# ---- block 1 ----
==> block_1/flops_by_reg.png <==
The bar under the picture is 100 microns long. Other sequential cells in the stronger gray, the rest of the logic in the fainter gray.
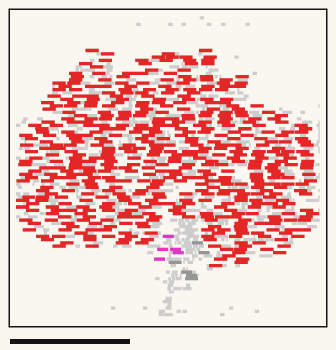
==> block_1/congestion.png <==
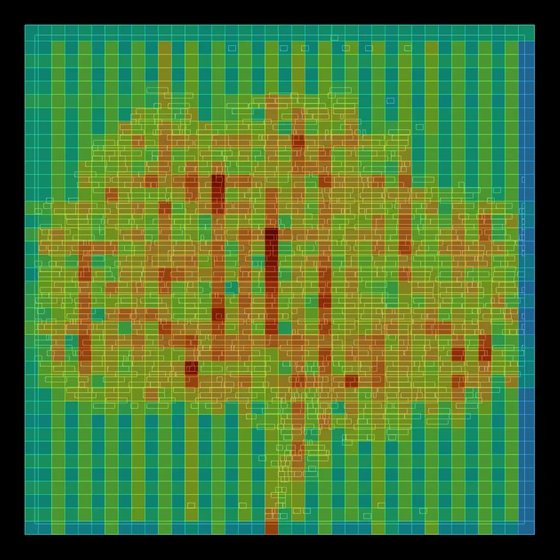
==> block_1/sizes.png <==
The bar under the picture is 100 microns long.
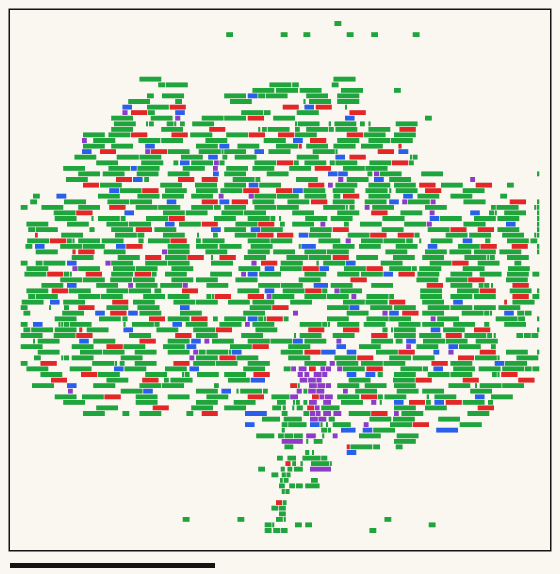
==> src/rtl/kanagawa_valid_skid_fifo.sv <==
// ============================================================================
// kanagawa_valid_skid_fifo
//   Captures a no-backpressure valid/data stream into a circular buffer and
//   re-presents it FWFT on ready/valid, with almost-full credit warning and a
//   sticky overflow flag. Optional saturating drop counter built when
//   KANAGAWA_VALID_SKID_FIFO_DROP_COUNT_EN is defined.
//   Revision: 1.0 - initial release
// ============================================================================
`default_nettype none

module kanagawa_valid_skid_fifo #(
  parameter int WIDTH              = 32,
  parameter int DEPTH              = 16,
  parameter int ALMOST_FULL_MARGIN = 4
) (
  input  logic                     clk,
  input  logic                     rst,
  input  logic                     valid_in,
  input  logic [WIDTH-1:0]         data_in,
  output logic                     valid_out,
  output logic [WIDTH-1:0]         data_out,
  input  logic                     ready_in,
  output logic [$clog2(DEPTH):0]   count_out,
  output logic                     empty_out,
  output logic                     almost_full_out,
  output logic                     overflow_out,
  input  logic                     overflow_clear_in,
  output logic [15:0]              drop_count_out
);

  localparam int AW = $clog2(DEPTH);
  localparam int PW = AW + 1;
  localparam logic [PW-1:0] AF_LEVEL = PW'(DEPTH - ALMOST_FULL_MARGIN);

  logic [WIDTH-1:0] mem_q [DEPTH];
  logic [PW-1:0]    wr_ptr_q, wr_ptr_d;
  logic [PW-1:0]    rd_ptr_q, rd_ptr_d;
  logic             overflow_q, overflow_d;

  logic full, empty, pop, push, drop;
  logic [PW-1:0] count;

  // Full when the pointers agree on the index bits but differ in the wrap bit.
  assign empty = (wr_ptr_q == rd_ptr_q);
  assign full  = (wr_ptr_q[AW] != rd_ptr_q[AW]) &&
                 (wr_ptr_q[AW-1:0] == rd_ptr_q[AW-1:0]);
  assign count = wr_ptr_q - rd_ptr_q;

  assign pop  = !empty && ready_in;
  assign push = valid_in && (!full || pop);
  assign drop = valid_in && full && !pop;

  assign valid_out       = !empty;
  assign empty_out       = empty;
  assign count_out       = count;
  assign almost_full_out = (count >= AF_LEVEL);
  assign data_out        = mem_q[rd_ptr_q[AW-1:0]];
  assign overflow_out    = overflow_q;

  always_comb begin
    wr_ptr_d   = wr_ptr_q + PW'(push);
    rd_ptr_d   = rd_ptr_q + PW'(pop);
    overflow_d = overflow_q;
    if (drop) begin
      overflow_d = 1'b1;
    end else if (overflow_clear_in) begin
      overflow_d = 1'b0;
    end
  end

  always_ff @(posedge clk or negedge rst) begin
    if (!rst) begin
      wr_ptr_q   <= '0;
      rd_ptr_q   <= '0;
      overflow_q <= 1'b0;
    end else begin
      wr_ptr_q   <= wr_ptr_d;
      rd_ptr_q   <= rd_ptr_d;
      overflow_q <= overflow_d;
    end
  end

  always_ff @(posedge clk) begin
    if (push) begin
      mem_q[wr_ptr_q[AW-1:0]] <= data_in;
    end
  end

`ifdef KANAGAWA_VALID_SKID_FIFO_DROP_COUNT_EN
  logic [15:0] drop_cnt_q, drop_cnt_d;

  // A drop colliding with a clear restarts the count at one.
  always_comb begin
    drop_cnt_d = drop_cnt_q;
    if (drop) begin
      if (overflow_clear_in) begin
        drop_cnt_d = 16'd1;
      end else if (drop_cnt_q != 16'hFFFF) begin
        drop_cnt_d = drop_cnt_q + 16'd1;
      end
    end else if (overflow_clear_in) begin
      drop_cnt_d = '0;
    end
  end

  always_ff @(posedge clk or negedge rst) begin
    if (!rst) begin
      drop_cnt_q <= '0;
    end else begin
      drop_cnt_q <= drop_cnt_d;
    end
  end

  assign drop_count_out = drop_cnt_q;
`else
  assign drop_count_out = '0;
`endif

endmodule

`default_nettype wire

==> config.mk <==
export PLATFORM = sky130hd
export DESIGN_NAME = kanagawa_valid_skid_fifo
export DESIGN_NICKNAME = d
export VERILOG_FILES = /design/src/rtl/kanagawa_valid_skid_fifo.sv
export SDC_FILE = /design/constraint.sdc
export NUM_CORES = 1
export LEC_CHECK = 0
export CAP_MARGIN = 5
export CORE_MARGIN = 5
export CORE_UTILIZATION = 31
export CTS_BUF_LIST = sky130_fd_sc_hd__clkbuf_4 sky130_fd_sc_hd__clkbuf_8
export CTS_CLUSTER_DIAMETER = 50
export DETAILED_ROUTE_END_ITERATION = 8
export SLEW_MARGIN = 15
export SYNTH_ARGS = -nofsm -noshare
export SYNTH_HDL_FRONTEND = slang
export SYNTH_SLANG_ARGS = --single-unit
==> constraint.sdc <==
create_clock -name clk -period 5.75 [get_ports clk]
set_input_delay 1.725 -clock clk [delete_from_list [all_inputs] [get_ports clk]]
set_output_delay 1.725 -clock clk [all_outputs]
set_load 0.005 [all_outputs]
==> run summary <==
flow finished, numbers: max layer used=met4, Core Region=64100 sq um, outcome=complete, no violations, number of flip-flops in the largest register=512, Die X-Extent=264 microns, Yosys Chip Area=19900 sq um, Overflow after GRT=0, Commonest cells post-synth=512 x edfxtp_1, 128 x mux4_2, 64 x a22oi_1, FF-to-FF Start=rd_ptr_q[2], Psw=3.47 mW, initial antenna violation count=3, met2 wire len=22.6 mm, crit path DRT=4.03 ns, die y size=264 microns, Top Consumer=registers, Post-synth EDFFs=512, CTS tree=yes, FP Util=31.1%, setup slack, reg-to-reg=2.60 ns, Fmax achieved=203 MHz, # Taps=855
Notes on block_1/flops_by_reg.png above:
legend:
  red:
    name_in_the_netlist: mem_q
    flops: 512
  magenta:
    name_in_the_netlist: wr_ptr_q
    flops: 5
    where: south
register area: 15700 sq um
Seq. pwr: 4.79 mW

Notes on block_1/congestion.png above:
M3 GR Usage: 3.25%
busiest layer in global routing: met2
met2 global-route usage: 21.4%
fin util: 36.7%
WL/cell: 23.0 microns

Notes on block_1/sizes.png above:
legend:
  green:
    size: _0 and _1 cells
    cells: 774
    share: 71%
  red:
    size: _2 cells
    cells: 141
    share: 13%
  blue:
    size: _6 and larger
    cells: 94
    share: 8.6%
  purple:
    size: _3 and _4 cells
    cells: 79
    share: 7.3%
count of plain and timing-repair buffers: 110
P&R area growth vs syn: 18.1%
Final Instance Area: 23500 sq um
worst setup margin: 0.831 ns

cells in the final DEF (no fill, tap or decap), types with 3 or more instances in the layout:
cell and instances:
edfxtp_1 512, mux4_2 128, clkbuf_8 84, clkdlybuf4s50_1 77
a22oi_1 64, nand2_1 35, clkbuf_4 30, buf_4 28
nor2_4 16, conb_1 16, clkinv_1 15, inv_1 9
dfrtp_1 9, ha_1 8, clkinv_2 7, xnor2_1 6
buf_12 5, nor3_2 4, diode_2 3, nor2b_1 3
xor2_1 3, nand3_1 3, inv_6 3
stage by stage:
stage / cell area, sq um / std cells / total power [mW] / hold slack (ns)
2_1_floorplan: 20000 / 892 / 7.02 / 0.465
3_3_place_gp: 22000 / 1800 / 8.72 / 0.490
3_5_place_dp: 22000 / 1800 / 8.76 / 0.500
4_1_cts: 23500 / 1943 / 11.8 / 0.511
5_1_grt: 23500 / 1943 / 12.2 / 0.552
6_report: 23500 / 1946 / 11.6 / 0.503
cell families after synthesis:
group / share of synthesized area [%]
AND-OR/OR-AND: 2.61
XOR/XNOR: 0.395
adder cells (fa/ha/maj): 0.602
buffers and inverters: 1.83
flip-flops: 78.5
multiplexers: 14.5
other: 0.0188
AND/OR/NAND/NOR: 1.61

# ---- block 2 ----
--- config.mk ---
export PLATFORM = sky130hd
export DESIGN_NAME = qsum
export DESIGN_NICKNAME = d
export VERILOG_FILES = /design/src/rtl/qsum.sv
export SDC_FILE = /design/constraint.sdc
export NUM_CORES = 1
export LEC_CHECK = 0
export CAP_MARGIN = 15
export CELL_PAD_IN_SITES_DETAIL_PLACEMENT = 0
export CELL_PAD_IN_SITES_GLOBAL_PLACEMENT = 1
export CORE_MARGIN = 2
export CORE_UTILIZATION = 38
export CTS_BUF_LIST = sky130_fd_sc_hd__clkbuf_8
export DETAILED_ROUTE_END_ITERATION = 8
export HOLD_SLACK_MARGIN = 0.06
export PLACE_DENSITY = 0.82
export REMOVE_ABC_BUFFERS = 1
export SYNTH_ARGS = -nofsm -noshare
export SYNTH_HDL_FRONTEND = slang
export SYNTH_SLANG_ARGS = --single-unit
--- constraint.sdc ---
create_clock -name clk -period 2.7 [get_ports clk]
set_clock_uncertainty 0.2 [all_clocks]
set_input_delay 0.675 -clock clk [delete_from_list [all_inputs] [get_ports clk]]
set_output_delay 0.675 -clock clk [all_outputs]
set_load 0.01 [all_outputs]
--- src/rtl/qsum.sv ---
// Queue reducer: sums and counts each innermost sub-transaction of a dti queue.
// Latency: result valid the cycle after the eot[0] item is accepted.
// Backpressure: a held result stalls din; releasing it lets a new item in that same cycle.
module qsum #(
  parameter int W_DIN  = 16,
  parameter int W_DOUT = 24,
  parameter int W_CNT  = 16,
  parameter int LVL    = 1,
  parameter int SIGNED = 0,
  parameter int SAT    = 0
) (
  input  logic                          clk,
  input  logic                          rst,
  input  logic                          din_vld,
  output logic                          din_rdy,
  input  logic [W_DIN+LVL-1:0]          din_dat,
  output logic                          dout_vld,
  input  logic                          dout_rdy,
  output logic [W_DOUT+W_CNT+LVL-2:0]   dout_dat
);

  localparam int W_O = W_DOUT + W_CNT + LVL - 1;

  localparam logic [0:0] ACC = 1'b0;
  localparam logic [0:0] OUT = 1'b1;

  localparam logic [W_DOUT-1:0] UMAX = {W_DOUT{1'b1}};
  localparam logic [W_DOUT-1:0] SMAX = {1'b0, {(W_DOUT-1){1'b1}}};
  localparam logic [W_DOUT-1:0] SMIN = {1'b1, {(W_DOUT-1){1'b0}}};
  localparam logic [W_CNT-1:0]  CMAX = {W_CNT{1'b1}};

  logic [0:0]        state;
  logic [W_DOUT-1:0] acc;
  logic [W_CNT-1:0]  cnt;
  logic              clamped;   // frame has saturated; sum frozen until frame end

  logic              hs_i;
  logic              hs_o;
  logic              eot0;
  logic [W_DIN-1:0]  data;
  logic              ext_bit;
  logic              acc_bit;
  logic [W_DOUT:0]   a_ext;
  logic [W_DOUT:0]   d_ext;
  logic [W_DOUT:0]   sum_full;
  logic              ovf_hi;
  logic              ovf_lo;
  logic [W_DOUT-1:0] sum_nxt;
  logic              clamped_nxt;
  logic [W_CNT-1:0]  cnt_nxt;
  logic [W_O-1:0]    result;

  assign data     = din_dat[W_DIN-1:0];
  assign eot0     = din_dat[W_DIN];
  assign dout_vld = (state == OUT);
  assign hs_o     = dout_vld && dout_rdy;
  assign din_rdy  = (state == ACC) || hs_o;
  assign hs_i     = din_vld && din_rdy;

  // Add the incoming sample one bit wider than the sum so overflow is visible, then clamp or wrap.
  // acc and clamped are always zero while a result is held, so the same path starts a new frame.
  always_comb begin
    ext_bit     = (SIGNED != 0) && data[W_DIN-1];
    acc_bit     = (SIGNED != 0) && acc[W_DOUT-1];
    d_ext       = {{(W_DOUT+1-W_DIN){ext_bit}}, data};
    a_ext       = {acc_bit, acc};
    sum_full    = a_ext + d_ext;
    ovf_hi      = 1'b0;
    ovf_lo      = 1'b0;
    if (SIGNED != 0) begin
      ovf_hi = !sum_full[W_DOUT] &&  sum_full[W_DOUT-1];
      ovf_lo =  sum_full[W_DOUT] && !sum_full[W_DOUT-1];
    end else begin
      ovf_hi = sum_full[W_DOUT];
    end
    sum_nxt     = sum_full[W_DOUT-1:0];
    clamped_nxt = clamped;
    if (clamped) begin
      sum_nxt = acc;
    end else if ((SAT != 0) && ovf_hi) begin
      sum_nxt     = (SIGNED != 0) ? SMAX : UMAX;
      clamped_nxt = 1'b1;
    end else if ((SAT != 0) && ovf_lo) begin
      sum_nxt     = SMIN;
      clamped_nxt = 1'b1;
    end
    cnt_nxt = (cnt == CMAX) ? cnt : cnt + 1'b1;
  end

  // Outer eot bits ride along only with the closing item of the innermost frame.
  if (LVL > 1) begin : g_eot
    assign result = {din_dat[W_DIN+LVL-1:W_DIN+1], cnt_nxt, sum_nxt};
  end else begin : g_noeot
    assign result = {cnt_nxt, sum_nxt};
  end

  // Accumulate, close a frame into the output register, or release a held result.
  always_ff @(posedge clk) begin
    if (rst) begin
      state    <= ACC;
      acc      <= '0;
      cnt      <= '0;
      clamped  <= 1'b0;
      dout_dat <= '0;
    end else if (hs_i) begin
      if (eot0) begin
        dout_dat <= result;
        acc      <= '0;
        cnt      <= '0;
        clamped  <= 1'b0;
        state    <= OUT;
      end else begin
        acc      <= sum_nxt;
        cnt      <= cnt_nxt;
        clamped  <= clamped_nxt;
        state    <= ACC;
      end
    end else if (hs_o) begin
      state <= ACC;
    end
  end

endmodule

==> block_2/placement_by_type.png <==
The bar under the picture is 20 microns long.
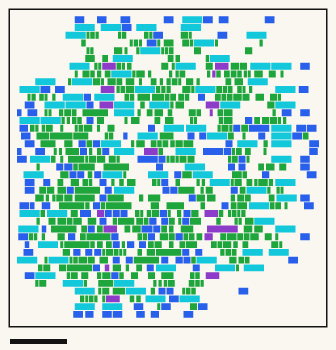
legend:
  green:
    class: combinational and other logic
    cells: 431
    share_of_their_area: 49%
  cyan:
    class: flops
    cells: 81
    share_of_their_area: 28%
  blue:
    class: other buffers and delay cells
    cells: 140
    share_of_their_area: 21%
  purple:
    class: clock drivers and dummy loads
    cells: 16
    share_of_their_area: 3.3%
fin util: 53.8%
sequential share of cell area: 26.7%
Rows: 39
Final Instance Area: 6070 sq um
Core Region: 11300 sq um

==> block_2/congestion.png <==
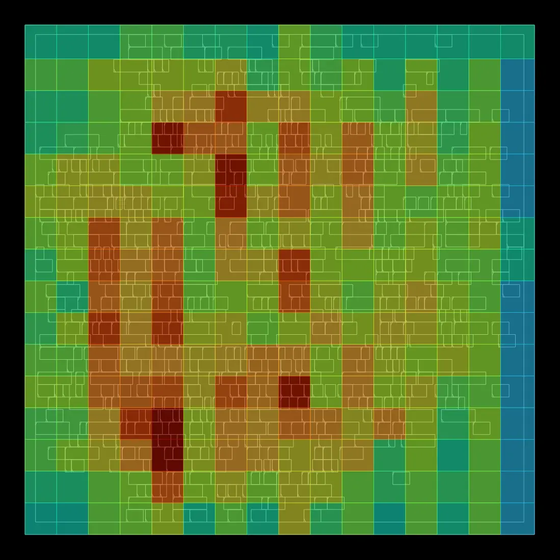
GRT Total Usage: 19.9%
met1 Resource Use GR: 26.4%
WL/cell: 15.3 microns

==> metrics by stage <==
stage / setup slack [ns] / std cells / TNS [ns]
floorplan: -0.155 / 512 / -0.411
global placement: -0.814 / 782 / -18.24
detailed placement: -0.879 / 782 / -19.47
CTS: 0.000500 / 804 / 0
global route: -0.0244 / 811 / -0.0281
finish: 0.0442 / 811 / 0
==> layout by cell type (no fill, tap or decap), drive strengths merged, types with 14 or more instances in the layout <==
cell type	Yosys	routed
clkdlybuf4s50	0	47
xor2	17	17
and3	15	15
nand2	57	57
dfxtp	81	81
a21oi	50	50
a211oi	15	15
o21ai	26	26
ha	17	17
nand3	19	19
clkbuf	29	15
a22oi	17	17
nor3	14	14
nor2	69	69
buf	4	79
==> cells by family (layout without fill, tap and decap cells) <==
group | count (synthesis) | in the layout | synth area share, %
and+or+nand+nor | 230 | 230 | 25.8
xor gates and xnor gates | 29 | 29 | 5.85
DFF | 81 | 81 | 37.4
muxes | 1 | 1 | 0.231
AOI/OAI and AO/OA | 147 | 147 | 21.9
buffers and inverters | 39 | 162 | 3.55
adders and majority gates | 18 | 18 | 5.36
==> sequential cells by signal (all words and copies together) (netlist names) <==
signal    cells
dout_vld      1
dout_dat     40
acc          24
cnt          16
==> run summary <==
flow finished, numbers: Pleak=2.36 nW, Inverters excl. clock=6, Commonest cells post-synth=81 x dfxtp_1, 69 x nor2_1, 57 x nand2_1, setup slack, reg-to-reg=0.16 ns, 1st-iter DRT viols=183, CP top delay family=simple AND/OR/NAND/NOR gates, Power, Total=2.82 mW, # setup viols final=0, R2R cell count=11, dominant class by area=combinational gates, num sequential=81, met2 wire len=5.84 mm, largest net degree at the start of global routing=47, PwrDens=465 nW/um^2, crit path DRT=2.82 ns, Int Power=2.01 mW, fin crit period=2.66 ns, Yosys top cell by area=dfxtp_1, critical path depth=9, combinational share of cell area=46.8%, relative slew slack=60.7%, Top Consumer=registers, Setup crit start=din_dat[10], outcome=complete, no violations, first-pass GRT wire length=20.1 mm, final hold violation count=0, Post-Syn Instances=545, busiest layer in global routing=met2

# ---- block 3 ----
==> block_3/congestion.png <==
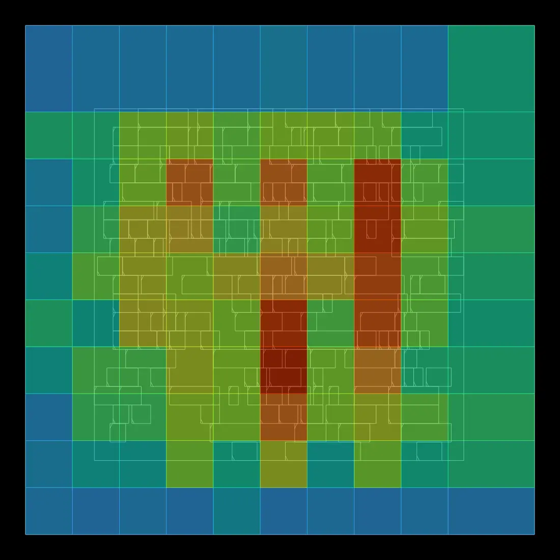
## src/rtl/addsub_digit_serial.sv

```systemverilog
// Digit-serial two's-complement adder/subtractor: DIGIT bits per clock, LSB digit first,
// with a start/busy/done handshake and registered sum, carry-out and signed overflow.
module addsub_digit_serial #(
   parameter int WIDTH = 6,
   parameter int DIGIT = 1
) (
   input  logic             clk,
   input  logic             rst,
   input  logic             start,
   input  logic             sel,
   input  logic [WIDTH-1:0] x,
   input  logic [WIDTH-1:0] y,
   output logic             busy,
   output logic             done,
   output logic [WIDTH-1:0] sum,
   output logic             c_out,
   output logic             overflow
);

   localparam int NUM_DIGITS = WIDTH / DIGIT;
   localparam int CW         = (NUM_DIGITS > 1) ? $clog2(NUM_DIGITS) : 1;

   typedef enum logic [1:0] {IDLE, RUN, DONE} state_t;

   state_t               r_state;
   state_t               w_nextState;

   logic [WIDTH-1:0]     r_x;
   logic [WIDTH-1:0]     r_y;
   logic [WIDTH-1:0]     r_shadow;
   logic                 r_sel;
   logic                 r_carry;
   logic [CW-1:0]        r_cnt;
   logic [WIDTH-1:0]     r_sum;
   logic                 r_cOut;
   logic                 r_ovf;

   logic [DIGIT-1:0]     w_a;
   logic [DIGIT-1:0]     w_b;
   logic [DIGIT:0]       w_res;
   logic [DIGIT-1:0]     w_s;
   logic                 w_cNext;
   logic                 w_cMsb;
   logic                 w_lastDigit;
   logic [WIDTH+DIGIT-1:0] w_shadowCat;
   logic [WIDTH-1:0]     w_shadowNext;

   // Operands shift right each RUN cycle, so the active digit is always the low slice.
   assign w_a          = r_x[DIGIT-1:0];
   assign w_b          = r_y[DIGIT-1:0] ^ {DIGIT{r_sel}};
   assign w_res        = {1'b0, w_a} + {1'b0, w_b} + {{DIGIT{1'b0}}, r_carry};
   assign w_s          = w_res[DIGIT-1:0];
   assign w_cNext      = w_res[DIGIT];
   assign w_cMsb       = w_s[DIGIT-1] ^ w_a[DIGIT-1] ^ w_b[DIGIT-1];
   assign w_lastDigit  = (r_cnt == CW'(NUM_DIGITS - 1));
   assign w_shadowCat  = {w_s, r_shadow};
   assign w_shadowNext = w_shadowCat[WIDTH+DIGIT-1:DIGIT];

   always_ff @(posedge clk) begin
      if (rst) r_state <= IDLE;
      else     r_state <= w_nextState;
   end

   always_comb begin
      w_nextState = r_state;
      case (r_state)
         IDLE:    if (start) w_nextState = RUN;
         RUN:     if (w_lastDigit) w_nextState = DONE;
         DONE:    w_nextState = IDLE;
         default: w_nextState = IDLE;
      endcase
   end

   always_comb begin
      busy = (r_state != IDLE);
      done = (r_state == DONE);
   end

   // Results are loaded only on the final digit, so they hold through the next operation's RUN.
   always_ff @(posedge clk) begin
      if (rst) begin
         r_x      <= '0;
         r_y      <= '0;
         r_shadow <= '0;
         r_sel    <= 1'b0;
         r_carry  <= 1'b0;
         r_cnt    <= '0;
         r_sum    <= '0;
         r_cOut   <= 1'b0;
         r_ovf    <= 1'b0;
      end else begin
         case (r_state)
            IDLE: begin
               if (start) begin
                  r_x     <= x;
                  r_y     <= y;
                  r_sel   <= sel;
                  r_carry <= sel;
                  r_cnt   <= '0;
               end
            end
            RUN: begin
               r_x      <= r_x >> DIGIT;
               r_y      <= r_y >> DIGIT;
               r_shadow <= w_shadowNext;
               r_carry  <= w_cNext;
               r_cnt    <= r_cnt + 1'b1;
               if (w_lastDigit) begin
                  r_sum  <= w_shadowNext;
                  r_cOut <= w_cNext;
                  r_ovf  <= w_cMsb ^ w_cNext;
               end
            end
            default: ;
         endcase
      end
   end

   assign sum      = r_sum;
   assign c_out    = r_cOut;
   assign overflow = r_ovf;

endmodule

```

## config.mk

```make
export PLATFORM = sky130hd
export DESIGN_NAME = addsub_digit_serial
export DESIGN_NICKNAME = d
export VERILOG_FILES = /design/src/rtl/addsub_digit_serial.sv
export SDC_FILE = /design/constraint.sdc
export NUM_CORES = 1
export LEC_CHECK = 0
export CORE_MARGIN = 10
export CORE_UTILIZATION = 48
export CTS_BUF_LIST = sky130_fd_sc_hd__clkbuf_8
export CTS_CLUSTER_SIZE = 8
export DETAILED_ROUTE_END_ITERATION = 6
export PLACE_DENSITY = 0.76
export SLEW_MARGIN = 25
export SYNTH_ARGS = -nofsm -noshare
export SYNTH_HDL_FRONTEND = slang
export SYNTH_SLANG_ARGS = --single-unit
```

## constraint.sdc

```tcl
create_clock -name clk -period 1.6 [get_ports clk]
set_input_delay 0.24 -clock clk [delete_from_list [all_inputs] [get_ports clk]]
set_output_delay 0.24 -clock clk [all_outputs]
set_load 0.01 [all_outputs]
```

==> run summary <==
flow finished, numbers: outcome=complete, no violations, sequential share of cell area=34.3%, Int Power=1.52 mW, # Taps=31, crit path max fanout=3, HP Start=r_shadow[1], relative slew slack=72.6%, dominant class by area=combinational gates, Total Neg Setup Slack=0 ns, most frequent logic cell in the layout=dfxtp_1, Worst Hold End=sum[0], CP top delay family=adder cells, max incr delay on CP=0.43 ns, crit start category=flop, Port Buf Inserts=25
Notes on block_3/congestion.png above:
met1 Resource Use GR: 12.8%
GRT Total Usage: 11.7%
WL/cell: 14.2 microns

cell families after synthesis:
logic type | synth area share [%]
AND-OR/OR-AND | 17.0
multiplexers | 8.33
buffers and inverters | 6.16
XOR/XNOR | 2.17
adder cells (fa/ha/maj) | 3.99
flip-flops | 44.4
AND/OR/NAND/NOR | 17.9
per-layer routing:
| layer | track usage, % | vias to the layer above |
|---|---|---|
| met1 | 12.8 | 530 |
| met3 | 4.99 | 5 |
| met4 | 5.46 | 0 |
| li1 | - | 583 |
| met5 | 0 | - |
| met2 | 19.3 | 29 |
worst max path at each step:
stage	from	endpoint	slack [ns]	cells past startpoint
floorplan	r_x[0]	overflow	0.1	5
global placement	r_sel	overflow	0.16	5
detailed placement	r_carry	overflow	0.11	5
CTS	r_state[1]	done	0.02	2
global route	r_carry	overflow	0.009	5
finish	r_carry	overflow	0.11	5
power by group through the flow:
stage	clock network, mW	registers, mW	logic [mW]
2_1_floorplan	0	0.870	0.168
3_3_place_gp	0	0.872	0.244
3_5_place_dp	0	0.875	0.252
4_1_cts	0.855	0.858	0.252
5_1_grt	0.898	0.862	0.274
6_report	0.838	0.857	0.249

# ---- block 4 ----
$ cat src/rtl/fetch_sequencer.sv
// rtl/fetch_sequencer.sv - two-wide instruction fetch sequencer with bundle queue and redirect squash
module fetch_sequencer #(
    parameter int          DEPTH    = 4,
    parameter logic [15:0] RESET_PC = 16'h0000,
    parameter logic [15:0] NOP_INST = 16'hFFFF
) (
    input  logic        clock,
    input  logic        reset,
    output logic [15:0] mem_address,
    input  logic [31:0] inst_bus,
    input  logic        fetch_en,
    input  logic        redirect_valid,
    input  logic [15:0] redirect_pc,
    output logic        out_valid,
    input  logic        out_ready,
    output logic [15:0] out_inst0,
    output logic [15:0] out_inst1,
    output logic [1:0]  out_slot_valid,
    output logic [15:0] out_pc,
    output logic [3:0]  queue_count
);

    localparam int         PTR_W   = $clog2(DEPTH);
    localparam logic [3:0] DEPTH_C = 4'(DEPTH);

    logic [15:0]      pc;
    logic             squash;
    logic [PTR_W-1:0] head;
    logic [PTR_W-1:0] tail;
    logic [3:0]       count;

    logic [15:0] q_inst0 [DEPTH];
    logic [15:0] q_inst1 [DEPTH];
    logic [15:0] q_pc    [DEPTH];
    logic [1:0]  q_slot  [DEPTH];

    logic push;
    logic pop;

    assign mem_address = pc;
    assign queue_count = count;
    assign out_valid   = (count != 4'd0);

    // A redirect suppresses both queue operations; a full queue may still accept a push when it pops.
    assign pop  = out_valid && out_ready && !redirect_valid;
    assign push = reset && fetch_en && !redirect_valid && ((count < DEPTH_C) || pop);

    always_ff @(posedge clock) begin
        if (!reset) begin
            pc     <= RESET_PC;
            squash <= 1'b0;
            head   <= '0;
            tail   <= '0;
            count  <= 4'd0;
        end else if (redirect_valid) begin
            pc     <= {redirect_pc[15:1], 1'b0};
            squash <= redirect_pc[0];
            head   <= '0;
            tail   <= '0;
            count  <= 4'd0;
        end else begin
            if (push) begin
                tail   <= tail + 1'b1;
                pc     <= pc + 16'd2;
                squash <= 1'b0;
            end
            if (pop) begin
                head <= head + 1'b1;
            end
            if (push && !pop) begin
                count <= count + 4'd1;
            end else if (pop && !push) begin
                count <= count - 4'd1;
            end
        end
    end

    // Odd redirect target: the even-address slot precedes the target and is replaced by a NOP.
    always_ff @(posedge clock) begin
        if (push) begin
            q_inst0[tail] <= squash ? NOP_INST : inst_bus[31:16];
            q_inst1[tail] <= inst_bus[15:0];
            q_pc[tail]    <= pc;
            q_slot[tail]  <= squash ? 2'b10 : 2'b11;
        end
    end

    always_comb begin
        out_inst0      = NOP_INST;
        out_inst1      = NOP_INST;
        out_pc         = 16'h0000;
        out_slot_valid = 2'b00;
        if (reset && out_valid) begin
            out_inst0      = q_inst0[head];
            out_inst1      = q_inst1[head];
            out_pc         = q_pc[head];
            out_slot_valid = q_slot[head];
        end
    end

endmodule
$ cat config.mk
export PLATFORM = sky130hd
export DESIGN_NAME = fetch_sequencer
export DESIGN_NICKNAME = d
export VERILOG_FILES = /design/src/rtl/fetch_sequencer.sv
export SDC_FILE = /design/constraint.sdc
export NUM_CORES = 1
export LEC_CHECK = 0
export ABC_AREA = 0
export CORE_MARGIN = 1.5
export CORE_UTILIZATION = 50
export CTS_CLUSTER_SIZE = 20
export DETAILED_ROUTE_END_ITERATION = 10
export HOLD_SLACK_MARGIN = 0.02
export PLACE_DENSITY_LB_ADDON = 0.3
export SYNTH_ARGS = -nofsm -noshare
export SYNTH_HDL_FRONTEND = slang
export SYNTH_SLANG_ARGS = --single-unit
$ cat constraint.sdc
create_clock -name clock -period 3.6 [get_ports clock]
set_input_delay 0.72 -clock clock [delete_from_list [all_inputs] [get_ports clock]]
set_output_delay 0.72 -clock clock [all_outputs]
set_load 0.005 [all_outputs]
==> block_4/logic_types.png <==
The bar under the picture is 50 microns long.
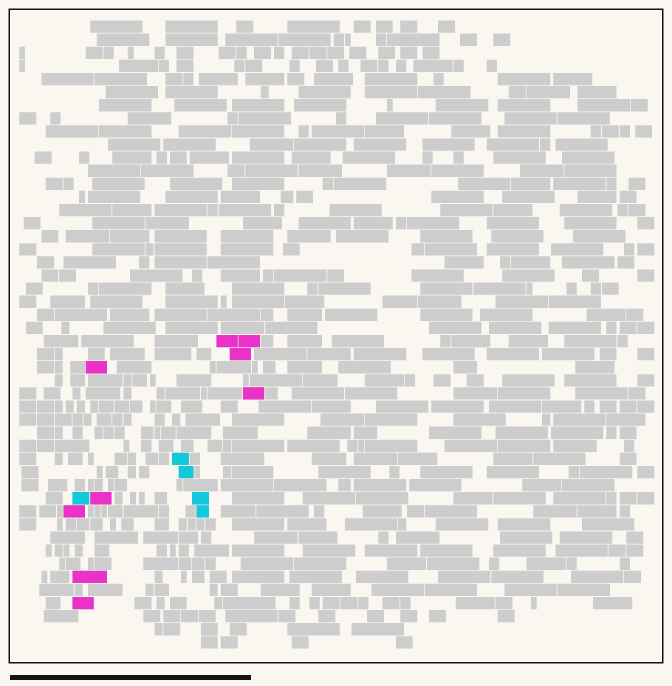
legend:
  cyan:
    family: AND-OR and OR-AND gates
    cells: 5
    where: south-west
  magenta:
    family: adder and majority cells
    cells: 9
fin cells: 866
combinational share of cell area: 21.2%
most frequent logic cell in the layout: edfxtp_1

==> run summary <==
flow finished, numbers: root buf cell=clkbuf_16, max-slew violations=0, TritonCTS Buffers=22, Pleak=3.62 nW, DP Worst Slack=0.338 ns, tool warning count=29, Post-Syn Instances=491, Peak VDD IR=340 uV, Die X-Extent=135 microns, H-tree Lvls=1, cts repair resizes=0, crit start category=flop, fillers=1190, outcome=complete, no violations, Overflow after GRT=0
## layout make-up
cell class / count / area (sq um) / share of cell area, %
Multi-Input combinational cell: 239 / 2340 / 21.2
Tap cell: 225 / 282 / 2.55
Inverter: 9 / 33.8 / 0.306
Sequential cell: 218 / 6290 / 57.0
Clock buffer: 27 / 611 / 5.53
Clock inverter: 13 / 93.8 / 0.850
Timing Repair Buffer: 135 / 1390 / 12.6
## worst max-delay path, delay by kind of cell (launching register included)
kind | cells | cell delay (ns)
AND/OR/NAND/NOR | 3 | 0.86
buffers and inverters | 2 | 0.82
flip-flops | 1 | 0.37
## where the power goes
part           switching [mW]  leakage, nW  total [mW]  internal [mW]
logic                   0.140         1.32       0.335          0.195
clock network           0.880        0.345        2.16           1.28
registers              0.0467         1.95        2.84           2.80
total                    1.07         3.62        5.34           4.27
## routing by layer
metal  GRT usage (%)  vias to the layer above  share of wire (%)
li1                -                     2190                  -
met1            25.9                     2429                 41
met2            34.0                      149                 52
met3            2.88                       28                5.4
met4            5.50                        0                1.7
met5               0                        -                  0
## path summary, 6_finish.rpt
check	to
setup / recovery	out_inst0[3]
hold / removal	flop
setup reg to reg	queue_count[3]
hold reg to reg	flop

# ---- block 5 ----
==> block_5/logic_types.png <==
The bar under the picture is 20 microns long.
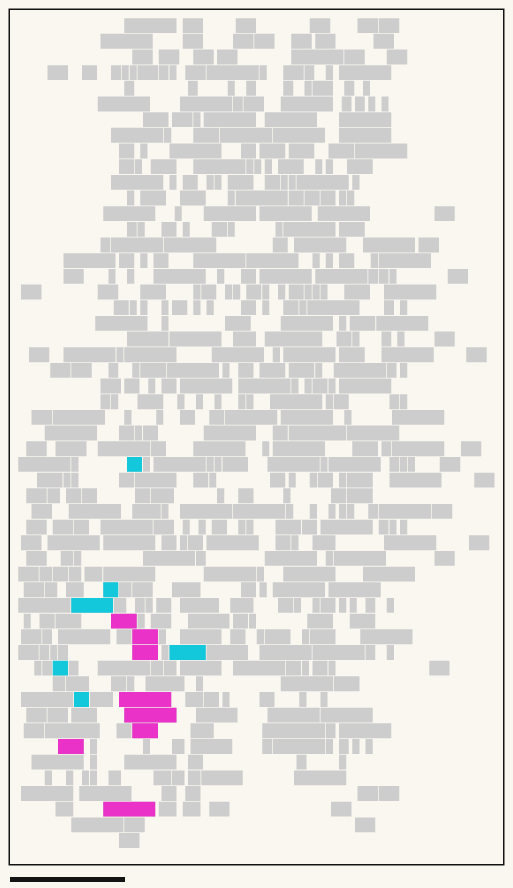
==> block_5/placement_by_type.png <==
The bar under the picture is 20 microns long.
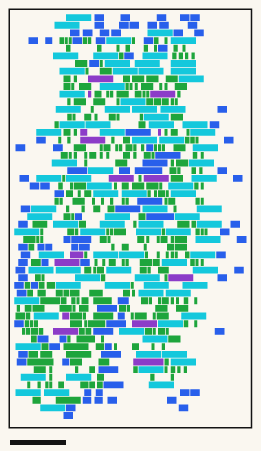
==> config.mk <==
export PLATFORM = sky130hd
export DESIGN_NAME = i2s_rx_frame_assembler
export DESIGN_NICKNAME = d
export VERILOG_FILES = /design/src/rtl/i2s_rx_frame_assembler.sv
export SDC_FILE = /design/constraint.sdc
export NUM_CORES = 1
export LEC_CHECK = 0
export CAP_MARGIN = 20
export CORE_ASPECT_RATIO = 1.75
export CORE_UTILIZATION = 35
export CTS_CLUSTER_SIZE = 10
export DETAILED_ROUTE_END_ITERATION = 8
export GPL_ROUTABILITY_DRIVEN = 0
export PLACE_DENSITY = 0.65
export SYNTH_ARGS = -nofsm -noshare
export SYNTH_HDL_FRONTEND = slang
export SYNTH_SLANG_ARGS = --single-unit
==> constraint.sdc <==
create_clock -name lmmi_clk_i -period 1.95 [get_ports lmmi_clk_i]
set_clock_uncertainty 0.15 [all_clocks]
set_input_delay 0.39 -clock lmmi_clk_i [delete_from_list [all_inputs] [get_ports lmmi_clk_i]]
set_output_delay 0.39 -clock lmmi_clk_i [all_outputs]
set_load 0.005 [all_outputs]
==> src/rtl/i2s_rx_frame_assembler.sv <==
// I2S receive frame assembler: pairs L/R sample words into frames, reduces them to OUT_WIDTH and queues them in a 2-deep FWFT FIFO.
// Optional macro RX_FRAME_ROUND_EN selects round-half-up with saturation and adds one input pipeline stage.
module i2s_rx_frame_assembler #(
  parameter int   IN_WIDTH  = 24,
  parameter int   OUT_WIDTH = 16,
  parameter logic WS_LEFT   = 1'b0
) (
  input  logic                 lmmi_clk_i,
  input  logic                 reset_n_i,
  input  logic                 conf_en_i,
  input  logic [31:0]          sample_dat_i,
  input  logic                 sample_vld_i,
  input  logic                 ws_i,
  output logic [OUT_WIDTH-1:0] frm_left_o,
  output logic [OUT_WIDTH-1:0] frm_right_o,
  output logic                 frm_vld_o,
  input  logic                 frm_rdy_i,
  output logic                 sync_err_o,
  output logic                 ovf_o,
  output logic [7:0]           drop_cnt_o,
  input  logic                 clr_i
);

  localparam int SH = IN_WIDTH - OUT_WIDTH;

  typedef enum logic {WAIT_L = 1'b0, WAIT_R = 1'b1} state_t;

  logic [IN_WIDTH-1:0]  dat_in;
  logic [OUT_WIDTH-1:0] dat_red;
  logic                 unused_bits;

  assign dat_in = sample_dat_i[IN_WIDTH-1:0];

  // ---------------------------------------------------------------------------
  // Sample width reduction
  // ---------------------------------------------------------------------------
`ifdef RX_FRAME_ROUND_EN
  localparam logic [IN_WIDTH:0] RND_BIAS = (IN_WIDTH+1)'(1) << (SH-1);

  logic [IN_WIDTH:0]  rnd_sum;
  logic [OUT_WIDTH:0] rnd_q;

  always_comb begin
    rnd_sum = {dat_in[IN_WIDTH-1], dat_in} + RND_BIAS;
    rnd_q   = rnd_sum[IN_WIDTH -: OUT_WIDTH+1];
    // The two top bits disagree only when the rounded value left the output range.
    if (rnd_q[OUT_WIDTH] != rnd_q[OUT_WIDTH-1])
      dat_red = rnd_q[OUT_WIDTH] ? {1'b1, {(OUT_WIDTH-1){1'b0}}}
                                 : {1'b0, {(OUT_WIDTH-1){1'b1}}};
    else
      dat_red = rnd_q[OUT_WIDTH-1:0];
  end

  assign unused_bits = ^{sample_dat_i[31:IN_WIDTH], rnd_sum[SH-1:0]};

  logic                 wrd_vld_d, wrd_vld_q;
  logic                 wrd_ws_d,  wrd_ws_q;
  logic [OUT_WIDTH-1:0] wrd_dat_d, wrd_dat_q;

  always_comb begin
    wrd_vld_d = conf_en_i & sample_vld_i;
    wrd_ws_d  = ws_i;
    wrd_dat_d = dat_red;
  end

  always_ff @(posedge lmmi_clk_i or negedge reset_n_i) begin
    if (!reset_n_i) begin
      wrd_vld_q <= 1'b0;
      wrd_ws_q  <= 1'b0;
      wrd_dat_q <= '0;
    end else begin
      wrd_vld_q <= wrd_vld_d;
      wrd_ws_q  <= wrd_ws_d;
      wrd_dat_q <= wrd_dat_d;
    end
  end

  logic                 wrd_vld;
  logic                 wrd_ws;
  logic [OUT_WIDTH-1:0] wrd_dat;
  assign wrd_vld = wrd_vld_q;
  assign wrd_ws  = wrd_ws_q;
  assign wrd_dat = wrd_dat_q;
`else
  assign dat_red     = dat_in[IN_WIDTH-1 -: OUT_WIDTH];
  assign unused_bits = ^{sample_dat_i[31:IN_WIDTH], dat_in[SH-1:0]};

  logic                 wrd_vld;
  logic                 wrd_ws;
  logic [OUT_WIDTH-1:0] wrd_dat;
  assign wrd_vld = sample_vld_i;
  assign wrd_ws  = ws_i;
  assign wrd_dat = dat_red;
`endif

  logic wrd_is_left;
  assign wrd_is_left = (wrd_ws == WS_LEFT);

  // ---------------------------------------------------------------------------
  // L/R pairing FSM
  // ---------------------------------------------------------------------------
  state_t               state_q;
  logic [OUT_WIDTH-1:0] held_l_q;

  always_ff @(posedge lmmi_clk_i or negedge reset_n_i) begin
    if (!reset_n_i) begin
      state_q  <= WAIT_L;
      held_l_q <= '0;
    end else if (!conf_en_i) begin
      state_q  <= WAIT_L;
      held_l_q <= '0;
    end else if (wrd_vld) begin
      case (state_q)
        WAIT_L: if (wrd_is_left) begin
          held_l_q <= wrd_dat;
          state_q  <= WAIT_R;
        end
        // A second left word replaces the held one; the old left is lost.
        WAIT_R: if (wrd_is_left) held_l_q <= wrd_dat;
                else             state_q  <= WAIT_L;
        default: state_q <= WAIT_L;
      endcase
    end
  end

  logic push;
  logic sync_drop;

  always_comb begin
    push      = 1'b0;
    sync_drop = 1'b0;
    if (wrd_vld) begin
      case (state_q)
        WAIT_L: sync_drop = ~wrd_is_left;
        WAIT_R: begin
          push      = ~wrd_is_left;
          sync_drop = wrd_is_left;
        end
        default: ;
      endcase
    end
  end

  // ---------------------------------------------------------------------------
  // 2-entry FWFT FIFO (head drives the outputs directly) and status
  // ---------------------------------------------------------------------------
  logic [1:0]           cnt_d,    cnt_q;
  logic [OUT_WIDTH-1:0] head_l_d, head_l_q;
  logic [OUT_WIDTH-1:0] head_r_d, head_r_q;
  logic [OUT_WIDTH-1:0] tail_l_d, tail_l_q;
  logic [OUT_WIDTH-1:0] tail_r_d, tail_r_q;
  logic                 vld_d,    vld_q;
  logic                 err_d,    err_q;
  logic                 ovf_d,    ovf_q;
  logic [7:0]           drop_d,   drop_q;
  logic                 pop;
  logic                 ovf_set;

  assign pop = vld_q & frm_rdy_i;

  always_comb begin
    cnt_d    = cnt_q;
    head_l_d = head_l_q;
    head_r_d = head_r_q;
    tail_l_d = tail_l_q;
    tail_r_d = tail_r_q;
    ovf_set  = 1'b0;
    case ({push, pop})
      2'b01: begin
        if (cnt_q == 2'd2) begin
          head_l_d = tail_l_q;
          head_r_d = tail_r_q;
          cnt_d    = 2'd1;
        end else begin
          head_l_d = '0;
          head_r_d = '0;
          cnt_d    = 2'd0;
        end
      end
      2'b10: begin
        if (cnt_q == 2'd0) begin
          head_l_d = held_l_q;
          head_r_d = wrd_dat;
          cnt_d    = 2'd1;
        end else if (cnt_q == 2'd1) begin
          tail_l_d = held_l_q;
          tail_r_d = wrd_dat;
          cnt_d    = 2'd2;
        end else begin
          ovf_set  = 1'b1;
        end
      end
      // Simultaneous push/pop always fits, even when full.
      2'b11: begin
        if (cnt_q == 2'd2) begin
          head_l_d = tail_l_q;
          head_r_d = tail_r_q;
          tail_l_d = held_l_q;
          tail_r_d = wrd_dat;
        end else begin
          head_l_d = held_l_q;
          head_r_d = wrd_dat;
        end
      end
      default: ;
    endcase
    vld_d = (cnt_d != 2'd0);

    err_d  = err_q | sync_drop;
    ovf_d  = ovf_q | ovf_set;
    drop_d = ((sync_drop | ovf_set) && drop_q != 8'hFF) ? drop_q + 8'd1 : drop_q;
    if (clr_i) begin
      err_d  = 1'b0;
      ovf_d  = 1'b0;
      drop_d = 8'd0;
    end

    if (!conf_en_i) begin
      cnt_d    = 2'd0;
      head_l_d = '0;
      head_r_d = '0;
      tail_l_d = '0;
      tail_r_d = '0;
      vld_d    = 1'b0;
      err_d    = 1'b0;
      ovf_d    = 1'b0;
      drop_d   = 8'd0;
    end
  end

  always_ff @(posedge lmmi_clk_i or negedge reset_n_i) begin
    if (!reset_n_i) begin
      cnt_q    <= 2'd0;
      head_l_q <= '0;
      head_r_q <= '0;
      tail_l_q <= '0;
      tail_r_q <= '0;
      vld_q    <= 1'b0;
      err_q    <= 1'b0;
      ovf_q    <= 1'b0;
      drop_q   <= 8'd0;
    end else begin
      cnt_q    <= cnt_d;
      head_l_q <= head_l_d;
      head_r_q <= head_r_d;
      tail_l_q <= tail_l_d;
      tail_r_q <= tail_r_d;
      vld_q    <= vld_d;
      err_q    <= err_d;
      ovf_q    <= ovf_d;
      drop_q   <= drop_d;
    end
  end

  assign frm_left_o  = head_l_q;
  assign frm_right_o = head_r_q;
  assign frm_vld_o   = vld_q;
  assign sync_err_o  = err_q;
  assign ovf_o       = ovf_q;
  assign drop_cnt_o  = drop_q;

endmodule

==> run summary <==
flow finished, numbers: outcome=finished with violations, failing checks=negative setup slack, cts repair resizes=18, Core Region=11900 sq um, final hold violation count=0, clock share of power=42.9%, final period utilization=107%, register area=2350 sq um, Psw=0.948 mW, RSZ-0062 raised after global routing=yes, tool warning count=49, Commonest cells post-synth=130 x nand2_1, 94 x dfrtp_1, 40 x a21boi_0, clock-net power=1.76 mW, worst setup margin=-0.137 ns, # setup viols final=68, sw frac=23.1%, via count=3559
## Picture notes: block_5/logic_types.png
legend:
  cyan:
    family: AND-OR and OR-AND gates
    cells: 6
    where: south-west
  magenta:
    family: adder and majority cells
    cells: 8
    where: south-west
most frequent logic cell in the layout: nand2_1
fin cells: 665
combinational share of cell area: 33.9%

## Picture notes: block_5/placement_by_type.png
legend:
  cyan:
    class: flops
    cells: 94
    share_of_their_area: 40%
  purple:
    class: clock drivers and dummy loads
    cells: 15
    share_of_their_area: 5.0%
  blue:
    class: other buffers and delay cells
    cells: 100
    share_of_their_area: 20%
  green:
    class: combinational and other logic
    cells: 319
    share_of_their_area: 35%
fin util: 50.7%
Final Instance Area: 6060 sq um
sequential share of cell area: 38.8%

## cell families (layout without fill, tap and decap cells)
group,after synthesis,in the layout
flip-flops,94,94
adder cells (fa/ha/maj),8,8
XOR/XNOR,1,1
AND-OR/OR-AND,132,132
AND/OR/NAND/NOR,166,166
buffers and inverters,39,123
multiplexers,4,4
## final timing paths
path	startpoint	endpoint	cells past startpoint
min in group asynchronous	reset_n_i	frm_right_o[1]	2
worst max-delay path	state_q	tail_l_q[0]	8
worst min-delay path	frm_left_o[5]	frm_left_o[5]	2
worst max register to register	state_q	tail_l_q[0]	8
max in group asynchronous	reset_n_i	frm_left_o[8]	3
worst min register to register	frm_left_o[5]	frm_left_o[5]	2
## area by class of cell
type                       instances  area share (%)
inverter                           8           0.496
tap                              137            2.83
clock buffer                      12            4.07
timing repair buffer             100            19.1
clock inverter                     3           0.744
sequential                        94            38.8
multi-input combinational        311            33.9
## routing by layer
| layer | up-vias | routed length [microns] |
|---|---|---|
| met3 | 22 | 534 |
| met5 | - | 0 |
| met2 | 101 | 6490 |
| met1 | 1769 | 4490 |
| li1 | 1667 | - |
| met4 | 0 | 272 |

# ---- block 6 ----
==> config.mk <==
export PLATFORM = sky130hd
export DESIGN_NAME = data_bus_controller_flat
export DESIGN_NICKNAME = d
export VERILOG_FILES = /design/src/rtl/data_bus_controller_pkg.sv /design/src/rtl/data_bus_controller_if.sv /design/src/rtl/data_bus_controller_mmio_register_file.sv /design/src/rtl/data_bus_controller.sv /design/src/flat_wrapper.sv
export SDC_FILE = /design/constraint.sdc
export NUM_CORES = 1
export LEC_CHECK = 0
export ABC_AREA = 1
export CAP_MARGIN = 20
export CORE_ASPECT_RATIO = 1.2
export CORE_MARGIN = 2
export CORE_UTILIZATION = 55
export DETAILED_ROUTE_END_ITERATION = 6
export DONT_BUFFER_PORTS = 1
export PLACE_DENSITY = 0.73
export SLEW_MARGIN = 20
export SYNTH_ARGS = -nofsm -noshare
export SYNTH_HDL_FRONTEND = slang
export SYNTH_SLANG_ARGS = --single-unit
==> constraint.sdc <==
create_clock -name clock -period 2.22 [get_ports clock]
set_input_delay 0.444 -clock clock [delete_from_list [all_inputs] [get_ports clock]]
set_output_delay 0.444 -clock clock [all_outputs]
set_load 0.01 [all_outputs]
==> src/rtl/data_bus_controller_pkg.sv <==
// Shared types and constants for the core data-port bus controller.
// Region decode helper lives here so the decode rule is in one place.
package data_bus_pkg;

  typedef enum logic [1:0] {
    IDLE,
    RAM_WAIT,
    RESPOND
  } bus_state_t;

  typedef enum logic [1:0] {
    REG_RAM,
    REG_MMIO,
    REG_UNMAPPED
  } region_t;

  localparam logic [3:0]  GPIO_OFS     = 4'h0;
  localparam logic [3:0]  CYCLE_LO_OFS = 4'h4;
  localparam logic [3:0]  CYCLE_HI_OFS = 4'h8;
  localparam logic [3:0]  ID_OFS       = 4'hC;
  localparam logic [31:0] ID_VALUE     = 32'h5256_3332;

  // RAM takes priority if the MMIO window ever overlaps it.
  function automatic region_t decode_region(
    input logic [31:0] addr,
    input int unsigned aw,
    input logic [31:0] base
  );
    if ((addr >> (aw + 2)) == 32'd0)
      return REG_RAM;
    else if (addr[31:4] == base[31:4])
      return REG_MMIO;
    else
      return REG_UNMAPPED;
  endfunction

endpackage

==> src/rtl/data_bus_controller_if.sv <==
// Core-side data port: request fields held with valid until data_ready.
// master = core, slave = bus controller.
interface data_bus_controller_if;
  logic        memory_transaction;
  logic        mem_write;
  logic [31:0] alu_result;
  logic [31:0] data_out;
  logic [3:0]  byte_enablers;
  logic [31:0] read_data;
  logic        data_ready;

  modport master (
    output memory_transaction,
    output mem_write,
    output alu_result,
    output data_out,
    output byte_enablers,
    input  read_data,
    input  data_ready
  );

  modport slave (
    input  memory_transaction,
    input  mem_write,
    input  alu_result,
    input  data_out,
    input  byte_enablers,
    output read_data,
    output data_ready
  );
endinterface

==> src/rtl/data_bus_controller_mmio_register_file.sv <==
// MMIO block: GPIO register, 64-bit cycle counter, high-word shadow, ID.
// Strobes come straight from the accepted request, so access is at edge T.
module mmio_register_file
  import data_bus_pkg::*;
(
  input  logic        clock,
  input  logic        sync_reset,
  input  logic [1:0]  offset,
  input  logic [31:0] wdata,
  input  logic [3:0]  be,
  input  logic        write_strobe,
  input  logic        read_strobe,
  output logic [31:0] rdata,
  output logic [31:0] gpio_out
);

  logic [63:0] counter;
  logic [31:0] cycle_hi_shadow;
  logic [31:0] gpio_q;

  // Free-running cycle counter, wraps silently.
  always_ff @(posedge clock) begin
    if (!sync_reset)
      counter <= '0;
    else
      counter <= counter + 64'd1;
  end

  // GPIO register with per-lane write enables.
  always_ff @(posedge clock) begin
    if (!sync_reset) begin
      gpio_q <= '0;
    end else if (write_strobe &&
                 offset == GPIO_OFS[3:2]) begin
      for (int i = 0; i < 4; i++)
        if (be[i])
          gpio_q[8*i +: 8] <= wdata[8*i +: 8];
    end
  end

  // Low-word read freezes the high word for an atomic 64-bit pair.
  always_ff @(posedge clock) begin
    if (!sync_reset)
      cycle_hi_shadow <= '0;
    else if (read_strobe &&
             offset == CYCLE_LO_OFS[3:2])
      cycle_hi_shadow <= counter[63:32];
  end

  // Read mux over the four word offsets.
  always_comb begin
    rdata = '0;
    unique case (offset)
      GPIO_OFS[3:2]:     rdata = gpio_q;
      CYCLE_LO_OFS[3:2]: rdata = counter[31:0];
      CYCLE_HI_OFS[3:2]: rdata = cycle_hi_shadow;
      ID_OFS[3:2]:       rdata = ID_VALUE;
      default:           rdata = '0;
    endcase
  end

  assign gpio_out = gpio_q;

endmodule

==> src/rtl/data_bus_controller.sv <==
// Data-port bus controller: decodes RAM / MMIO / unmapped, sequences RAM
// wait states and returns a single-cycle data_ready to the core.
module data_bus_controller
  import data_bus_pkg::*;
#(
  parameter int          RAM_LATENCY = 1,
  parameter int          RAM_ADDR_W  = 18,
  parameter logic [31:0] MMIO_BASE   = 32'h8000_0000
) (
  input  logic                  clock,
  input  logic                  sync_reset,
  data_bus_controller_if.slave  bus,
  output logic [RAM_ADDR_W-1:0] ram_address,
  output logic [31:0]           ram_data_in,
  output logic [3:0]            ram_byte_enablers,
  output logic                  ram_write_enable,
  input  logic [31:0]           ram_data_out,
  output logic [31:0]           gpio_out,
  output logic                  bus_error
);

  bus_state_t state;
  bus_state_t state_n;
  region_t    region;

  logic                  accept;
  logic                  mmio_wr;
  logic                  mmio_rd;
  logic                  unmapped;
  logic                  ram_last;
  logic [RAM_ADDR_W-1:0] addr_q;
  logic [31:0]           wdata_q;
  logic [3:0]            be_q;
  logic                  we_q;
  logic [1:0]            wait_cnt;
  logic                  first_q;
  logic [31:0]           read_data_q;
  logic [31:0]           mmio_rdata;

  assign region = decode_region(
    bus.alu_result, RAM_ADDR_W, MMIO_BASE);
  assign accept = (state == IDLE) &&
                  bus.memory_transaction;
  assign unmapped = accept &&
                    (region == REG_UNMAPPED);
  assign ram_last = (state == RAM_WAIT) &&
                    (wait_cnt == 2'd0);

  // State register; reset abandons any in-flight request.
  always_ff @(posedge clock) begin
    if (!sync_reset)
      state <= IDLE;
    else
      state <= state_n;
  end

  // Next state and MMIO access strobes.
  always_comb begin
    state_n = state;
    mmio_wr = 1'b0;
    mmio_rd = 1'b0;
    unique case (state)
      IDLE: begin
        if (accept) begin
          if (region == REG_RAM)
            state_n = RAM_WAIT;
          else
            state_n = RESPOND;
          mmio_wr = (region == REG_MMIO) &&
                    bus.mem_write;
          mmio_rd = (region == REG_MMIO) &&
                    !bus.mem_write;
        end
      end
      RAM_WAIT: begin
        if (wait_cnt == 2'd0)
          state_n = RESPOND;
      end
      RESPOND: state_n = IDLE;
      default: state_n = IDLE;
    endcase
  end

  // Latch the request so later input changes cannot disturb it.
  always_ff @(posedge clock) begin
    if (!sync_reset) begin
      addr_q  <= '0;
      wdata_q <= '0;
      be_q    <= '0;
      we_q    <= 1'b0;
    end else if (accept) begin
      addr_q  <= bus.alu_result[RAM_ADDR_W+1:2];
      wdata_q <= bus.data_out;
      be_q    <= bus.byte_enablers;
      we_q    <= bus.mem_write;
    end
  end

  // Wait-state counter; first_q marks the single write-strobe cycle.
  always_ff @(posedge clock) begin
    if (!sync_reset) begin
      wait_cnt <= '0;
      first_q  <= 1'b0;
    end else if (accept) begin
      wait_cnt <= 2'(RAM_LATENCY - 1);
      first_q  <= 1'b1;
    end else if (state == RAM_WAIT) begin
      first_q <= 1'b0;
      if (wait_cnt != 2'd0)
        wait_cnt <= wait_cnt - 2'd1;
    end
  end

  // Read data updates only when a read completes.
  always_ff @(posedge clock) begin
    if (!sync_reset)
      read_data_q <= '0;
    else if (mmio_rd)
      read_data_q <= mmio_rdata;
    else if (unmapped && !bus.mem_write)
      read_data_q <= '0;
    else if (ram_last && !we_q)
      read_data_q <= ram_data_out;
  end

  // Sticky unmapped-access flag.
  always_ff @(posedge clock) begin
    if (!sync_reset)
      bus_error <= 1'b0;
    else if (unmapped)
      bus_error <= 1'b1;
  end

  assign ram_address       = addr_q;
  assign ram_data_in       = wdata_q;
  assign ram_byte_enablers = be_q;
  assign ram_write_enable  = (state == RAM_WAIT) &&
                             first_q && we_q;

  assign bus.read_data  = read_data_q;
  assign bus.data_ready = (state == RESPOND);

  mmio_register_file u_mmio (
    .clock        (clock),
    .sync_reset   (sync_reset),
    .offset       (bus.alu_result[3:2]),
    .wdata        (bus.data_out),
    .be           (bus.byte_enablers),
    .write_strobe (mmio_wr),
    .read_strobe  (mmio_rd),
    .rdata        (mmio_rdata),
    .gpio_out     (gpio_out)
  );

endmodule

==> src/flat_wrapper.sv <==
// flat-port wrapper written by rule: the top's interface ports become plain ports
module data_bus_controller_flat import data_bus_pkg::*;
#(
  parameter int          RAM_LATENCY = 1,
  parameter int          RAM_ADDR_W  = 18,
  parameter logic [31:0] MMIO_BASE   = 32'h8000_0000
)
  (clock, sync_reset, ram_address, ram_data_in, ram_byte_enablers, ram_write_enable, ram_data_out, gpio_out, bus_error, bus_memory_transaction, bus_mem_write, bus_alu_result, bus_data_out, bus_byte_enablers, bus_read_data, bus_data_ready);
  data_bus_controller_if bus_i ();
  input  logic clock;
  input  logic sync_reset;
  output logic [RAM_ADDR_W-1:0] ram_address;
  output logic [31:0] ram_data_in;
  output logic [3:0] ram_byte_enablers;
  output logic ram_write_enable;
  input  logic [31:0] ram_data_out;
  output logic [31:0] gpio_out;
  output logic bus_error;
  input wire logic [$bits(bus_i.memory_transaction)-1:0] bus_memory_transaction;
  input wire logic [$bits(bus_i.mem_write)-1:0] bus_mem_write;
  input wire logic [$bits(bus_i.alu_result)-1:0] bus_alu_result;
  input wire logic [$bits(bus_i.data_out)-1:0] bus_data_out;
  input wire logic [$bits(bus_i.byte_enablers)-1:0] bus_byte_enablers;
  output wire logic [$bits(bus_i.read_data)-1:0] bus_read_data;
  output wire logic [$bits(bus_i.data_ready)-1:0] bus_data_ready;
  assign bus_i.memory_transaction = bus_memory_transaction;
  assign bus_i.mem_write = bus_mem_write;
  assign bus_i.alu_result = bus_alu_result;
  assign bus_i.data_out = bus_data_out;
  assign bus_i.byte_enablers = bus_byte_enablers;
  assign bus_read_data = bus_i.read_data;
  assign bus_data_ready = bus_i.data_ready;
  data_bus_controller #(.RAM_LATENCY(RAM_LATENCY), .RAM_ADDR_W(RAM_ADDR_W), .MMIO_BASE(MMIO_BASE)) u_core (.clock(clock), .sync_reset(sync_reset), .bus(bus_i), .ram_address(ram_address), .ram_data_in(ram_data_in), .ram_byte_enablers(ram_byte_enablers), .ram_write_enable(ram_write_enable), .ram_data_out(ram_data_out), .gpio_out(gpio_out), .bus_error(bus_error));
endmodule
==> block_6/congestion.png <==
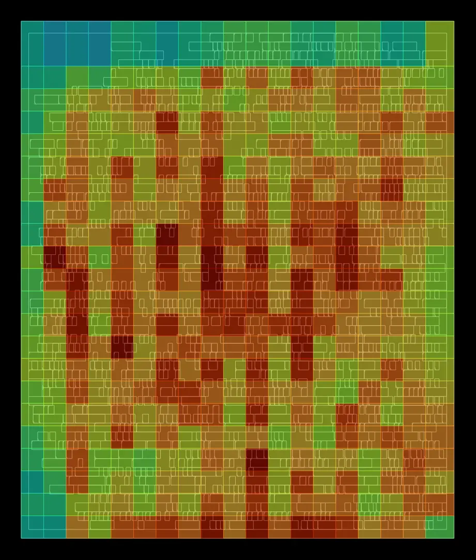
M3 GR Usage: 5.60%
met2 global-route usage: 58.0%
fin util: 61.7%
WL/cell: 19.1 microns
busiest layer in global routing: met2

==> block_6/sizes.png <==
The bar under the picture is 50 microns long.
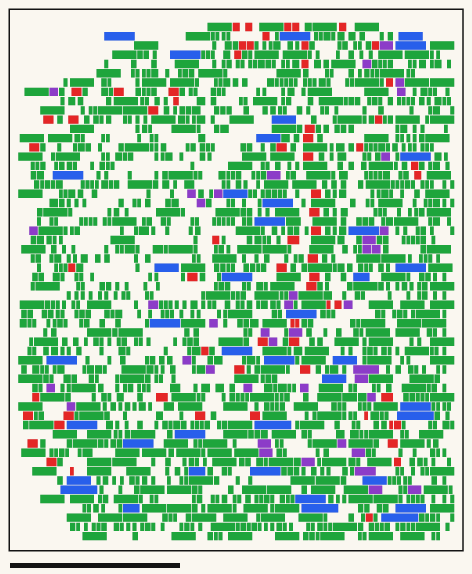
legend:
  blue:
    size: _6 and larger
    cells: 40
    share: 2.5%
  green:
    size: _0 and _1 cells
    cells: 1475
    share: 91%
  red:
    size: _2 cells
    cells: 66
    share: 4.1%
  purple:
    size: _3 and _4 cells
    cells: 40
    share: 2.5%
worst setup margin: 0.220 ns
Final Instance Area: 12100 sq um
count of plain and timing-repair buffers: 29

==> run summary <==
flow finished, numbers: outcome=complete, no violations, fin nets=1710, GRT Total Usage=33.2%, Post-synth EDFFs=0, drt first pass iters=6, Slowest cell on crit path=dfxtp_1, Multi-In Gates=1157, TritonCTS Buffers=23, crit path max fanout=6, CTS Hold Bufs=0, Top Ports=225, Logic pwr share=5.3%, max-cap violations=0, HP Start=bus_data_out[19], worst path cell trace=ha_1 > nand2_1 > nor2_4 > nand2_1 > inv_1 > nand4_1 > nor2_1 > nand3_1 > nand2_1 > nor2_1, asr flop ratio synth=0%, tool warning count=30, largest net degree at the start of global routing=168, # Cells Yosys=1623, area of placed instances=11200 sq um, Fmax achieved=500 MHz, diode count=0, fin crit period=2.00 ns, Commonest cells post-synth=322 x nor2_1, 278 x nand2_1, 221 x dfxtp_1, # setup viols final=0, count leader, synth=nor2_1, Total Neg Setup Slack=0 ns, Setup crit start=u_core.u_mmio.counter[0], Inverters excl. clock=172
==> block_6/placement_by_type.png <==
The bar under the picture is 50 microns long.
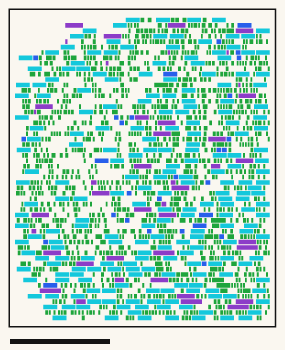
legend:
  purple:
    class: clock drivers and dummy loads
    cells: 42
    share_of_their_area: 7.2%
  green:
    class: combinational and other logic
    cells: 1329
    share_of_their_area: 53%
  cyan:
    class: flops
    cells: 221
    share_of_their_area: 38%
  blue:
    class: other buffers and delay cells
    cells: 29
    share_of_their_area: 2.5%
sequential share of cell area: 36.7%
Core Region: 19500 sq um
Rows: 56

## state kept, by name, indices dropped and copies added, names as in the netlist
register / count
u_core.first_q: 1
u_core.we_q: 1
u_core.u_mmio.cycle_hi_shadow: 32
u_core.ram_data_in: 32
u_core.bus_error: 1
u_core.u_mmio.counter: 64
u_core.ram_byte_enablers: 4
u_core.ram_address: 18
u_core.wait_cnt: 2
u_core.state: 2
u_core.bus.read_data: 32
u_core.u_mmio.gpio_out: 32
## routing by layer
layer | track usage [%] | vias up | wire, microns
li1 | - | 5262 | -
met1 | 39.4 | 4945 | 14300
met2 | 58.0 | 454 | 17100
met3 | 5.60 | 85 | 2710
met4 | 17.3 | 0 | 1850
met5 | 0 | - | 0
## cells by family after synthesis
logic type / after synthesis / share of synthesized area, %
fa+ha+maj: 2 / 0.228
flops: 221 / 40.3
xor+xnor: 7 / 0.559
buf+inv: 245 / 9.24
compound gates: 301 / 15.5
simple gates: 847 / 34.2
## power by group through the flow
stage	combinational, mW	sequential, mW	clock (mW)
2_1_floorplan	0.413	4.30	0
3_3_place_gp	0.466	4.32	0
3_5_place_dp	0.477	4.33	0
4_1_cts	0.480	4.24	4.36
5_1_grt	0.557	4.25	4.50
6_report	0.482	4.23	4.31

# ---- block 7 ----
<file path="src/rtl/mux_arb_pkg.sv">
// Shared types for the four-way round-robin capture arbiter.
package mux_arb_pkg;

  localparam int NUM_REQ = 4;

  typedef logic [1:0] sel_t;

  typedef enum logic {
    EMPTY = 1'b0,
    FULL  = 1'b1
  } state_t;

endpackage

</file>
<file path="src/rtl/mux4_rr_arbiter_if.sv">
// Requester/consumer bundle; the arbiter uses the slave side, the driver of requests the master side.
interface mux4_rr_arbiter_if #(
  parameter int DATA_W = 8
);
  logic [3:0]        req;
  logic [DATA_W-1:0] in0;
  logic [DATA_W-1:0] in1;
  logic [DATA_W-1:0] in2;
  logic [DATA_W-1:0] in3;
  logic [3:0]        gnt;
  logic [DATA_W-1:0] out_data;
  logic [1:0]        out_src;
  logic              out_valid;
  logic              out_ready;

  modport master (
    output req, in0, in1, in2, in3, out_ready,
    input  gnt, out_data, out_src, out_valid
  );

  modport slave (
    input  req, in0, in1, in2, in3, out_ready,
    output gnt, out_data, out_src, out_valid
  );
endinterface

</file>
<file path="src/rtl/MUX4x1_8bit.sv">
// Plain 4:1 word multiplexer used to pick the granted requester's data.
module MUX4x1_8bit #(
  parameter int W = 8
) (
  input  logic [W-1:0] in0,
  input  logic [W-1:0] in1,
  input  logic [W-1:0] in2,
  input  logic [W-1:0] in3,
  input  logic [1:0]   sel2,
  output logic [W-1:0] out
);
  always_comb begin
    unique case (sel2)
      2'd0:    out = in0;
      2'd1:    out = in1;
      2'd2:    out = in2;
      default: out = in3;
    endcase
  end
endmodule

</file>
<file path="src/rtl/mux4_rr_arbiter.sv">
// Round-robin arbiter that captures one requester's word into a single-entry
// output register, with a combinational one-hot grant.
module mux4_rr_arbiter
  import mux_arb_pkg::*;
#(
  parameter int DATA_W = 8
) (
  input  logic                clk,
  input  logic                reset,
  mux4_rr_arbiter_if.slave    bus
);

  state_t            state, state_nx;
  sel_t              ptr;
  sel_t              winner;
  sel_t              idx;
  logic              found;
  logic              slot_free;
  logic              grant;
  logic [DATA_W-1:0] mux_y;
  logic [DATA_W-1:0] data_q;
  sel_t              src_q;

  // Scan from ptr upward; walking offsets high-to-low lets the nearest hit win.
  always_comb begin
    found  = 1'b0;
    winner = ptr;
    idx    = ptr;
    for (int k = NUM_REQ - 1; k >= 0; k--) begin
      idx = ptr + sel_t'(k);
      if (bus.req[idx]) begin
        winner = idx;
        found  = 1'b1;
      end
    end
  end

  assign slot_free = (state == EMPTY) || (bus.out_ready && state == FULL);
  assign grant     = slot_free && found && !reset;

  // NOTE: every output of a combinational block gets a default first so no
  // path leaves it unassigned and a latch is never inferred.
  always_comb begin
    state_nx = state;
    bus.gnt  = '0;
    if (grant) begin
      state_nx         = FULL;
      bus.gnt[winner]  = 1'b1;
    end else if (slot_free) begin
      state_nx = EMPTY;
    end
  end

  MUX4x1_8bit #(.W(DATA_W)) u_mux (
    .in0  (bus.in0),
    .in1  (bus.in1),
    .in2  (bus.in2),
    .in3  (bus.in3),
    .sel2 (winner),
    .out  (mux_y)
  );

  // NOTE: sequential state uses non-blocking assignments so all registers
  // update from pre-edge values regardless of statement order.
  always_ff @(posedge clk) begin
    if (reset) begin
      state  <= EMPTY;
      ptr    <= '0;
      data_q <= '0;
      src_q  <= '0;
    end else begin
      state <= state_nx;
      if (grant) begin
        data_q <= mux_y;
        src_q  <= winner;
        ptr    <= winner + sel_t'(1);
      end
    end
  end

  assign bus.out_valid = (state == FULL);
  assign bus.out_data  = data_q;
  assign bus.out_src   = src_q;

endmodule

</file>
<file path="src/flat_wrapper.sv">
// flat-port wrapper written by rule: the top's interface ports become plain ports
module mux4_rr_arbiter_flat import mux_arb_pkg::*;
#(
  parameter int DATA_W = 8
)
  (clk, reset, bus_req, bus_in0, bus_in1, bus_in2, bus_in3, bus_out_ready, bus_gnt, bus_out_data, bus_out_src, bus_out_valid);
  mux4_rr_arbiter_if #(.DATA_W(DATA_W)) bus_i ();
  input  logic clk;
  input  logic reset;
  input wire logic [$bits(bus_i.req)-1:0] bus_req;
  input wire logic [$bits(bus_i.in0)-1:0] bus_in0;
  input wire logic [$bits(bus_i.in1)-1:0] bus_in1;
  input wire logic [$bits(bus_i.in2)-1:0] bus_in2;
  input wire logic [$bits(bus_i.in3)-1:0] bus_in3;
  input wire logic [$bits(bus_i.out_ready)-1:0] bus_out_ready;
  output wire logic [$bits(bus_i.gnt)-1:0] bus_gnt;
  output wire logic [$bits(bus_i.out_data)-1:0] bus_out_data;
  output wire logic [$bits(bus_i.out_src)-1:0] bus_out_src;
  output wire logic [$bits(bus_i.out_valid)-1:0] bus_out_valid;
  assign bus_i.req = bus_req;
  assign bus_i.in0 = bus_in0;
  assign bus_i.in1 = bus_in1;
  assign bus_i.in2 = bus_in2;
  assign bus_i.in3 = bus_in3;
  assign bus_i.out_ready = bus_out_ready;
  assign bus_gnt = bus_i.gnt;
  assign bus_out_data = bus_i.out_data;
  assign bus_out_src = bus_i.out_src;
  assign bus_out_valid = bus_i.out_valid;
  mux4_rr_arbiter #(.DATA_W(DATA_W)) u_core (.clk(clk), .reset(reset), .bus(bus_i));
endmodule
</file>
<file path="config.mk">
export PLATFORM = sky130hd
export DESIGN_NAME = mux4_rr_arbiter_flat
export DESIGN_NICKNAME = d
export VERILOG_FILES = /design/src/rtl/mux_arb_pkg.sv /design/src/rtl/mux4_rr_arbiter_if.sv /design/src/rtl/MUX4x1_8bit.sv /design/src/rtl/mux4_rr_arbiter.sv /design/src/flat_wrapper.sv
export SDC_FILE = /design/constraint.sdc
export NUM_CORES = 1
export LEC_CHECK = 0
export CAP_MARGIN = 5
export CORE_MARGIN = 2
export CORE_UTILIZATION = 40
export CTS_CLUSTER_DIAMETER = 30
export DETAILED_ROUTE_END_ITERATION = 12
export MAX_ROUTING_LAYER = met4
export PLACE_DENSITY = 0.85
export SLEW_MARGIN = 20
export SYNTH_ARGS = -nofsm -noshare
export SYNTH_HDL_FRONTEND = slang
export SYNTH_SLANG_ARGS = --single-unit
export TNS_END_PERCENT = 5
</file>
<file path="constraint.sdc">
create_clock -name clk -period 6.8 [get_ports clk]
set_clock_uncertainty 0.1 [all_clocks]
set_input_delay 1.7 -clock clk [delete_from_list [all_inputs] [get_ports clk]]
set_output_delay 1.7 -clock clk [all_outputs]
set_load 0.005 [all_outputs]
</file>
==> run summary <==
flow finished, numbers: critical path arrival=4.10 ns, crit path DRT=5.00 ns, Post-synth EDFFs=0, Top Consumer=combinational cells, FF-to-FF Start=u_core.ptr[1], # setup viols final=0, outcome=complete, no violations, drt first pass iters=4, Yosys top cell by area=dfxtp_1, deepest clock path buffer count=2, Top cells excl fill/tap=53 x clkdlybuf4s50_1, 13 x dfxtp_1, 10 x nand2_1, 9 x o211ai_1, 8 x a222oi_1, Worst path most repeated cell=clkdlybuf4s50_1, CTS Hold Bufs=0, number of flip-flops in the largest register=8, Critical Path Sink Type=output port, clock sinks=13, Logic pwr share=42.0%, die y size=51.7 microns, vias per cell=5.24, Syn Nets=146, R2R cell count=9, drt total wl=2.52 mm, Psw=0.0773 mW
-- logic make-up after synthesis --
kind of cell,count (synthesis),synth area share [%]
AND-OR/OR-AND,36,32.3
adder cells (fa/ha/maj),5,6.87
buffers and inverters,13,7.97
AND/OR/NAND/NOR,35,24.3
flip-flops,13,28.6
-- worst register-to-register path, stage by stage, from the launching register on --
cell	delay (ns)
dfxtp_1	0.46
nand2b_1	0.15
a21oi_1	0.08
a211oi_2	0.36
inv_1	0.15
ha_1	0.32
a222oi_1	0.40
nand2_1	0.10
o211ai_1	0.11
a21oi_1	0.08
-- metrics by stage --
stage	cells	util (%)	cell area [sq um]
floorplan	102	-	911
global placement	176	65.1	1430
detailed placement	176	65.1	1430
CTS	180	66.4	1450
global route	180	66.4	1450
finish	180	66.4	1450
-- final cells by class --
cell class,count,area (sq um),share of cell area [%]
clock buffers,3,22.5,1.55
clock inverters,1,5.00,0.344
inverters,6,22.5,1.55
multi-input cells,76,578,39.8
flip-flops and latches,13,260,17.9
well taps,28,35.0,2.41
repair buffers,53,531,36.5
-- metal layers --
metal	up-vias	wire length (microns)	global-route usage, %
li1	477	-	-
met1	440	1120	25.4
met2	26	1330	35.0
met3	0	74	2.01
met4	0	0	6.14
met5	-	0	-
==> block_7/placement_by_type.png <==
The bar under the picture is 20 microns long.
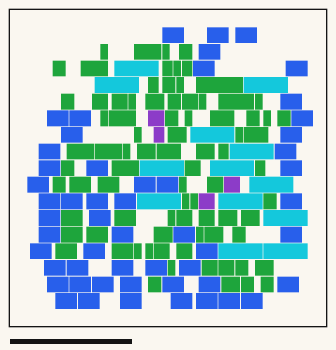
legend:
  green:
    class: combinational and other logic
    cells: 82
    share_of_their_area: 42%
  purple:
    class: clock drivers and dummy loads
    cells: 4
    share_of_their_area: 1.9%
  cyan:
    class: flops
    cells: 13
    share_of_their_area: 18%
  blue:
    class: other buffers and delay cells
    cells: 53
    share_of_their_area: 37%
sequential share of cell area: 17.9%
Final Instance Area: 1450 sq um
Core Region: 2190 sq um

==> block_7/logic_types.png <==
The bar under the picture is 20 microns long.
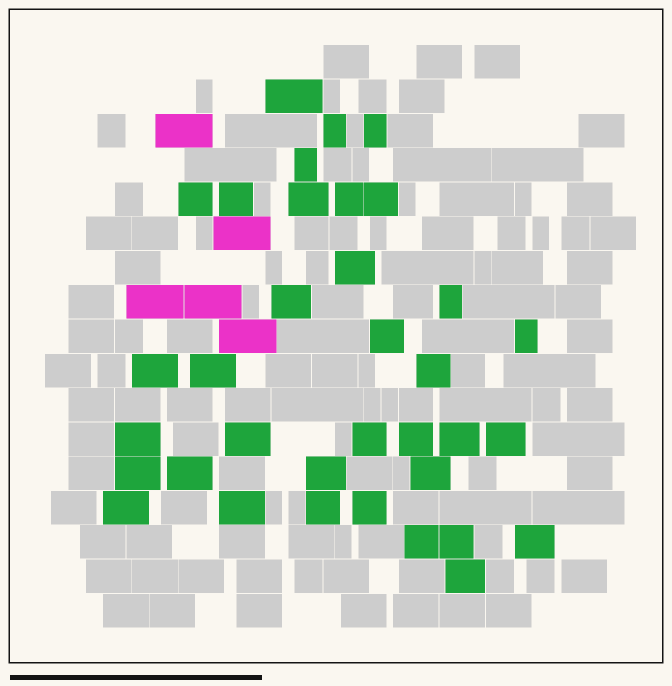
legend:
  magenta:
    family: adder and majority cells
    cells: 5
  green:
    family: inverting AOI/OAI gates
    cells: 35
fin cells: 180
combinational share of cell area: 39.8%

==> block_7/sizes.png <==
The bar under the picture is 20 microns long.
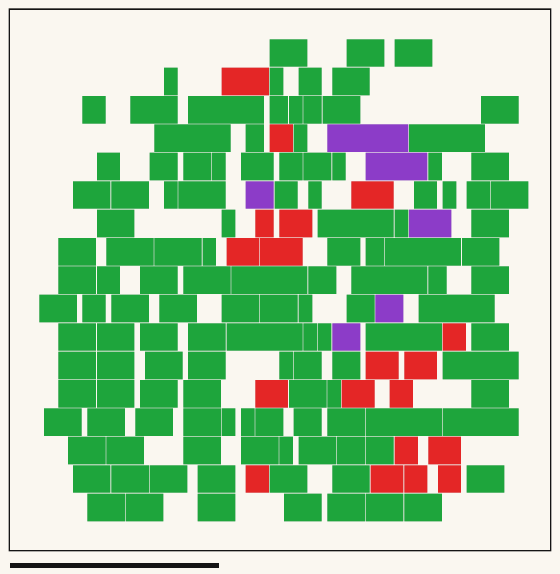
legend:
  red:
    size: _2 cells
    cells: 19
    share: 13%
  green:
    size: _0 and _1 cells
    cells: 127
    share: 84%
  purple:
    size: _3 and _4 cells
    cells: 6
    share: 3.9%
P&R area growth vs syn: 59.6%
worst setup margin: 0.899 ns
count of plain and timing-repair buffers: 53


# ---- block 8 ----
==> block_8/placement_by_type.png <==
The bar under the picture is 20 microns long.
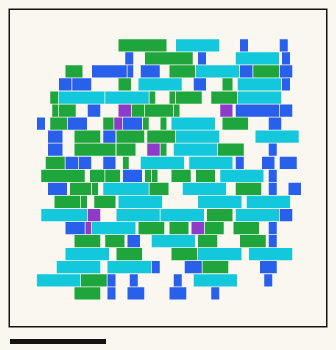
==> block_8/logic_types.png <==
The bar under the picture is 20 microns long.
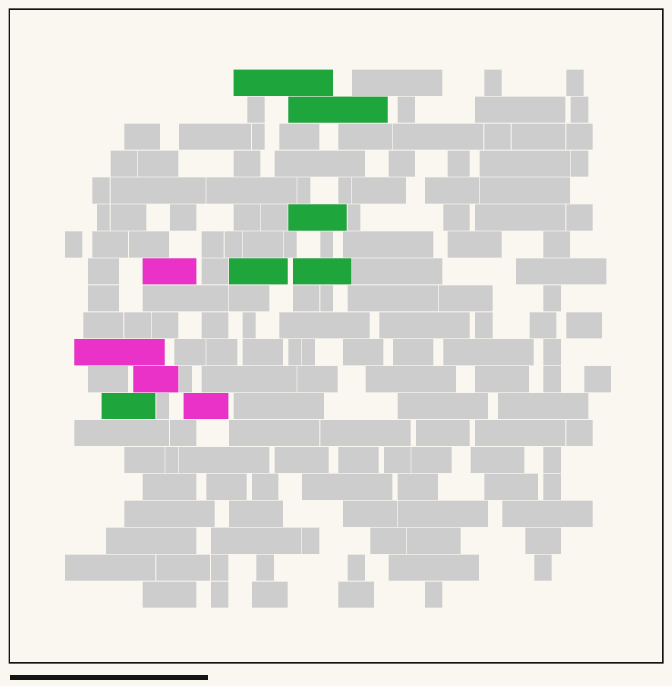
File: src/rtl/tdm_demux4.sv
// tdm_demux4: receive end of a 4:1 TDM link; rebuilds four channel words per frame.
// Optional resync-error pulse output frame_err is enabled with `define TDM_DEMUX4_ERR_EN.
module tdm_demux4 #(
   parameter int WIDTH = 4
) (
   input  logic             clk,
   input  logic             rst_n,
   input  logic [WIDTH-1:0] in,
   input  logic             in_valid,
   input  logic             sync,
   output logic [WIDTH-1:0] out0,
   output logic [WIDTH-1:0] out1,
   output logic [WIDTH-1:0] out2,
   output logic [WIDTH-1:0] out3,
   output logic             frame_valid,
   output logic [1:0]       slot,
   output logic             locked
`ifdef TDM_DEMUX4_ERR_EN
  ,output logic             frame_err
`endif
);

   typedef enum logic {
      HUNT = 1'b0,
      RUN  = 1'b1
   } state_t;

   state_t           r_state;
   logic [1:0]       r_slot;
   logic             r_locked;
   logic             r_frame_valid;
   logic             r_frame_err;
   logic [WIDTH-1:0] r_shadow0;
   logic [WIDTH-1:0] r_shadow1;
   logic [WIDTH-1:0] r_shadow2;
   logic [WIDTH-1:0] r_out0;
   logic [WIDTH-1:0] r_out1;
   logic [WIDTH-1:0] r_out2;
   logic [WIDTH-1:0] r_out3;

   // A sync beat arriving anywhere but slot 0 while running drops the partial frame.
   logic w_resync;
   assign w_resync = in_valid && sync && (r_state == RUN) && (r_slot != 2'd0);

   always_ff @(posedge clk or negedge rst_n) begin
      if (!rst_n) begin
         r_state       <= HUNT;
         r_slot        <= 2'd0;
         r_locked      <= 1'b0;
         r_frame_valid <= 1'b0;
         r_frame_err   <= 1'b0;
         r_shadow0     <= '0;
         r_shadow1     <= '0;
         r_shadow2     <= '0;
         r_out0        <= '0;
         r_out1        <= '0;
         r_out2        <= '0;
         r_out3        <= '0;
      end else begin
         // NOTE: non-blocking assignments throughout; the pulse defaults below are
         // overridden later in the same block, and the last assignment wins.
         r_frame_valid <= 1'b0;
         r_frame_err   <= w_resync;
         if (in_valid) begin
            case (r_state)
               HUNT: begin
                  if (sync) begin
                     r_shadow0 <= in;
                     r_slot    <= 2'd1;
                     r_locked  <= 1'b1;
                     r_state   <= RUN;
                  end
               end
               RUN: begin
                  if (sync) begin
                     r_shadow0 <= in;
                     r_slot    <= 2'd1;
                  end else begin
                     case (r_slot)
                        2'd0: r_shadow0 <= in;
                        2'd1: r_shadow1 <= in;
                        2'd2: r_shadow2 <= in;
                        default: begin
                           r_out0        <= r_shadow0;
                           r_out1        <= r_shadow1;
                           r_out2        <= r_shadow2;
                           r_out3        <= in;
                           r_frame_valid <= 1'b1;
                        end
                     endcase
                     r_slot <= r_slot + 2'd1;
                  end
               end
               default: r_state <= HUNT;
            endcase
         end
      end
   end

   assign out0        = r_out0;
   assign out1        = r_out1;
   assign out2        = r_out2;
   assign out3        = r_out3;
   assign frame_valid = r_frame_valid;
   assign slot        = r_slot;
   assign locked      = r_locked;

`ifdef TDM_DEMUX4_ERR_EN
   assign frame_err = r_frame_err;
`else
   logic w_unused_err;
   assign w_unused_err = r_frame_err;
`endif

endmodule

File: config.mk
export PLATFORM = sky130hd
export DESIGN_NAME = tdm_demux4
export DESIGN_NICKNAME = d
export VERILOG_FILES = /design/src/rtl/tdm_demux4.sv
export SDC_FILE = /design/constraint.sdc
export NUM_CORES = 1
export LEC_CHECK = 0
export CAP_MARGIN = 10
export CORE_MARGIN = 5
export CORE_UTILIZATION = 45
export CTS_CLUSTER_SIZE = 28
export DETAILED_ROUTE_END_ITERATION = 10
export HOLD_SLACK_MARGIN = 0.03
export PLACE_DENSITY = 0.73
export RECOVER_POWER = 100
export SETUP_SLACK_MARGIN = 0.2
export SLEW_MARGIN = 20
export SYNTH_ARGS = -nofsm -noshare
export SYNTH_HDL_FRONTEND = slang
export SYNTH_SLANG_ARGS = --single-unit
File: constraint.sdc
create_clock -name clk -period 1.4 [get_ports clk]
set_clock_uncertainty 0.15 [all_clocks]
set_input_delay 0.28 -clock clk [delete_from_list [all_inputs] [get_ports clk]]
set_output_delay 0.28 -clock clk [all_outputs]
set_load 0.02 [all_outputs]
==> run summary <==
flow finished, numbers: outcome=finished with violations, Fmax achieved=657 MHz, setup slack, reg-to-reg=-0.12 ns, Multi-In Gates=51, # setup viols final=27, Total Neg Setup Slack=-2.73 ns, Peak VDD IR=895 uV, DP Wirelength=1.82 mm, max-slew violations=0, via count=966, DP Worst Slack=-0.439 ns, top cells, area=dfrtp_1 59%, mux2_2 12%, mux2_4 9.6%, drt first pass iters=5, # DRC=0, Overflow after GRT=0, dominant class by area=sequential cells, deepest clock path buffer count=2, worst setup margin=-0.121 ns, count of plain and timing-repair buffers=52, failing checks=negative setup slack
## Picture notes: block_8/placement_by_type.png
legend:
  green:
    class: combinational and other logic
    cells: 59
    share_of_their_area: 35%
  cyan:
    class: flops
    cells: 33
    share_of_their_area: 42%
  purple:
    class: clock drivers and dummy loads
    cells: 7
    share_of_their_area: 2.3%
  blue:
    class: other buffers and delay cells
    cells: 52
    share_of_their_area: 21%
Rows: 20
Core Region: 3030 sq um

## Picture notes: block_8/logic_types.png
legend:
  green:
    family: inverting AOI/OAI gates
    cells: 6
  magenta:
    family: adder and majority cells
    cells: 4
    where: west
combinational share of cell area: 32.4%
fin cells: 195

==> logic make-up after synthesis <==
group	count (synthesis)	share of synthesized area, %
compound gates	7	4.01
buf+inv	11	3.84
simple gates	16	8.03
fa+ha+maj	4	3.57
mux	24	21.7
flops	33	58.9
==> worst max path at each step <==
stage                        from           end  slack [ns]  cells after the start
after floorplan           slot[0]       out0[0]       -0.14                      4
after global placement       sync  r_shadow1[0]       -0.41                      4
after detailed placement     sync  r_shadow1[1]       -0.44                      4
after CTS                 slot[0]       out3[0]       -0.14                      4
after global routing      slot[1]  r_shadow1[1]       -0.19                      5
final                     slot[1]       out3[3]       -0.12                      4
==> where the power goes <==
part | internal, mW | switching [mW] | leakage (nW) | total [mW]
Clock | 0.185 | 0.284 | 0.0281 | 0.469
Combinational | 0.863 | 0.699 | 0.612 | 1.56
Sequential | 1.32 | 0.196 | 0.403 | 1.52
Total | 2.37 | 1.18 | 1.04 | 3.55
==> flip-flops by register name, indices dropped and copies added, names as in the netlist, 2 cells and up <==
signal / flops
out3: 4
r_shadow2: 4
slot: 2
r_shadow0: 4
out0: 4
out1: 4
out2: 4
r_shadow1: 4

# ---- block 9 ----
## src/rtl/rcv_fifo_pkg.sv

```systemverilog
// Shared sizing, entry type and pointer helper for the receive FIFO.
// Entries are WORDS_PER_ENTRY bus words packed MSB-first.
package rcv_fifo_pkg;

  localparam int WORD_W          = 32;
  localparam int WORDS_PER_ENTRY = 4;
  localparam int DEPTH           = 3;
  localparam int ENTRY_W         = WORD_W * WORDS_PER_ENTRY;
  localparam int CNT_W           = $clog2(DEPTH + 1);
  localparam int PTR_W           = $clog2(DEPTH);
  localparam int WCNT_W          = $clog2(WORDS_PER_ENTRY);

  typedef logic [ENTRY_W-1:0] entry_t;
  typedef logic [PTR_W-1:0]   ptr_t;

  // DEPTH need not be a power of two, so wrap explicitly.
  function automatic ptr_t ptr_inc(input ptr_t p);
    return (p == ptr_t'(DEPTH - 1)) ? '0 : ptr_t'(p + 1'b1);
  endfunction

endpackage

```

## src/rtl/rcv_fifo_mem.sv

```systemverilog
// Circular buffer of DEPTH complete entries; head visible combinationally, zero when empty.
// Pop on an empty buffer is ignored; push while full is dropped unless a pop frees the slot.
module rcv_fifo_mem
  import rcv_fifo_pkg::*;
(
  input  logic               clk,
  input  logic               n_rst,
  input  logic               push,
  input  logic [ENTRY_W-1:0] push_dat,
  input  logic               pop,
  output logic [ENTRY_W-1:0] head_dat,
  output logic [CNT_W-1:0]   count
);

  entry_t             mem_q [DEPTH];
  entry_t             mem_d [DEPTH];
  ptr_t               head_q, head_d;
  ptr_t               tail_q, tail_d;
  logic [CNT_W-1:0]   count_q, count_d;
  logic               do_push, do_pop;

  always_comb begin
    do_pop  = pop && (count_q != '0);
    do_push = push && ((count_q != CNT_W'(DEPTH)) || do_pop);
    mem_d   = mem_q;
    head_d  = head_q;
    tail_d  = tail_q;
    count_d = count_q;
    if (do_push) begin
      mem_d[tail_q] = push_dat;
      tail_d        = ptr_inc(tail_q);
    end
    if (do_pop) begin
      head_d = ptr_inc(head_q);
    end
    case ({do_push, do_pop})
      2'b10:   count_d = count_q + 1'b1;
      2'b01:   count_d = count_q - 1'b1;
      default: count_d = count_q;
    endcase
  end

  always_ff @(posedge clk or negedge n_rst) begin
    if (!n_rst) begin
      mem_q   <= '{default: '0};
      head_q  <= '0;
      tail_q  <= '0;
      count_q <= '0;
    end else begin
      mem_q   <= mem_d;
      head_q  <= head_d;
      tail_q  <= tail_d;
      count_q <= count_d;
    end
  end

  assign head_dat = (count_q == '0) ? '0 : mem_q[head_q];
  assign count    = count_q;

endmodule

```

## src/rtl/rcv_fifo.sv

```systemverilog
// Assembles bus words MSB-first into entries and queues them; head entry is combinational.
// Words offered while full are dropped; fix_error discards the partial entry and beats a same-cycle word.
module rcv_fifo
  import rcv_fifo_pkg::*;
(
  input  logic               clk,
  input  logic               n_rst,
  input  logic [WORD_W-1:0]  HWDATA,
  input  logic               rcv_enq_word,
  input  logic               rcv_deq,
  input  logic               fix_error,
  output logic [ENTRY_W-1:0] rcv_fifo_out,
  output logic               full,
  output logic               empty,
  output logic               framing_error
);

  localparam logic [WCNT_W-1:0] LAST_WORD = WCNT_W'(WORDS_PER_ENTRY - 1);

  logic [WCNT_W-1:0] word_cnt_q, word_cnt_d;
  entry_t            asm_q, asm_d, asm_ins;
  logic              accept, push;
  logic [CNT_W-1:0]  count;

  always_comb begin
    accept  = rcv_enq_word && !full && !fix_error;
    asm_ins = asm_q;
    asm_ins[ENTRY_W - 1 - WORD_W * int'(word_cnt_q) -: WORD_W] = HWDATA;
    // The completing word goes straight into the store, not via asm_q.
    push       = accept && (word_cnt_q == LAST_WORD);
    word_cnt_d = word_cnt_q;
    asm_d      = asm_q;
    if (fix_error || push) begin
      word_cnt_d = '0;
      asm_d      = '0;
    end else if (accept) begin
      word_cnt_d = word_cnt_q + 1'b1;
      asm_d      = asm_ins;
    end
  end

  always_ff @(posedge clk or negedge n_rst) begin
    if (!n_rst) begin
      word_cnt_q <= '0;
      asm_q      <= '0;
    end else begin
      word_cnt_q <= word_cnt_d;
      asm_q      <= asm_d;
    end
  end

  rcv_fifo_mem u_mem (
    .clk      (clk),
    .n_rst    (n_rst),
    .push     (push),
    .push_dat (asm_ins),
    .pop      (rcv_deq),
    .head_dat (rcv_fifo_out),
    .count    (count)
  );

  assign full          = (count == CNT_W'(DEPTH));
  assign empty         = (count == '0) && (word_cnt_q == '0);
  assign framing_error = (word_cnt_q != '0);

endmodule

```

## config.mk

```make
export PLATFORM = sky130hd
export DESIGN_NAME = rcv_fifo
export DESIGN_NICKNAME = d
export VERILOG_FILES = /design/src/rtl/rcv_fifo_pkg.sv /design/src/rtl/rcv_fifo_mem.sv /design/src/rtl/rcv_fifo.sv
export SDC_FILE = /design/constraint.sdc
export NUM_CORES = 1
export LEC_CHECK = 0
export CORE_MARGIN = 8
export CORE_UTILIZATION = 45
export DETAILED_ROUTE_END_ITERATION = 16
export DONT_BUFFER_PORTS = 1
export PLACE_DENSITY = 0.66
export RECOVER_POWER = 50
export SLEW_MARGIN = 20
export SYNTH_ARGS = -nofsm -noshare
export SYNTH_HDL_FRONTEND = slang
export SYNTH_SLANG_ARGS = --single-unit
```

## constraint.sdc

```tcl
create_clock -name clk -period 2.8 [get_ports clk]
set_input_delay 0.42 -clock clk [delete_from_list [all_inputs] [get_ports clk]]
set_output_delay 0.42 -clock clk [all_outputs]
set_load 0.1 [all_outputs]
```

==> block_9/logic_types.png <==
The bar under the picture is 50 microns long.
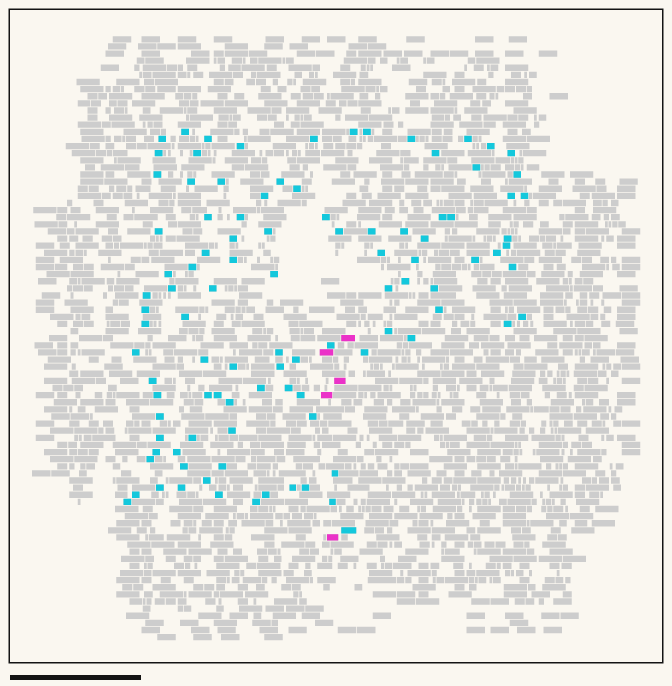
legend:
  magenta:
    family: adder and majority cells
    cells: 5
    where: center
  cyan:
    family: AND-OR and OR-AND gates
    cells: 101
combinational share of cell area: 35.8%
most frequent logic cell in the layout: dfrtp_1

==> block_9/flops_by_reg.png <==
The bar under the picture is 50 microns long. Other sequential cells in the stronger gray, the rest of the logic in the fainter gray.
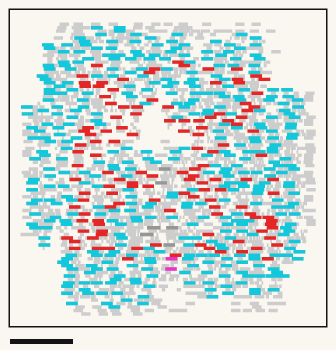
legend:
  red:
    name_in_the_netlist: asm_q
    flops: 128
  cyan:
    name_in_the_netlist: u_mem.mem_q
    flops: 384
    where: spread over the die
  magenta:
    name_in_the_netlist: u_mem.count
    flops: 2
sequential share of cell area: 42.6%
register area: 13000 sq um

==> run summary <==
flow finished, numbers: outcome=finished with violations, failing checks=negative hold slack, max-slew violations, Pleak=13.3 nW, Yosys top cell by area=dfrtp_1, Slowest cell on crit path=dfrtp_4, count leader, synth=dfrtp_1, RSZ-0062 raised after global routing=yes, max-slew violations=323, fin cells=2927, Core Region=53800 sq um, synthesized area=24500 sq um, sequential share of power=30.9%, asr flop ratio synth=100%, final hold violation count=520, # DRC=0, DP Worst Slack=0.434 ns, crit start category=flop, fin crit period=2.76 ns, Hold Slack=-0.434 ns, clock sinks=520
## power groups by stage
stage	Sequential (mW)	Clock [mW]	Combinational, mW
4_1_cts	8.41	7.59	11.0
3_5_place_dp	8.63	0	10.6
6_report	8.42	7.46	11.3
3_3_place_gp	8.59	0	10.5
2_1_floorplan	8.40	0	7.04
5_1_grt	8.49	7.90	11.7
## metal layers
metal  up-vias  global-route usage, %  share of wire [%]  routed length [microns]
met5         -                      0              0.081                       58
met4         8                   8.13                3.6                     2570
met3       133                   5.18                7.3                     5200
met2       514                   36.0                 47                    33800
met1      8764                   29.0                 42                    29900
li1       7436                      -                  -                        -
## area by class of cell
cell class,count,area [sq um],share of cell area (%)
clock inverters,13,144,0.471
clock buffers,86,1720,5.61
flip-flops and latches,520,13000,42.6
inverters,100,375,1.23
well taps,696,871,2.85
multi-input cells,1316,10900,35.8
diodes,3,7.51,0.0246
repair buffers,193,3490,11.4
## flip-flops by register name, indices dropped and copies added, names as in the netlist
| signal | count |
|---|---|
| u_mem.count | 2 |
| asm_q | 128 |
| word_cnt_q | 2 |
| u_mem.mem_q | 384 |
| u_mem.head_q | 2 |
| u_mem.tail_q | 2 |

# ---- block 10 ----
==> block_10/placement_by_type.png <==
The bar under the picture is 20 microns long.
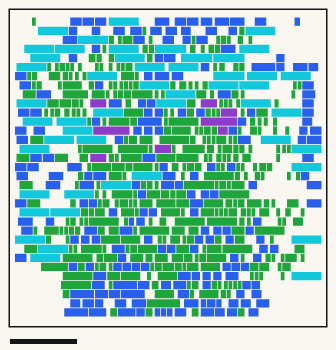
==> block_10/sizes.png <==
The bar under the picture is 20 microns long.
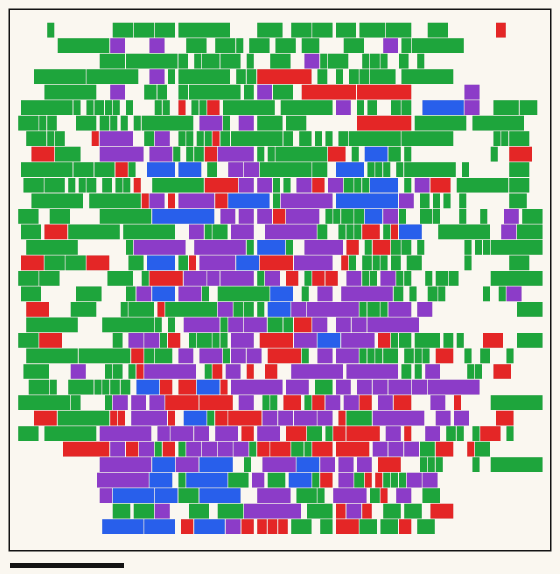
==> block_10/congestion.png <==
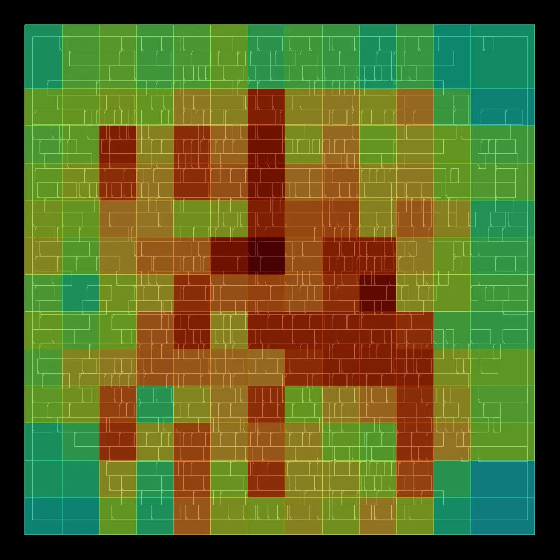
[config.mk]
export PLATFORM = sky130hd
export DESIGN_NAME = control_unit
export DESIGN_NICKNAME = d
export VERILOG_FILES = /design/src/rtl/control_unit.sv
export SDC_FILE = /design/constraint.sdc
export NUM_CORES = 1
export LEC_CHECK = 0
export ABC_AREA = 1
export CORE_UTILIZATION = 40
export CTS_CLUSTER_SIZE = 25
export DETAILED_ROUTE_END_ITERATION = 10
export GPL_TIMING_DRIVEN = 1
export PLACE_DENSITY = 0.68
export SETUP_SLACK_MARGIN = 0.5
export SLEW_MARGIN = 20
export SYNTH_ARGS = -nofsm -noshare
export SYNTH_HDL_FRONTEND = slang
export SYNTH_SLANG_ARGS = --single-unit
[constraint.sdc]
create_clock -name clk -period 2.3 [get_ports clk]
set_input_delay 0.575 -clock clk [delete_from_list [all_inputs] [get_ports clk]]
set_output_delay 0.575 -clock clk [all_outputs]
set_load 0.005 [all_outputs]
[src/rtl/control_unit.sv]
// Multi-cycle sequencer for the 16-bit CPU: fetches over req/ack, decodes, and
// drives the register bank's selects, write port, PC update and the Z flag.
`default_nettype none

module control_unit #(
  parameter int PC_REG  = 0,
  parameter int PC_STEP = 2
) (
  input  logic        clk,
  input  logic        rst,
  input  logic [15:0] pc_data_out,
  output logic        imem_req,
  output logic [15:0] imem_addr,
  input  logic        imem_ack,
  input  logic [15:0] imem_data,
  input  logic        alu_zero,
  output logic [3:0]  src_reg,
  output logic [3:0]  dst_reg,
  output logic [3:0]  wr_reg,
  output logic        wr_en,
  output logic [1:0]  wr_sel,
  output logic [2:0]  alu_op,
  output logic        pc_inc,
  output logic [15:0] pc_data_in,
  output logic        halted,
  output logic        stat_z
);

  typedef enum logic [2:0] {
    S_FETCH,
    S_DECODE,
    S_EXEC,
    S_WB,
    S_HALT
  } state_t;

  localparam logic [3:0] OP_MOV  = 4'h1;
  localparam logic [3:0] OP_ADD  = 4'h2;
  localparam logic [3:0] OP_SUB  = 4'h3;
  localparam logic [3:0] OP_AND  = 4'h4;
  localparam logic [3:0] OP_XOR  = 4'h5;
  localparam logic [3:0] OP_JMP  = 4'h6;
  localparam logic [3:0] OP_JZ   = 4'h7;
  localparam logic [3:0] OP_HALT = 4'hF;

  localparam logic [2:0] ALU_PASS = 3'd0;
  localparam logic [2:0] ALU_ADD  = 3'd1;
  localparam logic [2:0] ALU_SUB  = 3'd2;
  localparam logic [2:0] ALU_AND  = 3'd3;
  localparam logic [2:0] ALU_XOR  = 3'd4;

  // wr_sel encodings; 2 (status) is reserved for the bank's mux.
  localparam logic [1:0] WB_ALU = 2'd0;
  localparam logic [1:0] WB_MOV = 2'd1;

  state_t      r_state;
  logic [15:0] r_ir;
  logic        r_zero_tmp;

  logic [3:0]  w_opcode;
  logic        w_is_alu;
  logic        w_is_mov;
  logic        w_writes;
  logic        w_dst_is_pc;
  logic        w_take_jump;
  logic [15:0] w_off;
  logic [15:0] w_pc_seq;
  logic [15:0] w_pc_jmp;
  logic [2:0]  w_alu_op;

  assign imem_addr   = pc_data_out;
  assign w_opcode    = r_ir[15:12];
  assign w_is_alu    = (w_opcode >= OP_ADD) && (w_opcode <= OP_XOR);
  assign w_is_mov    = (w_opcode == OP_MOV);
  assign w_writes    = w_is_alu || w_is_mov;
  assign w_dst_is_pc = (r_ir[7:4] == 4'(PC_REG));
  assign w_take_jump = (w_opcode == OP_JMP) || ((w_opcode == OP_JZ) && stat_z);
  // Signed word offset: sext(off8) << 1 fills exactly 16 bits.
  assign w_off       = {{7{r_ir[7]}}, r_ir[7:0], 1'b0};
  assign w_pc_seq    = pc_data_out + 16'(PC_STEP);
  assign w_pc_jmp    = w_pc_seq + w_off;

  // NOTE: every variable assigned in always_comb gets a default first, so no latch is inferred.
  always_comb begin
    w_alu_op = ALU_PASS;
    case (w_opcode)
      OP_ADD:  w_alu_op = ALU_ADD;
      OP_SUB:  w_alu_op = ALU_SUB;
      OP_AND:  w_alu_op = ALU_AND;
      OP_XOR:  w_alu_op = ALU_XOR;
      default: w_alu_op = ALU_PASS;
    endcase
  end

  // NOTE: sequential state uses non-blocking assignments only, so all registers update together.
  always_ff @(posedge clk or negedge rst) begin
    if (!rst) begin
      r_state    <= S_FETCH;
      r_ir       <= '0;
      r_zero_tmp <= 1'b0;
      imem_req   <= 1'b0;
      src_reg    <= '0;
      dst_reg    <= '0;
      wr_reg     <= '0;
      wr_en      <= 1'b0;
      wr_sel     <= '0;
      alu_op     <= '0;
      pc_inc     <= 1'b0;
      pc_data_in <= '0;
      halted     <= 1'b0;
      stat_z     <= 1'b0;
    end else begin
      imem_req <= 1'b0;
      wr_en    <= 1'b0;
      pc_inc   <= 1'b0;
      case (r_state)
        S_FETCH: begin
          // An ack only counts while the request is actually on the bus.
          if (imem_req && imem_ack) begin
            r_ir    <= imem_data;
            src_reg <= imem_data[11:8];
            dst_reg <= imem_data[7:4];
            r_state <= S_DECODE;
          end else begin
            imem_req <= 1'b1;
          end
        end
        S_DECODE: begin
          alu_op  <= w_alu_op;
          r_state <= S_EXEC;
        end
        S_EXEC: begin
          r_zero_tmp <= alu_zero;
          r_state    <= S_WB;
          if (w_writes) begin
            wr_en  <= 1'b1;
            wr_reg <= r_ir[7:4];
            wr_sel <= w_is_mov ? WB_MOV : WB_ALU;
          end
          // A register write to the PC is the new PC; pc_inc would override it in the bank.
          if (w_opcode != OP_HALT) begin
            pc_inc     <= !(w_writes && w_dst_is_pc);
            pc_data_in <= w_take_jump ? w_pc_jmp : w_pc_seq;
          end
        end
        S_WB: begin
          if (w_is_alu) stat_z <= r_zero_tmp;
          alu_op <= ALU_PASS;
          wr_reg <= '0;
          wr_sel <= WB_ALU;
          if (w_opcode == OP_HALT) begin
            halted  <= 1'b1;
            r_state <= S_HALT;
          end else begin
            imem_req <= 1'b1;
            r_state  <= S_FETCH;
          end
        end
        S_HALT: r_state <= S_HALT;
        default: r_state <= S_FETCH;
      endcase
    end
  end

endmodule

`default_nettype wire

==> run summary <==
flow finished, numbers: R2R cell count=13, drt first pass iters=5, worst path cell trace=buf_12 > ha_4 > inv_1 > nor2_2 > nand2_2 > nor2_4 > xor2_1 > inv_2 > ha_4 > nand2_4 > nor2_4 > inv_1 > nor2_1 > nand2_1 > nand3_1 > nand4_1 > nand3_2 > nand2_1, vias in the first global route=3591, Basic Gates by Area=26.4%, Post-Syn Instances=458, Top Consumer=registers, Comb power=0.596 mW, deepest clock path buffer count=2, number of flip-flops in the largest register=16, Reg clk slew, reported paths=0.10 ns, combinational share of cell area=40.1%, critical path arrival=2.51 ns, Hold Path Class=in -> async, outcome=complete, no violations, CP top delay family=simple AND/OR/NAND/NOR gates, area share, top type=35.7%, cts repair resizes=169, syn avg cell area=7.49 sq um, asr flop ratio synth=100%, Yosys Chip Area=3430 sq um, antenna-violating nets left=0, proportion of synthesized area in mux cells=2.30%, first-pass GRT wire length=16.8 mm, max-slew violations=0, DP Worst Slack=-0.975 ns, # DRC=0, Top Ports=90, area of placed instances=4790 sq um, Multi-In Gates=310
Notes on block_10/placement_by_type.png above:
legend:
  purple:
    class: clock drivers and dummy loads
    cells: 8
    share_of_their_area: 2.3%
  blue:
    class: other buffers and delay cells
    cells: 196
    share_of_their_area: 31%
  green:
    class: combinational and other logic
    cells: 377
    share_of_their_area: 46%
  cyan:
    class: flops
    cells: 49
    share_of_their_area: 21%
Rows: 33
Final Instance Area: 6020 sq um

Notes on block_10/sizes.png above:
legend:
  green:
    size: _0 and _1 cells
    cells: 354
    share: 56%
  purple:
    size: _3 and _4 cells
    cells: 143
    share: 23%
  red:
    size: _2 cells
    cells: 100
    share: 16%
  blue:
    size: _6 and larger
    cells: 33
    share: 5.2%
count of plain and timing-repair buffers: 196
P&R area growth vs syn: 75.4%

Notes on block_10/congestion.png above:
fin util: 72.9%
met2 global-route usage: 43.1%
WL/cell: 15.5 microns
M3 GR Usage: 3.86%

==> layout by cell type, fill, tap and decap left out, types with 11 or more instances in the layout <==
master and instances:
nand2_1 81, a21oi_1 14, inv_2 23, nand2_2 20
dlygate4sd2_1 11, o21ai_0 14, nand3_1 23, buf_6 16
nand2_4 11, inv_1 39, dfrtp_1 45, clkdlybuf4s50_1 43
nor2_1 31, ha_4 16, dlymetal6s2s_1 18, buf_4 89
==> path summary, 6_finish.rpt <==
path | to | slack [ns] | start
setup / recovery | pc_data_in[15] | 0.005 | pc_data_out[1]
hold / removal | pc_data_in[15] | 0.11 | rst
setup reg to reg | pc_data_in[12] | 0.36 | r_ir[7]
hold reg to reg | pc_data_in[0] | 0.48 | pc_data_in[0]
max in group asynchronous | pc_data_in[3] | 1.69 | rst
min in group clk | pc_data_in[0] | 0.48 | pc_data_in[0]
==> metal layers <==
layer | routed length, microns | track usage, % | vias up
met4 | 369 | 7.32 | 0
met1 | 4620 | 29.9 | 1759
met3 | 517 | 3.86 | 32
met5 | 0 | 0 | -
met2 | 5910 | 43.1 | 111
li1 | - | - | 1782

# ---- block 11 ----
===== src/rtl/uart_rsp_pkg.sv =====
// Shared constants for the UART command responder: opcodes, reply bytes and FSM encoding.
package uart_rsp_pkg;

  localparam logic [7:0] OpWrite = 8'h57;
  localparam logic [7:0] OpRead  = 8'h52;
  localparam logic [7:0] RspOk   = 8'h4B;
  localparam logic [7:0] RspErr  = 8'h3F;

  typedef enum logic [2:0] {
    StIdle,
    StGetAddr,
    StGetData,
    StTxSend,
    StTxWait
  } state_e;

endpackage


===== src/rtl/uart_rsp_regfile.sv =====
// Byte register file: one synchronous write port, combinational read, flattened view of all bytes.
module uart_rsp_regfile #(
  parameter int unsigned ADDR_W = 4
) (
  input  logic                        clk,
  input  logic                        rst,
  input  logic                        we,
  input  logic [ADDR_W-1:0]           waddr,
  input  logic [7:0]                  wdata,
  input  logic [ADDR_W-1:0]           raddr,
  output logic [7:0]                  rdata,
  output logic [8*(2**ADDR_W)-1:0]    regs
);

  localparam int unsigned Depth = 2 ** ADDR_W;

  logic [7:0] mem [Depth];

  always_ff @(posedge clk or negedge rst) begin
    if (!rst) begin
      for (int k = 0; k < Depth; k++) mem[k] <= 8'h00;
    end else if (we) begin
      mem[waddr] <= wdata;
    end
  end

  assign rdata = mem[raddr];

  always_comb begin
    regs = '0;
    for (int k = 0; k < Depth; k++) regs[8*k +: 8] = mem[k];
  end

endmodule


===== src/rtl/uart_cmd_responder.sv =====
// Decodes W/R byte commands from the UART receive side and returns one reply byte per command.
// Optional inter-byte timeout is enabled by defining UART_RSP_TIMEOUT_EN.
module uart_cmd_responder
  import uart_rsp_pkg::*;
#(
  parameter int unsigned ADDR_W      = 4,
  parameter int unsigned TIMEOUT_CYC = 100000
) (
  input  logic                     clk,
  input  logic                     rst,
  input  logic [7:0]               rx_data,
  input  logic                     rx_valid,
  input  logic                     tx_rdy,
  output logic [7:0]               tx_data,
  output logic                     tx_en,
  output logic [8*(2**ADDR_W)-1:0] regs,
  output logic                     ovr
);

  state_e            state_q;
  logic              is_write_q;
  logic              addr_ok_q;
  logic              guard_q;
  logic [ADDR_W-1:0] addr_q;
  logic [7:0]        reply_q;
  logic [7:0]        rd_data;
  logic              rx_addr_ok;
  logic              we;
  logic              timeout;

  // Address bytes with any bit set above the register range are rejected.
  assign rx_addr_ok = (32'(rx_data) >> ADDR_W) == 32'd0;
  assign we         = (state_q == StGetData) && rx_valid && addr_ok_q;

  uart_rsp_regfile #(
    .ADDR_W (ADDR_W)
  ) u_regfile (
    .clk   (clk),
    .rst   (rst),
    .we    (we),
    .waddr (addr_q),
    .wdata (rx_data),
    .raddr (rx_data[ADDR_W-1:0]),
    .rdata (rd_data),
    .regs  (regs)
  );

`ifdef UART_RSP_TIMEOUT_EN
  localparam int unsigned CntW = $clog2(TIMEOUT_CYC) + 1;

  logic [CntW-1:0] cnt_q;
  logic            waiting;

  assign waiting = (state_q == StGetAddr) || (state_q == StGetData);
  // A byte arriving on the expiry cycle takes priority over the timeout.
  assign timeout = waiting && !rx_valid && (cnt_q == CntW'(TIMEOUT_CYC - 1));

  always_ff @(posedge clk or negedge rst) begin
    if (!rst) begin
      cnt_q <= '0;
    end else if (waiting && !rx_valid && !timeout) begin
      cnt_q <= cnt_q + 1'b1;
    end else begin
      cnt_q <= '0;
    end
  end
`else
  assign timeout = 1'b0;
`endif

  always_ff @(posedge clk or negedge rst) begin
    if (!rst) begin
      state_q    <= StIdle;
      is_write_q <= 1'b0;
      addr_ok_q  <= 1'b0;
      guard_q    <= 1'b0;
      addr_q     <= '0;
      reply_q    <= 8'h00;
      tx_data    <= 8'h00;
      tx_en      <= 1'b0;
      ovr        <= 1'b0;
    end else begin
      tx_en <= 1'b0;
      unique case (state_q)
        StIdle: begin
          if (rx_valid) begin
            if (rx_data == OpWrite || rx_data == OpRead) begin
              is_write_q <= (rx_data == OpWrite);
              state_q    <= StGetAddr;
            end else begin
              reply_q <= RspErr;
              state_q <= StTxSend;
            end
          end
        end
        StGetAddr: begin
          if (rx_valid) begin
            addr_q    <= rx_data[ADDR_W-1:0];
            addr_ok_q <= rx_addr_ok;
            if (is_write_q) begin
              state_q <= StGetData;
            end else begin
              // Latch the read value now so a later write cannot change the reply.
              reply_q <= rx_addr_ok ? rd_data : RspErr;
              state_q <= StTxSend;
            end
          end else if (timeout) begin
            state_q <= StIdle;
          end
        end
        StGetData: begin
          if (rx_valid) begin
            reply_q <= addr_ok_q ? RspOk : RspErr;
            state_q <= StTxSend;
          end else if (timeout) begin
            state_q <= StIdle;
          end
        end
        StTxSend: begin
          if (rx_valid) ovr <= 1'b1;
          if (tx_rdy) begin
            tx_en   <= 1'b1;
            tx_data <= reply_q;
            guard_q <= 1'b1;
            state_q <= StTxWait;
          end
        end
        StTxWait: begin
          if (rx_valid) ovr <= 1'b1;
          // tx_rdy may still read high on the cycle right after tx_en.
          if (guard_q) begin
            guard_q <= 1'b0;
          end else if (tx_rdy) begin
            state_q <= StIdle;
          end
        end
        default: state_q <= StIdle;
      endcase
    end
  end

endmodule

===== config.mk =====
export PLATFORM = sky130hd
export DESIGN_NAME = uart_cmd_responder
export DESIGN_NICKNAME = d
export VERILOG_FILES = /design/src/rtl/uart_rsp_pkg.sv /design/src/rtl/uart_rsp_regfile.sv /design/src/rtl/uart_cmd_responder.sv
export SDC_FILE = /design/constraint.sdc
export NUM_CORES = 1
export LEC_CHECK = 0
export CORE_MARGIN = 5
export CORE_UTILIZATION = 55
export CTS_CLUSTER_SIZE = 30
export DETAILED_ROUTE_END_ITERATION = 10
export HOLD_SLACK_MARGIN = 0.06
export PLACE_DENSITY = 0.82
export SYNTH_ARGS = -nofsm -noshare
export SYNTH_HDL_FRONTEND = slang
export SYNTH_HIERARCHICAL = 1
export SYNTH_SLANG_ARGS = --single-unit

===== constraint.sdc =====
create_clock -name clk -period 4.7 [get_ports clk]
set_input_delay 0.94 -clock clk [delete_from_list [all_inputs] [get_ports clk]]
set_output_delay 0.94 -clock clk [all_outputs]
set_load 0.1 [all_outputs]

==> block_11/sizes.png <==
The bar under the picture is 20 microns long.
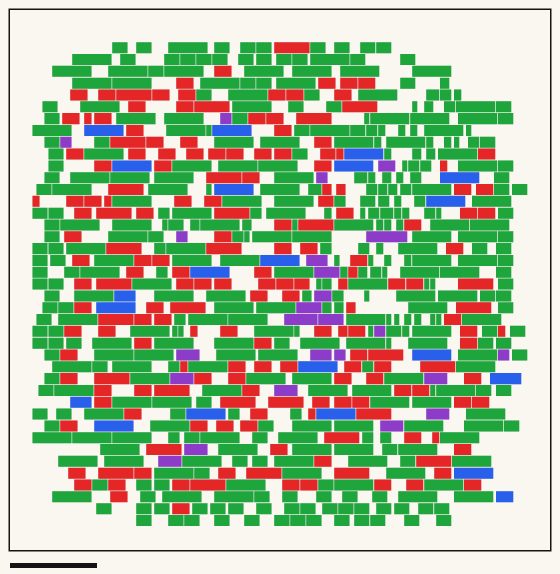
legend:
  red:
    size: _2 cells
    cells: 184
    share: 29%
  green:
    size: _0 and _1 cells
    cells: 405
    share: 64%
  blue:
    size: _6 and larger
    cells: 21
    share: 3.3%
  purple:
    size: _3 and _4 cells
    cells: 24
    share: 3.8%
worst setup margin: 1.29 ns
count of plain and timing-repair buffers: 156
P&R area growth vs syn: 29.7%
Final Instance Area: 9310 sq um

==> run summary <==
flow finished, numbers: H-tree Lvls=4, crit start category=input pin, WL met3=1.34 mm, max incr delay on CP=1.03 ns, Slowest cell on crit path=clkdlybuf4s50_1, outcome=complete, no violations, count leader, synth=dfrtp_1, Hold Slack=0.465 ns, WL/cell=23.8 microns, MI comb area=3120 sq um, 1st-iter DRT viols=454, diode count=0, Psw=2.25 mW, ClkCell Share=5.49%, met1 Resource Use GR=33.9%, Inst Count DP=775, met2 global-route usage=40.1%
## registers in the layout (all words and copies together) (netlist names)
name,cells
u_regfile/regs,128
reply_q,8
tx_data,8
addr_q,4
state_q,3
addr_ok_q,1
guard_q,1
is_write_q,1
ovr,1
tx_en,1
## cells by family (layout without fill, tap and decap cells)
group / count (synthesis) / after routing / synth area share (%)
xor+xnor: 1 / 1 / 0.122
flops: 156 / 156 / 54.3
buf+inv: 31 / 190 / 2.16
compound gates: 44 / 44 / 4.34
mux: 173 / 173 / 32.6
simple gates: 70 / 70 / 6.48
## final timing paths
check | from | to | slack [ns] | cells past startpoint
min in group asynchronous | rst | u_regfile/regs[48] | 0.64 | 1
worst max-delay path | rx_data[2] | reply_q[6] | 1.29 | 7
worst max register to register | state_q[1] | u_regfile/regs[70] | 1.95 | 5
worst min-delay path | ovr | ovr | 0.46 | 1
worst min register to register | ovr | ovr | 0.46 | 1
max in group asynchronous | rst | u_regfile/regs[102] | 2.87 | 2
## power groups by stage
stage               combinational [mW]  clock [mW]  sequential, mW
finish                            2.02        1.22            1.81
detailed placement                2.03           0            1.83
floorplan                        0.525           0            2.83
CTS                               2.03        1.22            1.81
global route                      2.09        1.29            1.84
global placement                  2.00           0            1.81

# ---- block 12 ----
[config.mk]
export PLATFORM = sky130hd
export DESIGN_NAME = mc_ctrl_fsm
export DESIGN_NICKNAME = d
export VERILOG_FILES = /design/src/rtl/mc_ctrl_fsm.sv
export SDC_FILE = /design/constraint.sdc
export NUM_CORES = 1
export LEC_CHECK = 0
export CAP_MARGIN = 10
export CORE_MARGIN = 3
export CORE_UTILIZATION = 41
export DETAILED_ROUTE_END_ITERATION = 10
export PLACE_DENSITY = 0.74
export SLEW_MARGIN = 20
export SYNTH_ARGS = -nofsm -noshare
export SYNTH_HDL_FRONTEND = slang
export SYNTH_SLANG_ARGS = --single-unit
[constraint.sdc]
create_clock -name clk -period 1.7 [get_ports clk]
set_clock_uncertainty 0.15 [all_clocks]
set_input_delay 0.34 -clock clk [delete_from_list [all_inputs] [get_ports clk]]
set_output_delay 0.34 -clock clk [all_outputs]
set_load 0.03 [all_outputs]
[src/rtl/mc_ctrl_fsm.sv]
// Multicycle MIPS main controller: sequences each instruction through fetch/decode/execute/memory/writeback.
// Define MC_BNE_EN to build the BNE state (op 000101); otherwise that opcode is treated as illegal.
module mc_ctrl_fsm #(
  parameter int MEM_HANDSHAKE = 1
) (
  input  logic       clk,
  input  logic       rst_n,
  input  logic [5:0] op,
  input  logic       zero,
  input  logic       mem_ready,
  output logic [1:0] alu_op,
  output logic       alu_src_a,
  output logic [1:0] alu_src_b,
  output logic [1:0] pc_src,
  output logic       iord,
  output logic       mem_read,
  output logic       mem_write,
  output logic       ir_write,
  output logic       reg_write,
  output logic       reg_dst,
  output logic       mem_to_reg,
  output logic       pc_en,
  output logic       illegal_op,
  output logic [3:0] state_o
);

  typedef enum logic [3:0] {
    IDLE   = 4'd0,
    FETCH  = 4'd1,
    DECODE = 4'd2,
    MEMADR = 4'd3,
    MEMRD  = 4'd4,
    MEMWB  = 4'd5,
    MEMWR  = 4'd6,
    EXEC   = 4'd7,
    ALUWB  = 4'd8,
    BRANCH = 4'd9,
    ADDIEX = 4'd10,
    ADDIWB = 4'd11,
`ifdef MC_BNE_EN
    BNE    = 4'd13,
`endif
    JUMP   = 4'd12
  } state_t;

  typedef struct packed {
    logic [1:0] alu_op;
    logic       alu_src_a;
    logic [1:0] alu_src_b;
    logic [1:0] pc_src;
    logic       iord;
    logic       mem_read;
    logic       mem_write;
    logic       fetch;
    logic       reg_write;
    logic       reg_dst;
    logic       mem_to_reg;
    logic       jump;
    logic       branch;
    logic       bne;
  } ctrl_t;

  localparam logic [5:0] OP_RTYPE = 6'b000000;
  localparam logic [5:0] OP_J     = 6'b000010;
  localparam logic [5:0] OP_BEQ   = 6'b000100;
  localparam logic [5:0] OP_ADDI  = 6'b001000;
  localparam logic [5:0] OP_LW    = 6'b100011;
  localparam logic [5:0] OP_SW    = 6'b101011;
`ifdef MC_BNE_EN
  localparam logic [5:0] OP_BNE   = 6'b000101;
`endif

  state_t r_state;
  state_t w_next;
  ctrl_t  r_ctrl;
  logic   r_illegal;
  logic   w_illegal_next;
  logic   w_complete;

  assign w_complete = (MEM_HANDSHAKE == 0) || mem_ready;

  // Outputs are registered from the next state so they line up with r_state as a Moore decode.
  function automatic ctrl_t decode(input state_t s);
    ctrl_t c;
    c = '0;
    case (s)
      FETCH:  begin c.mem_read = 1'b1; c.alu_src_b = 2'b01; c.fetch = 1'b1; end
      DECODE: c.alu_src_b = 2'b11;
      MEMADR: begin c.alu_src_a = 1'b1; c.alu_src_b = 2'b10; end
      MEMRD:  begin c.iord = 1'b1; c.mem_read = 1'b1; end
      MEMWB:  begin c.mem_to_reg = 1'b1; c.reg_write = 1'b1; end
      MEMWR:  begin c.iord = 1'b1; c.mem_write = 1'b1; end
      EXEC:   begin c.alu_src_a = 1'b1; c.alu_op = 2'b10; end
      ALUWB:  begin c.reg_dst = 1'b1; c.reg_write = 1'b1; end
      ADDIEX: begin c.alu_src_a = 1'b1; c.alu_src_b = 2'b10; end
      ADDIWB: c.reg_write = 1'b1;
      BRANCH: begin c.alu_src_a = 1'b1; c.alu_op = 2'b01; c.pc_src = 2'b01; c.branch = 1'b1; end
      JUMP:   begin c.pc_src = 2'b10; c.jump = 1'b1; end
`ifdef MC_BNE_EN
      BNE:    begin c.alu_src_a = 1'b1; c.alu_op = 2'b01; c.pc_src = 2'b01; c.bne = 1'b1; end
`endif
      default: ;
    endcase
    return c;
  endfunction

  always_comb begin
    w_next         = FETCH;
    w_illegal_next = 1'b0;
    case (r_state)
      FETCH:  w_next = w_complete ? DECODE : FETCH;
      DECODE: begin
        case (op)
          OP_LW, OP_SW: w_next = MEMADR;
          OP_RTYPE:     w_next = EXEC;
          OP_BEQ:       w_next = BRANCH;
          OP_ADDI:      w_next = ADDIEX;
          OP_J:         w_next = JUMP;
`ifdef MC_BNE_EN
          OP_BNE:       w_next = BNE;
`endif
          default:      w_illegal_next = 1'b1;
        endcase
      end
      MEMADR: w_next = (op == OP_SW) ? MEMWR : MEMRD;
      MEMRD:  w_next = w_complete ? MEMWB : MEMRD;
      MEMWR:  w_next = w_complete ? FETCH : MEMWR;
      EXEC:   w_next = ALUWB;
      ADDIEX: w_next = ADDIWB;
      default: w_next = FETCH;
    endcase
  end

  always_ff @(posedge clk or negedge rst_n) begin
    if (!rst_n) begin
      r_state   <= IDLE;
      r_ctrl    <= '0;
      r_illegal <= 1'b0;
    end else begin
      r_state   <= w_next;
      r_ctrl    <= decode(w_next);
      r_illegal <= w_illegal_next;
    end
  end

  assign alu_op     = r_ctrl.alu_op;
  assign alu_src_a  = r_ctrl.alu_src_a;
  assign alu_src_b  = r_ctrl.alu_src_b;
  assign pc_src     = r_ctrl.pc_src;
  assign iord       = r_ctrl.iord;
  assign mem_read   = r_ctrl.mem_read;
  assign mem_write  = r_ctrl.mem_write;
  assign ir_write   = r_ctrl.fetch & w_complete;
  assign reg_write  = r_ctrl.reg_write;
  assign reg_dst    = r_ctrl.reg_dst;
  assign mem_to_reg = r_ctrl.mem_to_reg;
  assign pc_en      = (r_ctrl.fetch & w_complete) | r_ctrl.jump
                    | (r_ctrl.branch & zero) | (r_ctrl.bne & ~zero);
  assign illegal_op = r_illegal;
  assign state_o    = r_state;

endmodule

==> block_12/flops_by_reg.png <==
The bar under the picture is 20 microns long. Other sequential cells in the stronger gray, the rest of the logic in the fainter gray.
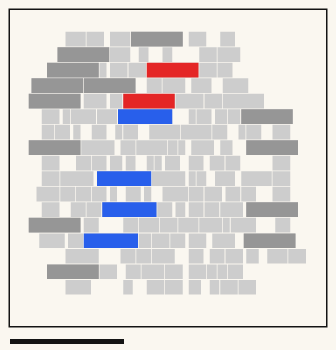
legend:
  blue:
    name_in_the_netlist: state_o
    flops: 4
  red:
    name_in_the_netlist: r_ctrl
    flops: 2
fin util: 72.3%
register area: 480 sq um
sequential share of cell area: 29.2%
Seq. pwr: 0.719 mW

==> block_12/logic_types.png <==
The bar under the picture is 20 microns long.
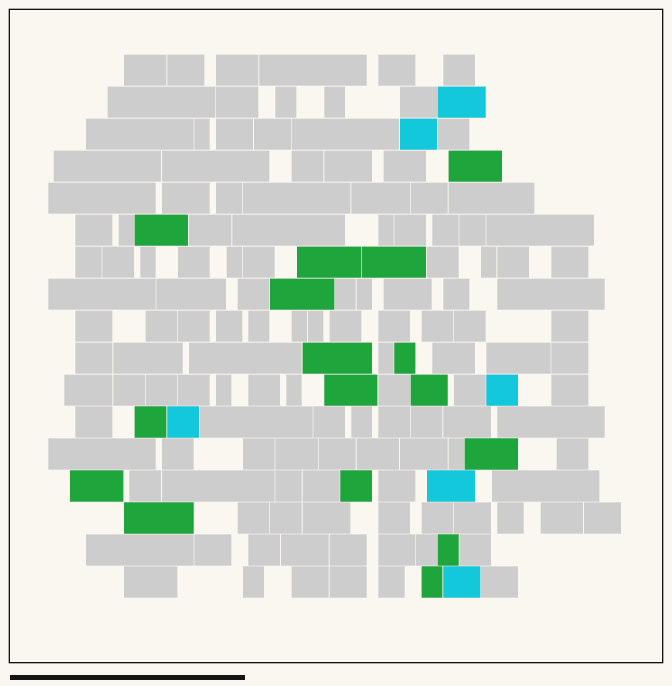
legend:
  green:
    family: inverting AOI/OAI gates
    cells: 16
  cyan:
    family: AND-OR and OR-AND gates
    cells: 6
fin cells: 181
combinational share of cell area: 33.6%

==> run summary <==
flow finished, numbers: proportion of synthesized area in mux cells=0.999%, Worst Max-Slew Pin Slew=0.323 ns, first-pass GRT wire length=4.46 mm, # Cells Yosys=96, deepest clock path buffer count=2, Core Region=2280 sq um, outcome=finished with violations, # setup viols final=7, worst setup margin=-0.169 ns, # Taps=28, cts repair resizes=49, Layout non-clock buf frac=32.3%, Commonest cells post-synth=19 x dfrtp_1, 10 x nor3_1, 8 x nor2_1, drt first pass iters=4, failing checks=negative setup slack
[power groups by stage]
| stage | logic (mW) | clock network, mW | registers, mW |
|---|---|---|---|
| 6_report | 2.07 | 0.230 | 0.719 |
| 5_1_grt | 2.19 | 0.262 | 0.739 |
| 4_1_cts | 1.79 | 0.241 | 0.717 |
| 3_5_place_dp | 1.58 | 0 | 0.734 |
| 3_3_place_gp | 1.55 | 0 | 0.735 |
| 2_1_floorplan | 0.861 | 0 | 0.847 |
[routing by layer]
metal / vias to the layer above / wire length (microns) / part of all wire, %
li1: 452 / - / -
met3: 4 / 98 / 3.5
met4: 0 / 40 / 1.4
met1: 480 / 1170 / 42
met5: - / 0 / 0
met2: 21 / 1470 / 53
[how the worst max path moves through the flow]
stage,startpoint,end,depth (start not counted),slack [ns]
2_1_floorplan,state_o[3],alu_src_a,5,-0.04
3_3_place_gp,mem_ready,pc_en,4,-0.58
4_1_cts,state_o[2],alu_src_a,6,-0.09
3_5_place_dp,mem_ready,pc_en,4,-0.59
5_1_grt,state_o[3],alu_src_a,5,-0.24
6_report,state_o[3],alu_src_a,5,-0.17


==> gallery <==
Register map, names as in the netlist.
(a)
The bar under the picture is 20 microns long. Other sequential cells in the stronger gray, the rest of the logic in the fainter gray.
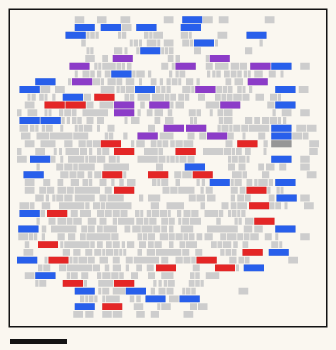
(b)
The bar under the picture is 50 microns long. Other sequential cells in the stronger gray, the rest of the logic in the fainter gray.
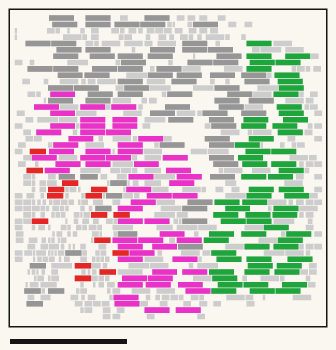
(c)
The bar under the picture is 50 microns long. Other sequential cells in the stronger gray, the rest of the logic in the fainter gray.
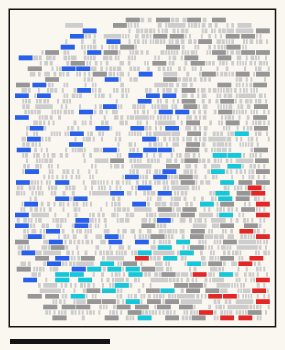
(d)
The bar under the picture is 20 microns long. Other sequential cells in the stronger gray, the rest of the logic in the fainter gray.
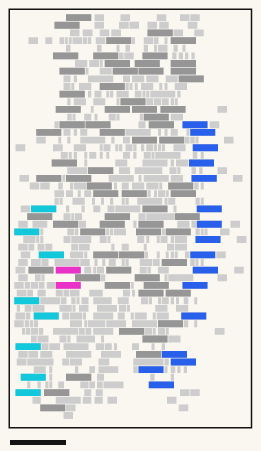
(e)
The bar under the picture is 20 microns long. Other sequential cells in the stronger gray, the rest of the logic in the fainter gray.
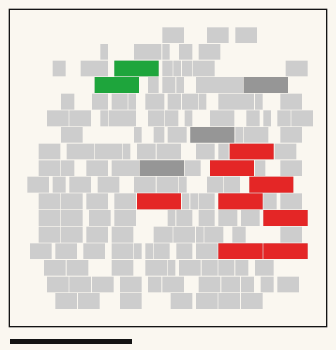
(f)
The bar under the picture is 20 microns long. Other sequential cells in the stronger gray, the rest of the logic in the fainter gray.
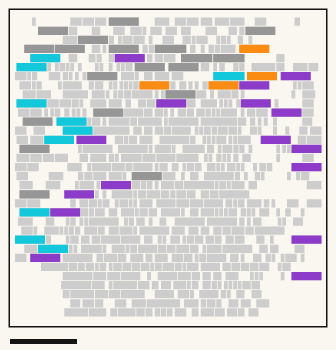
- fewest sequential cells: (e)
block 4 -> (b)
block 10 -> (f)
block 6 -> (c)
block 5 -> (d)
block 2 -> (a)
block 7 -> (e)


==> notes/layouts.md <==
Pictures saved along the way, in no particular order.

Gate-type map.
shot_01.png
The bar under the picture is 50 microns long.
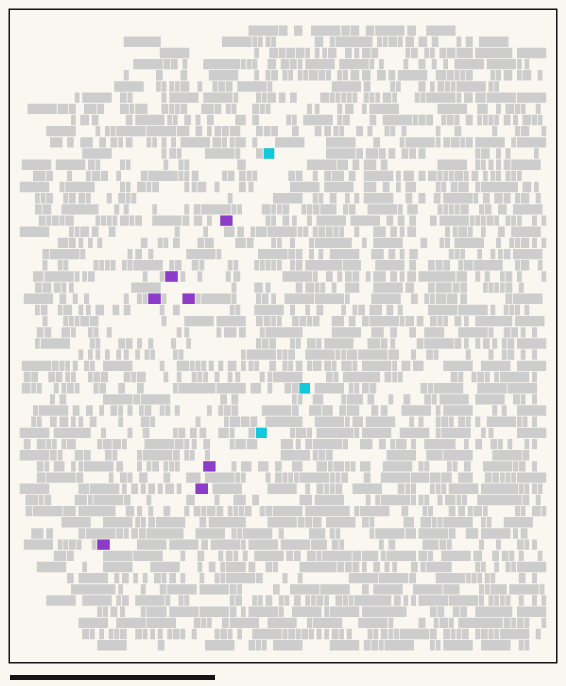
shot_02.png
The bar under the picture is 20 microns long.
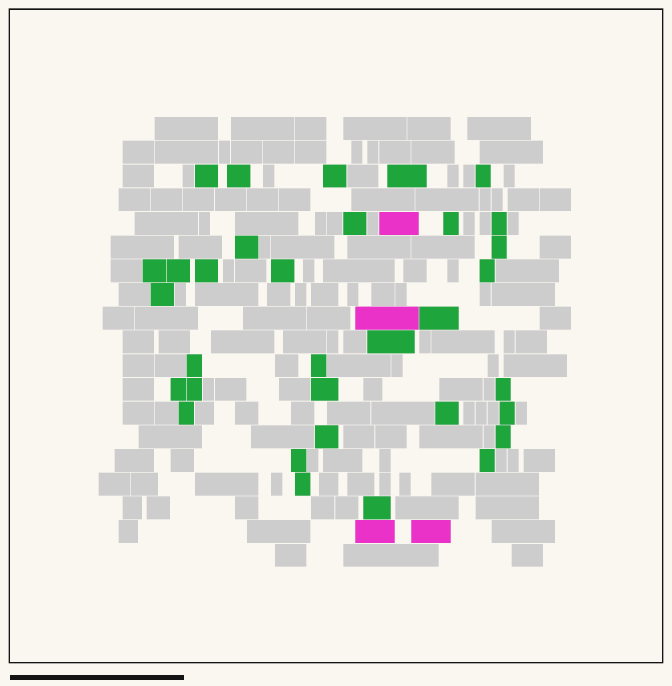
shot_03.png
The bar under the picture is 20 microns long.
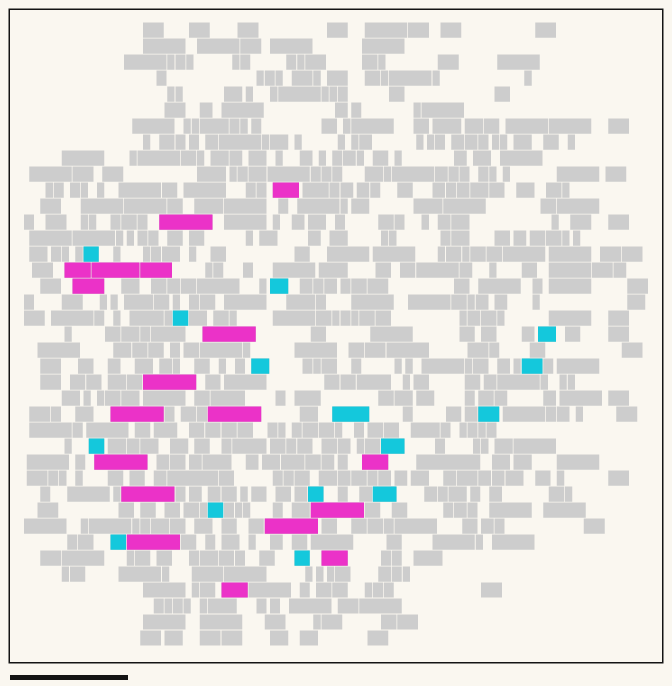
shot_04.png
The bar under the picture is 100 microns long.
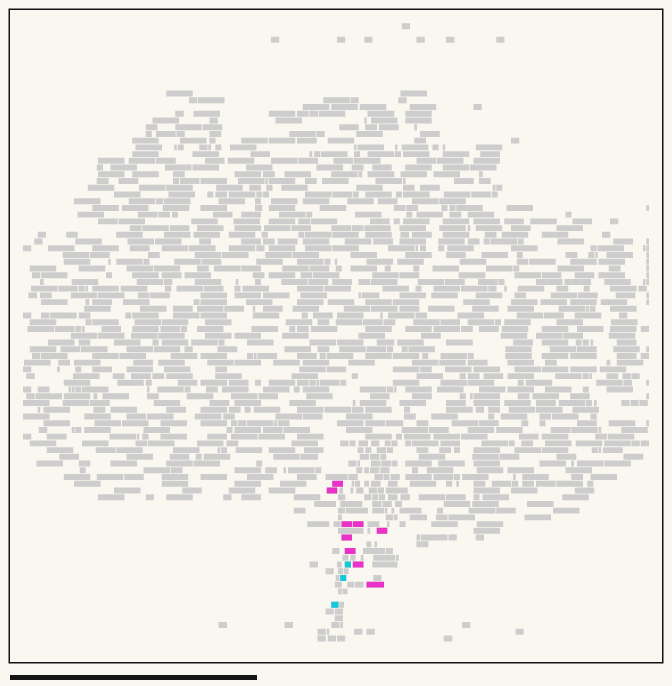
shot_05.png
The bar under the picture is 20 microns long.
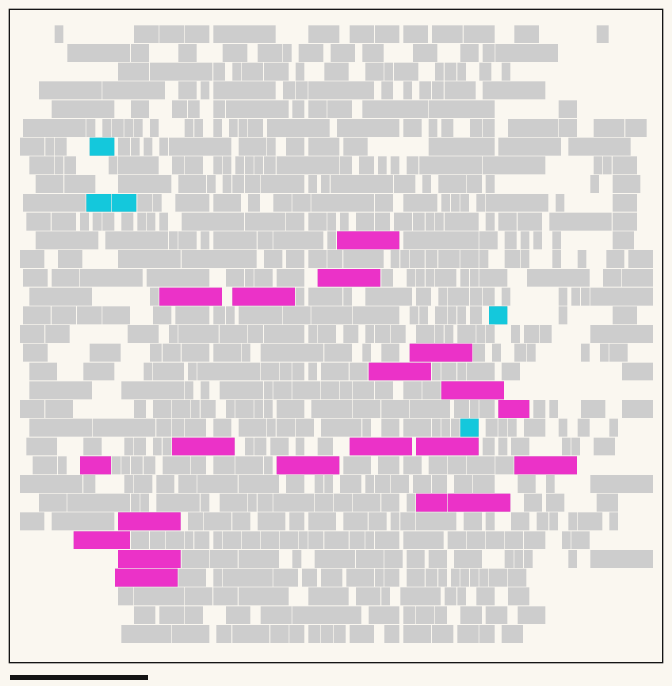
shot_06.png
The bar under the picture is 20 microns long.
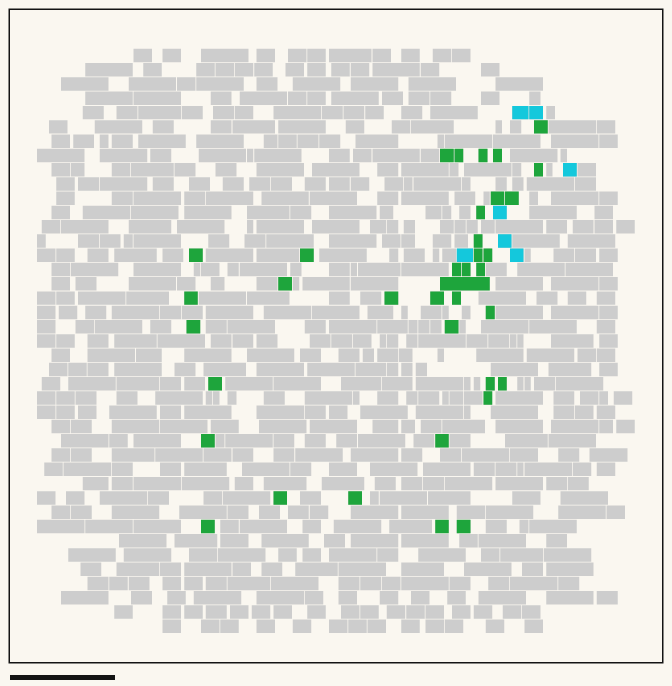
shot_05.png comes from block 10.
shot_03.png comes from block 2.
shot_06.png comes from block 11.
shot_04.png comes from block 1.
shot_01.png comes from block 6.
shot_02.png comes from block 3.

Power is estimated from default activity; no workload was simulated.
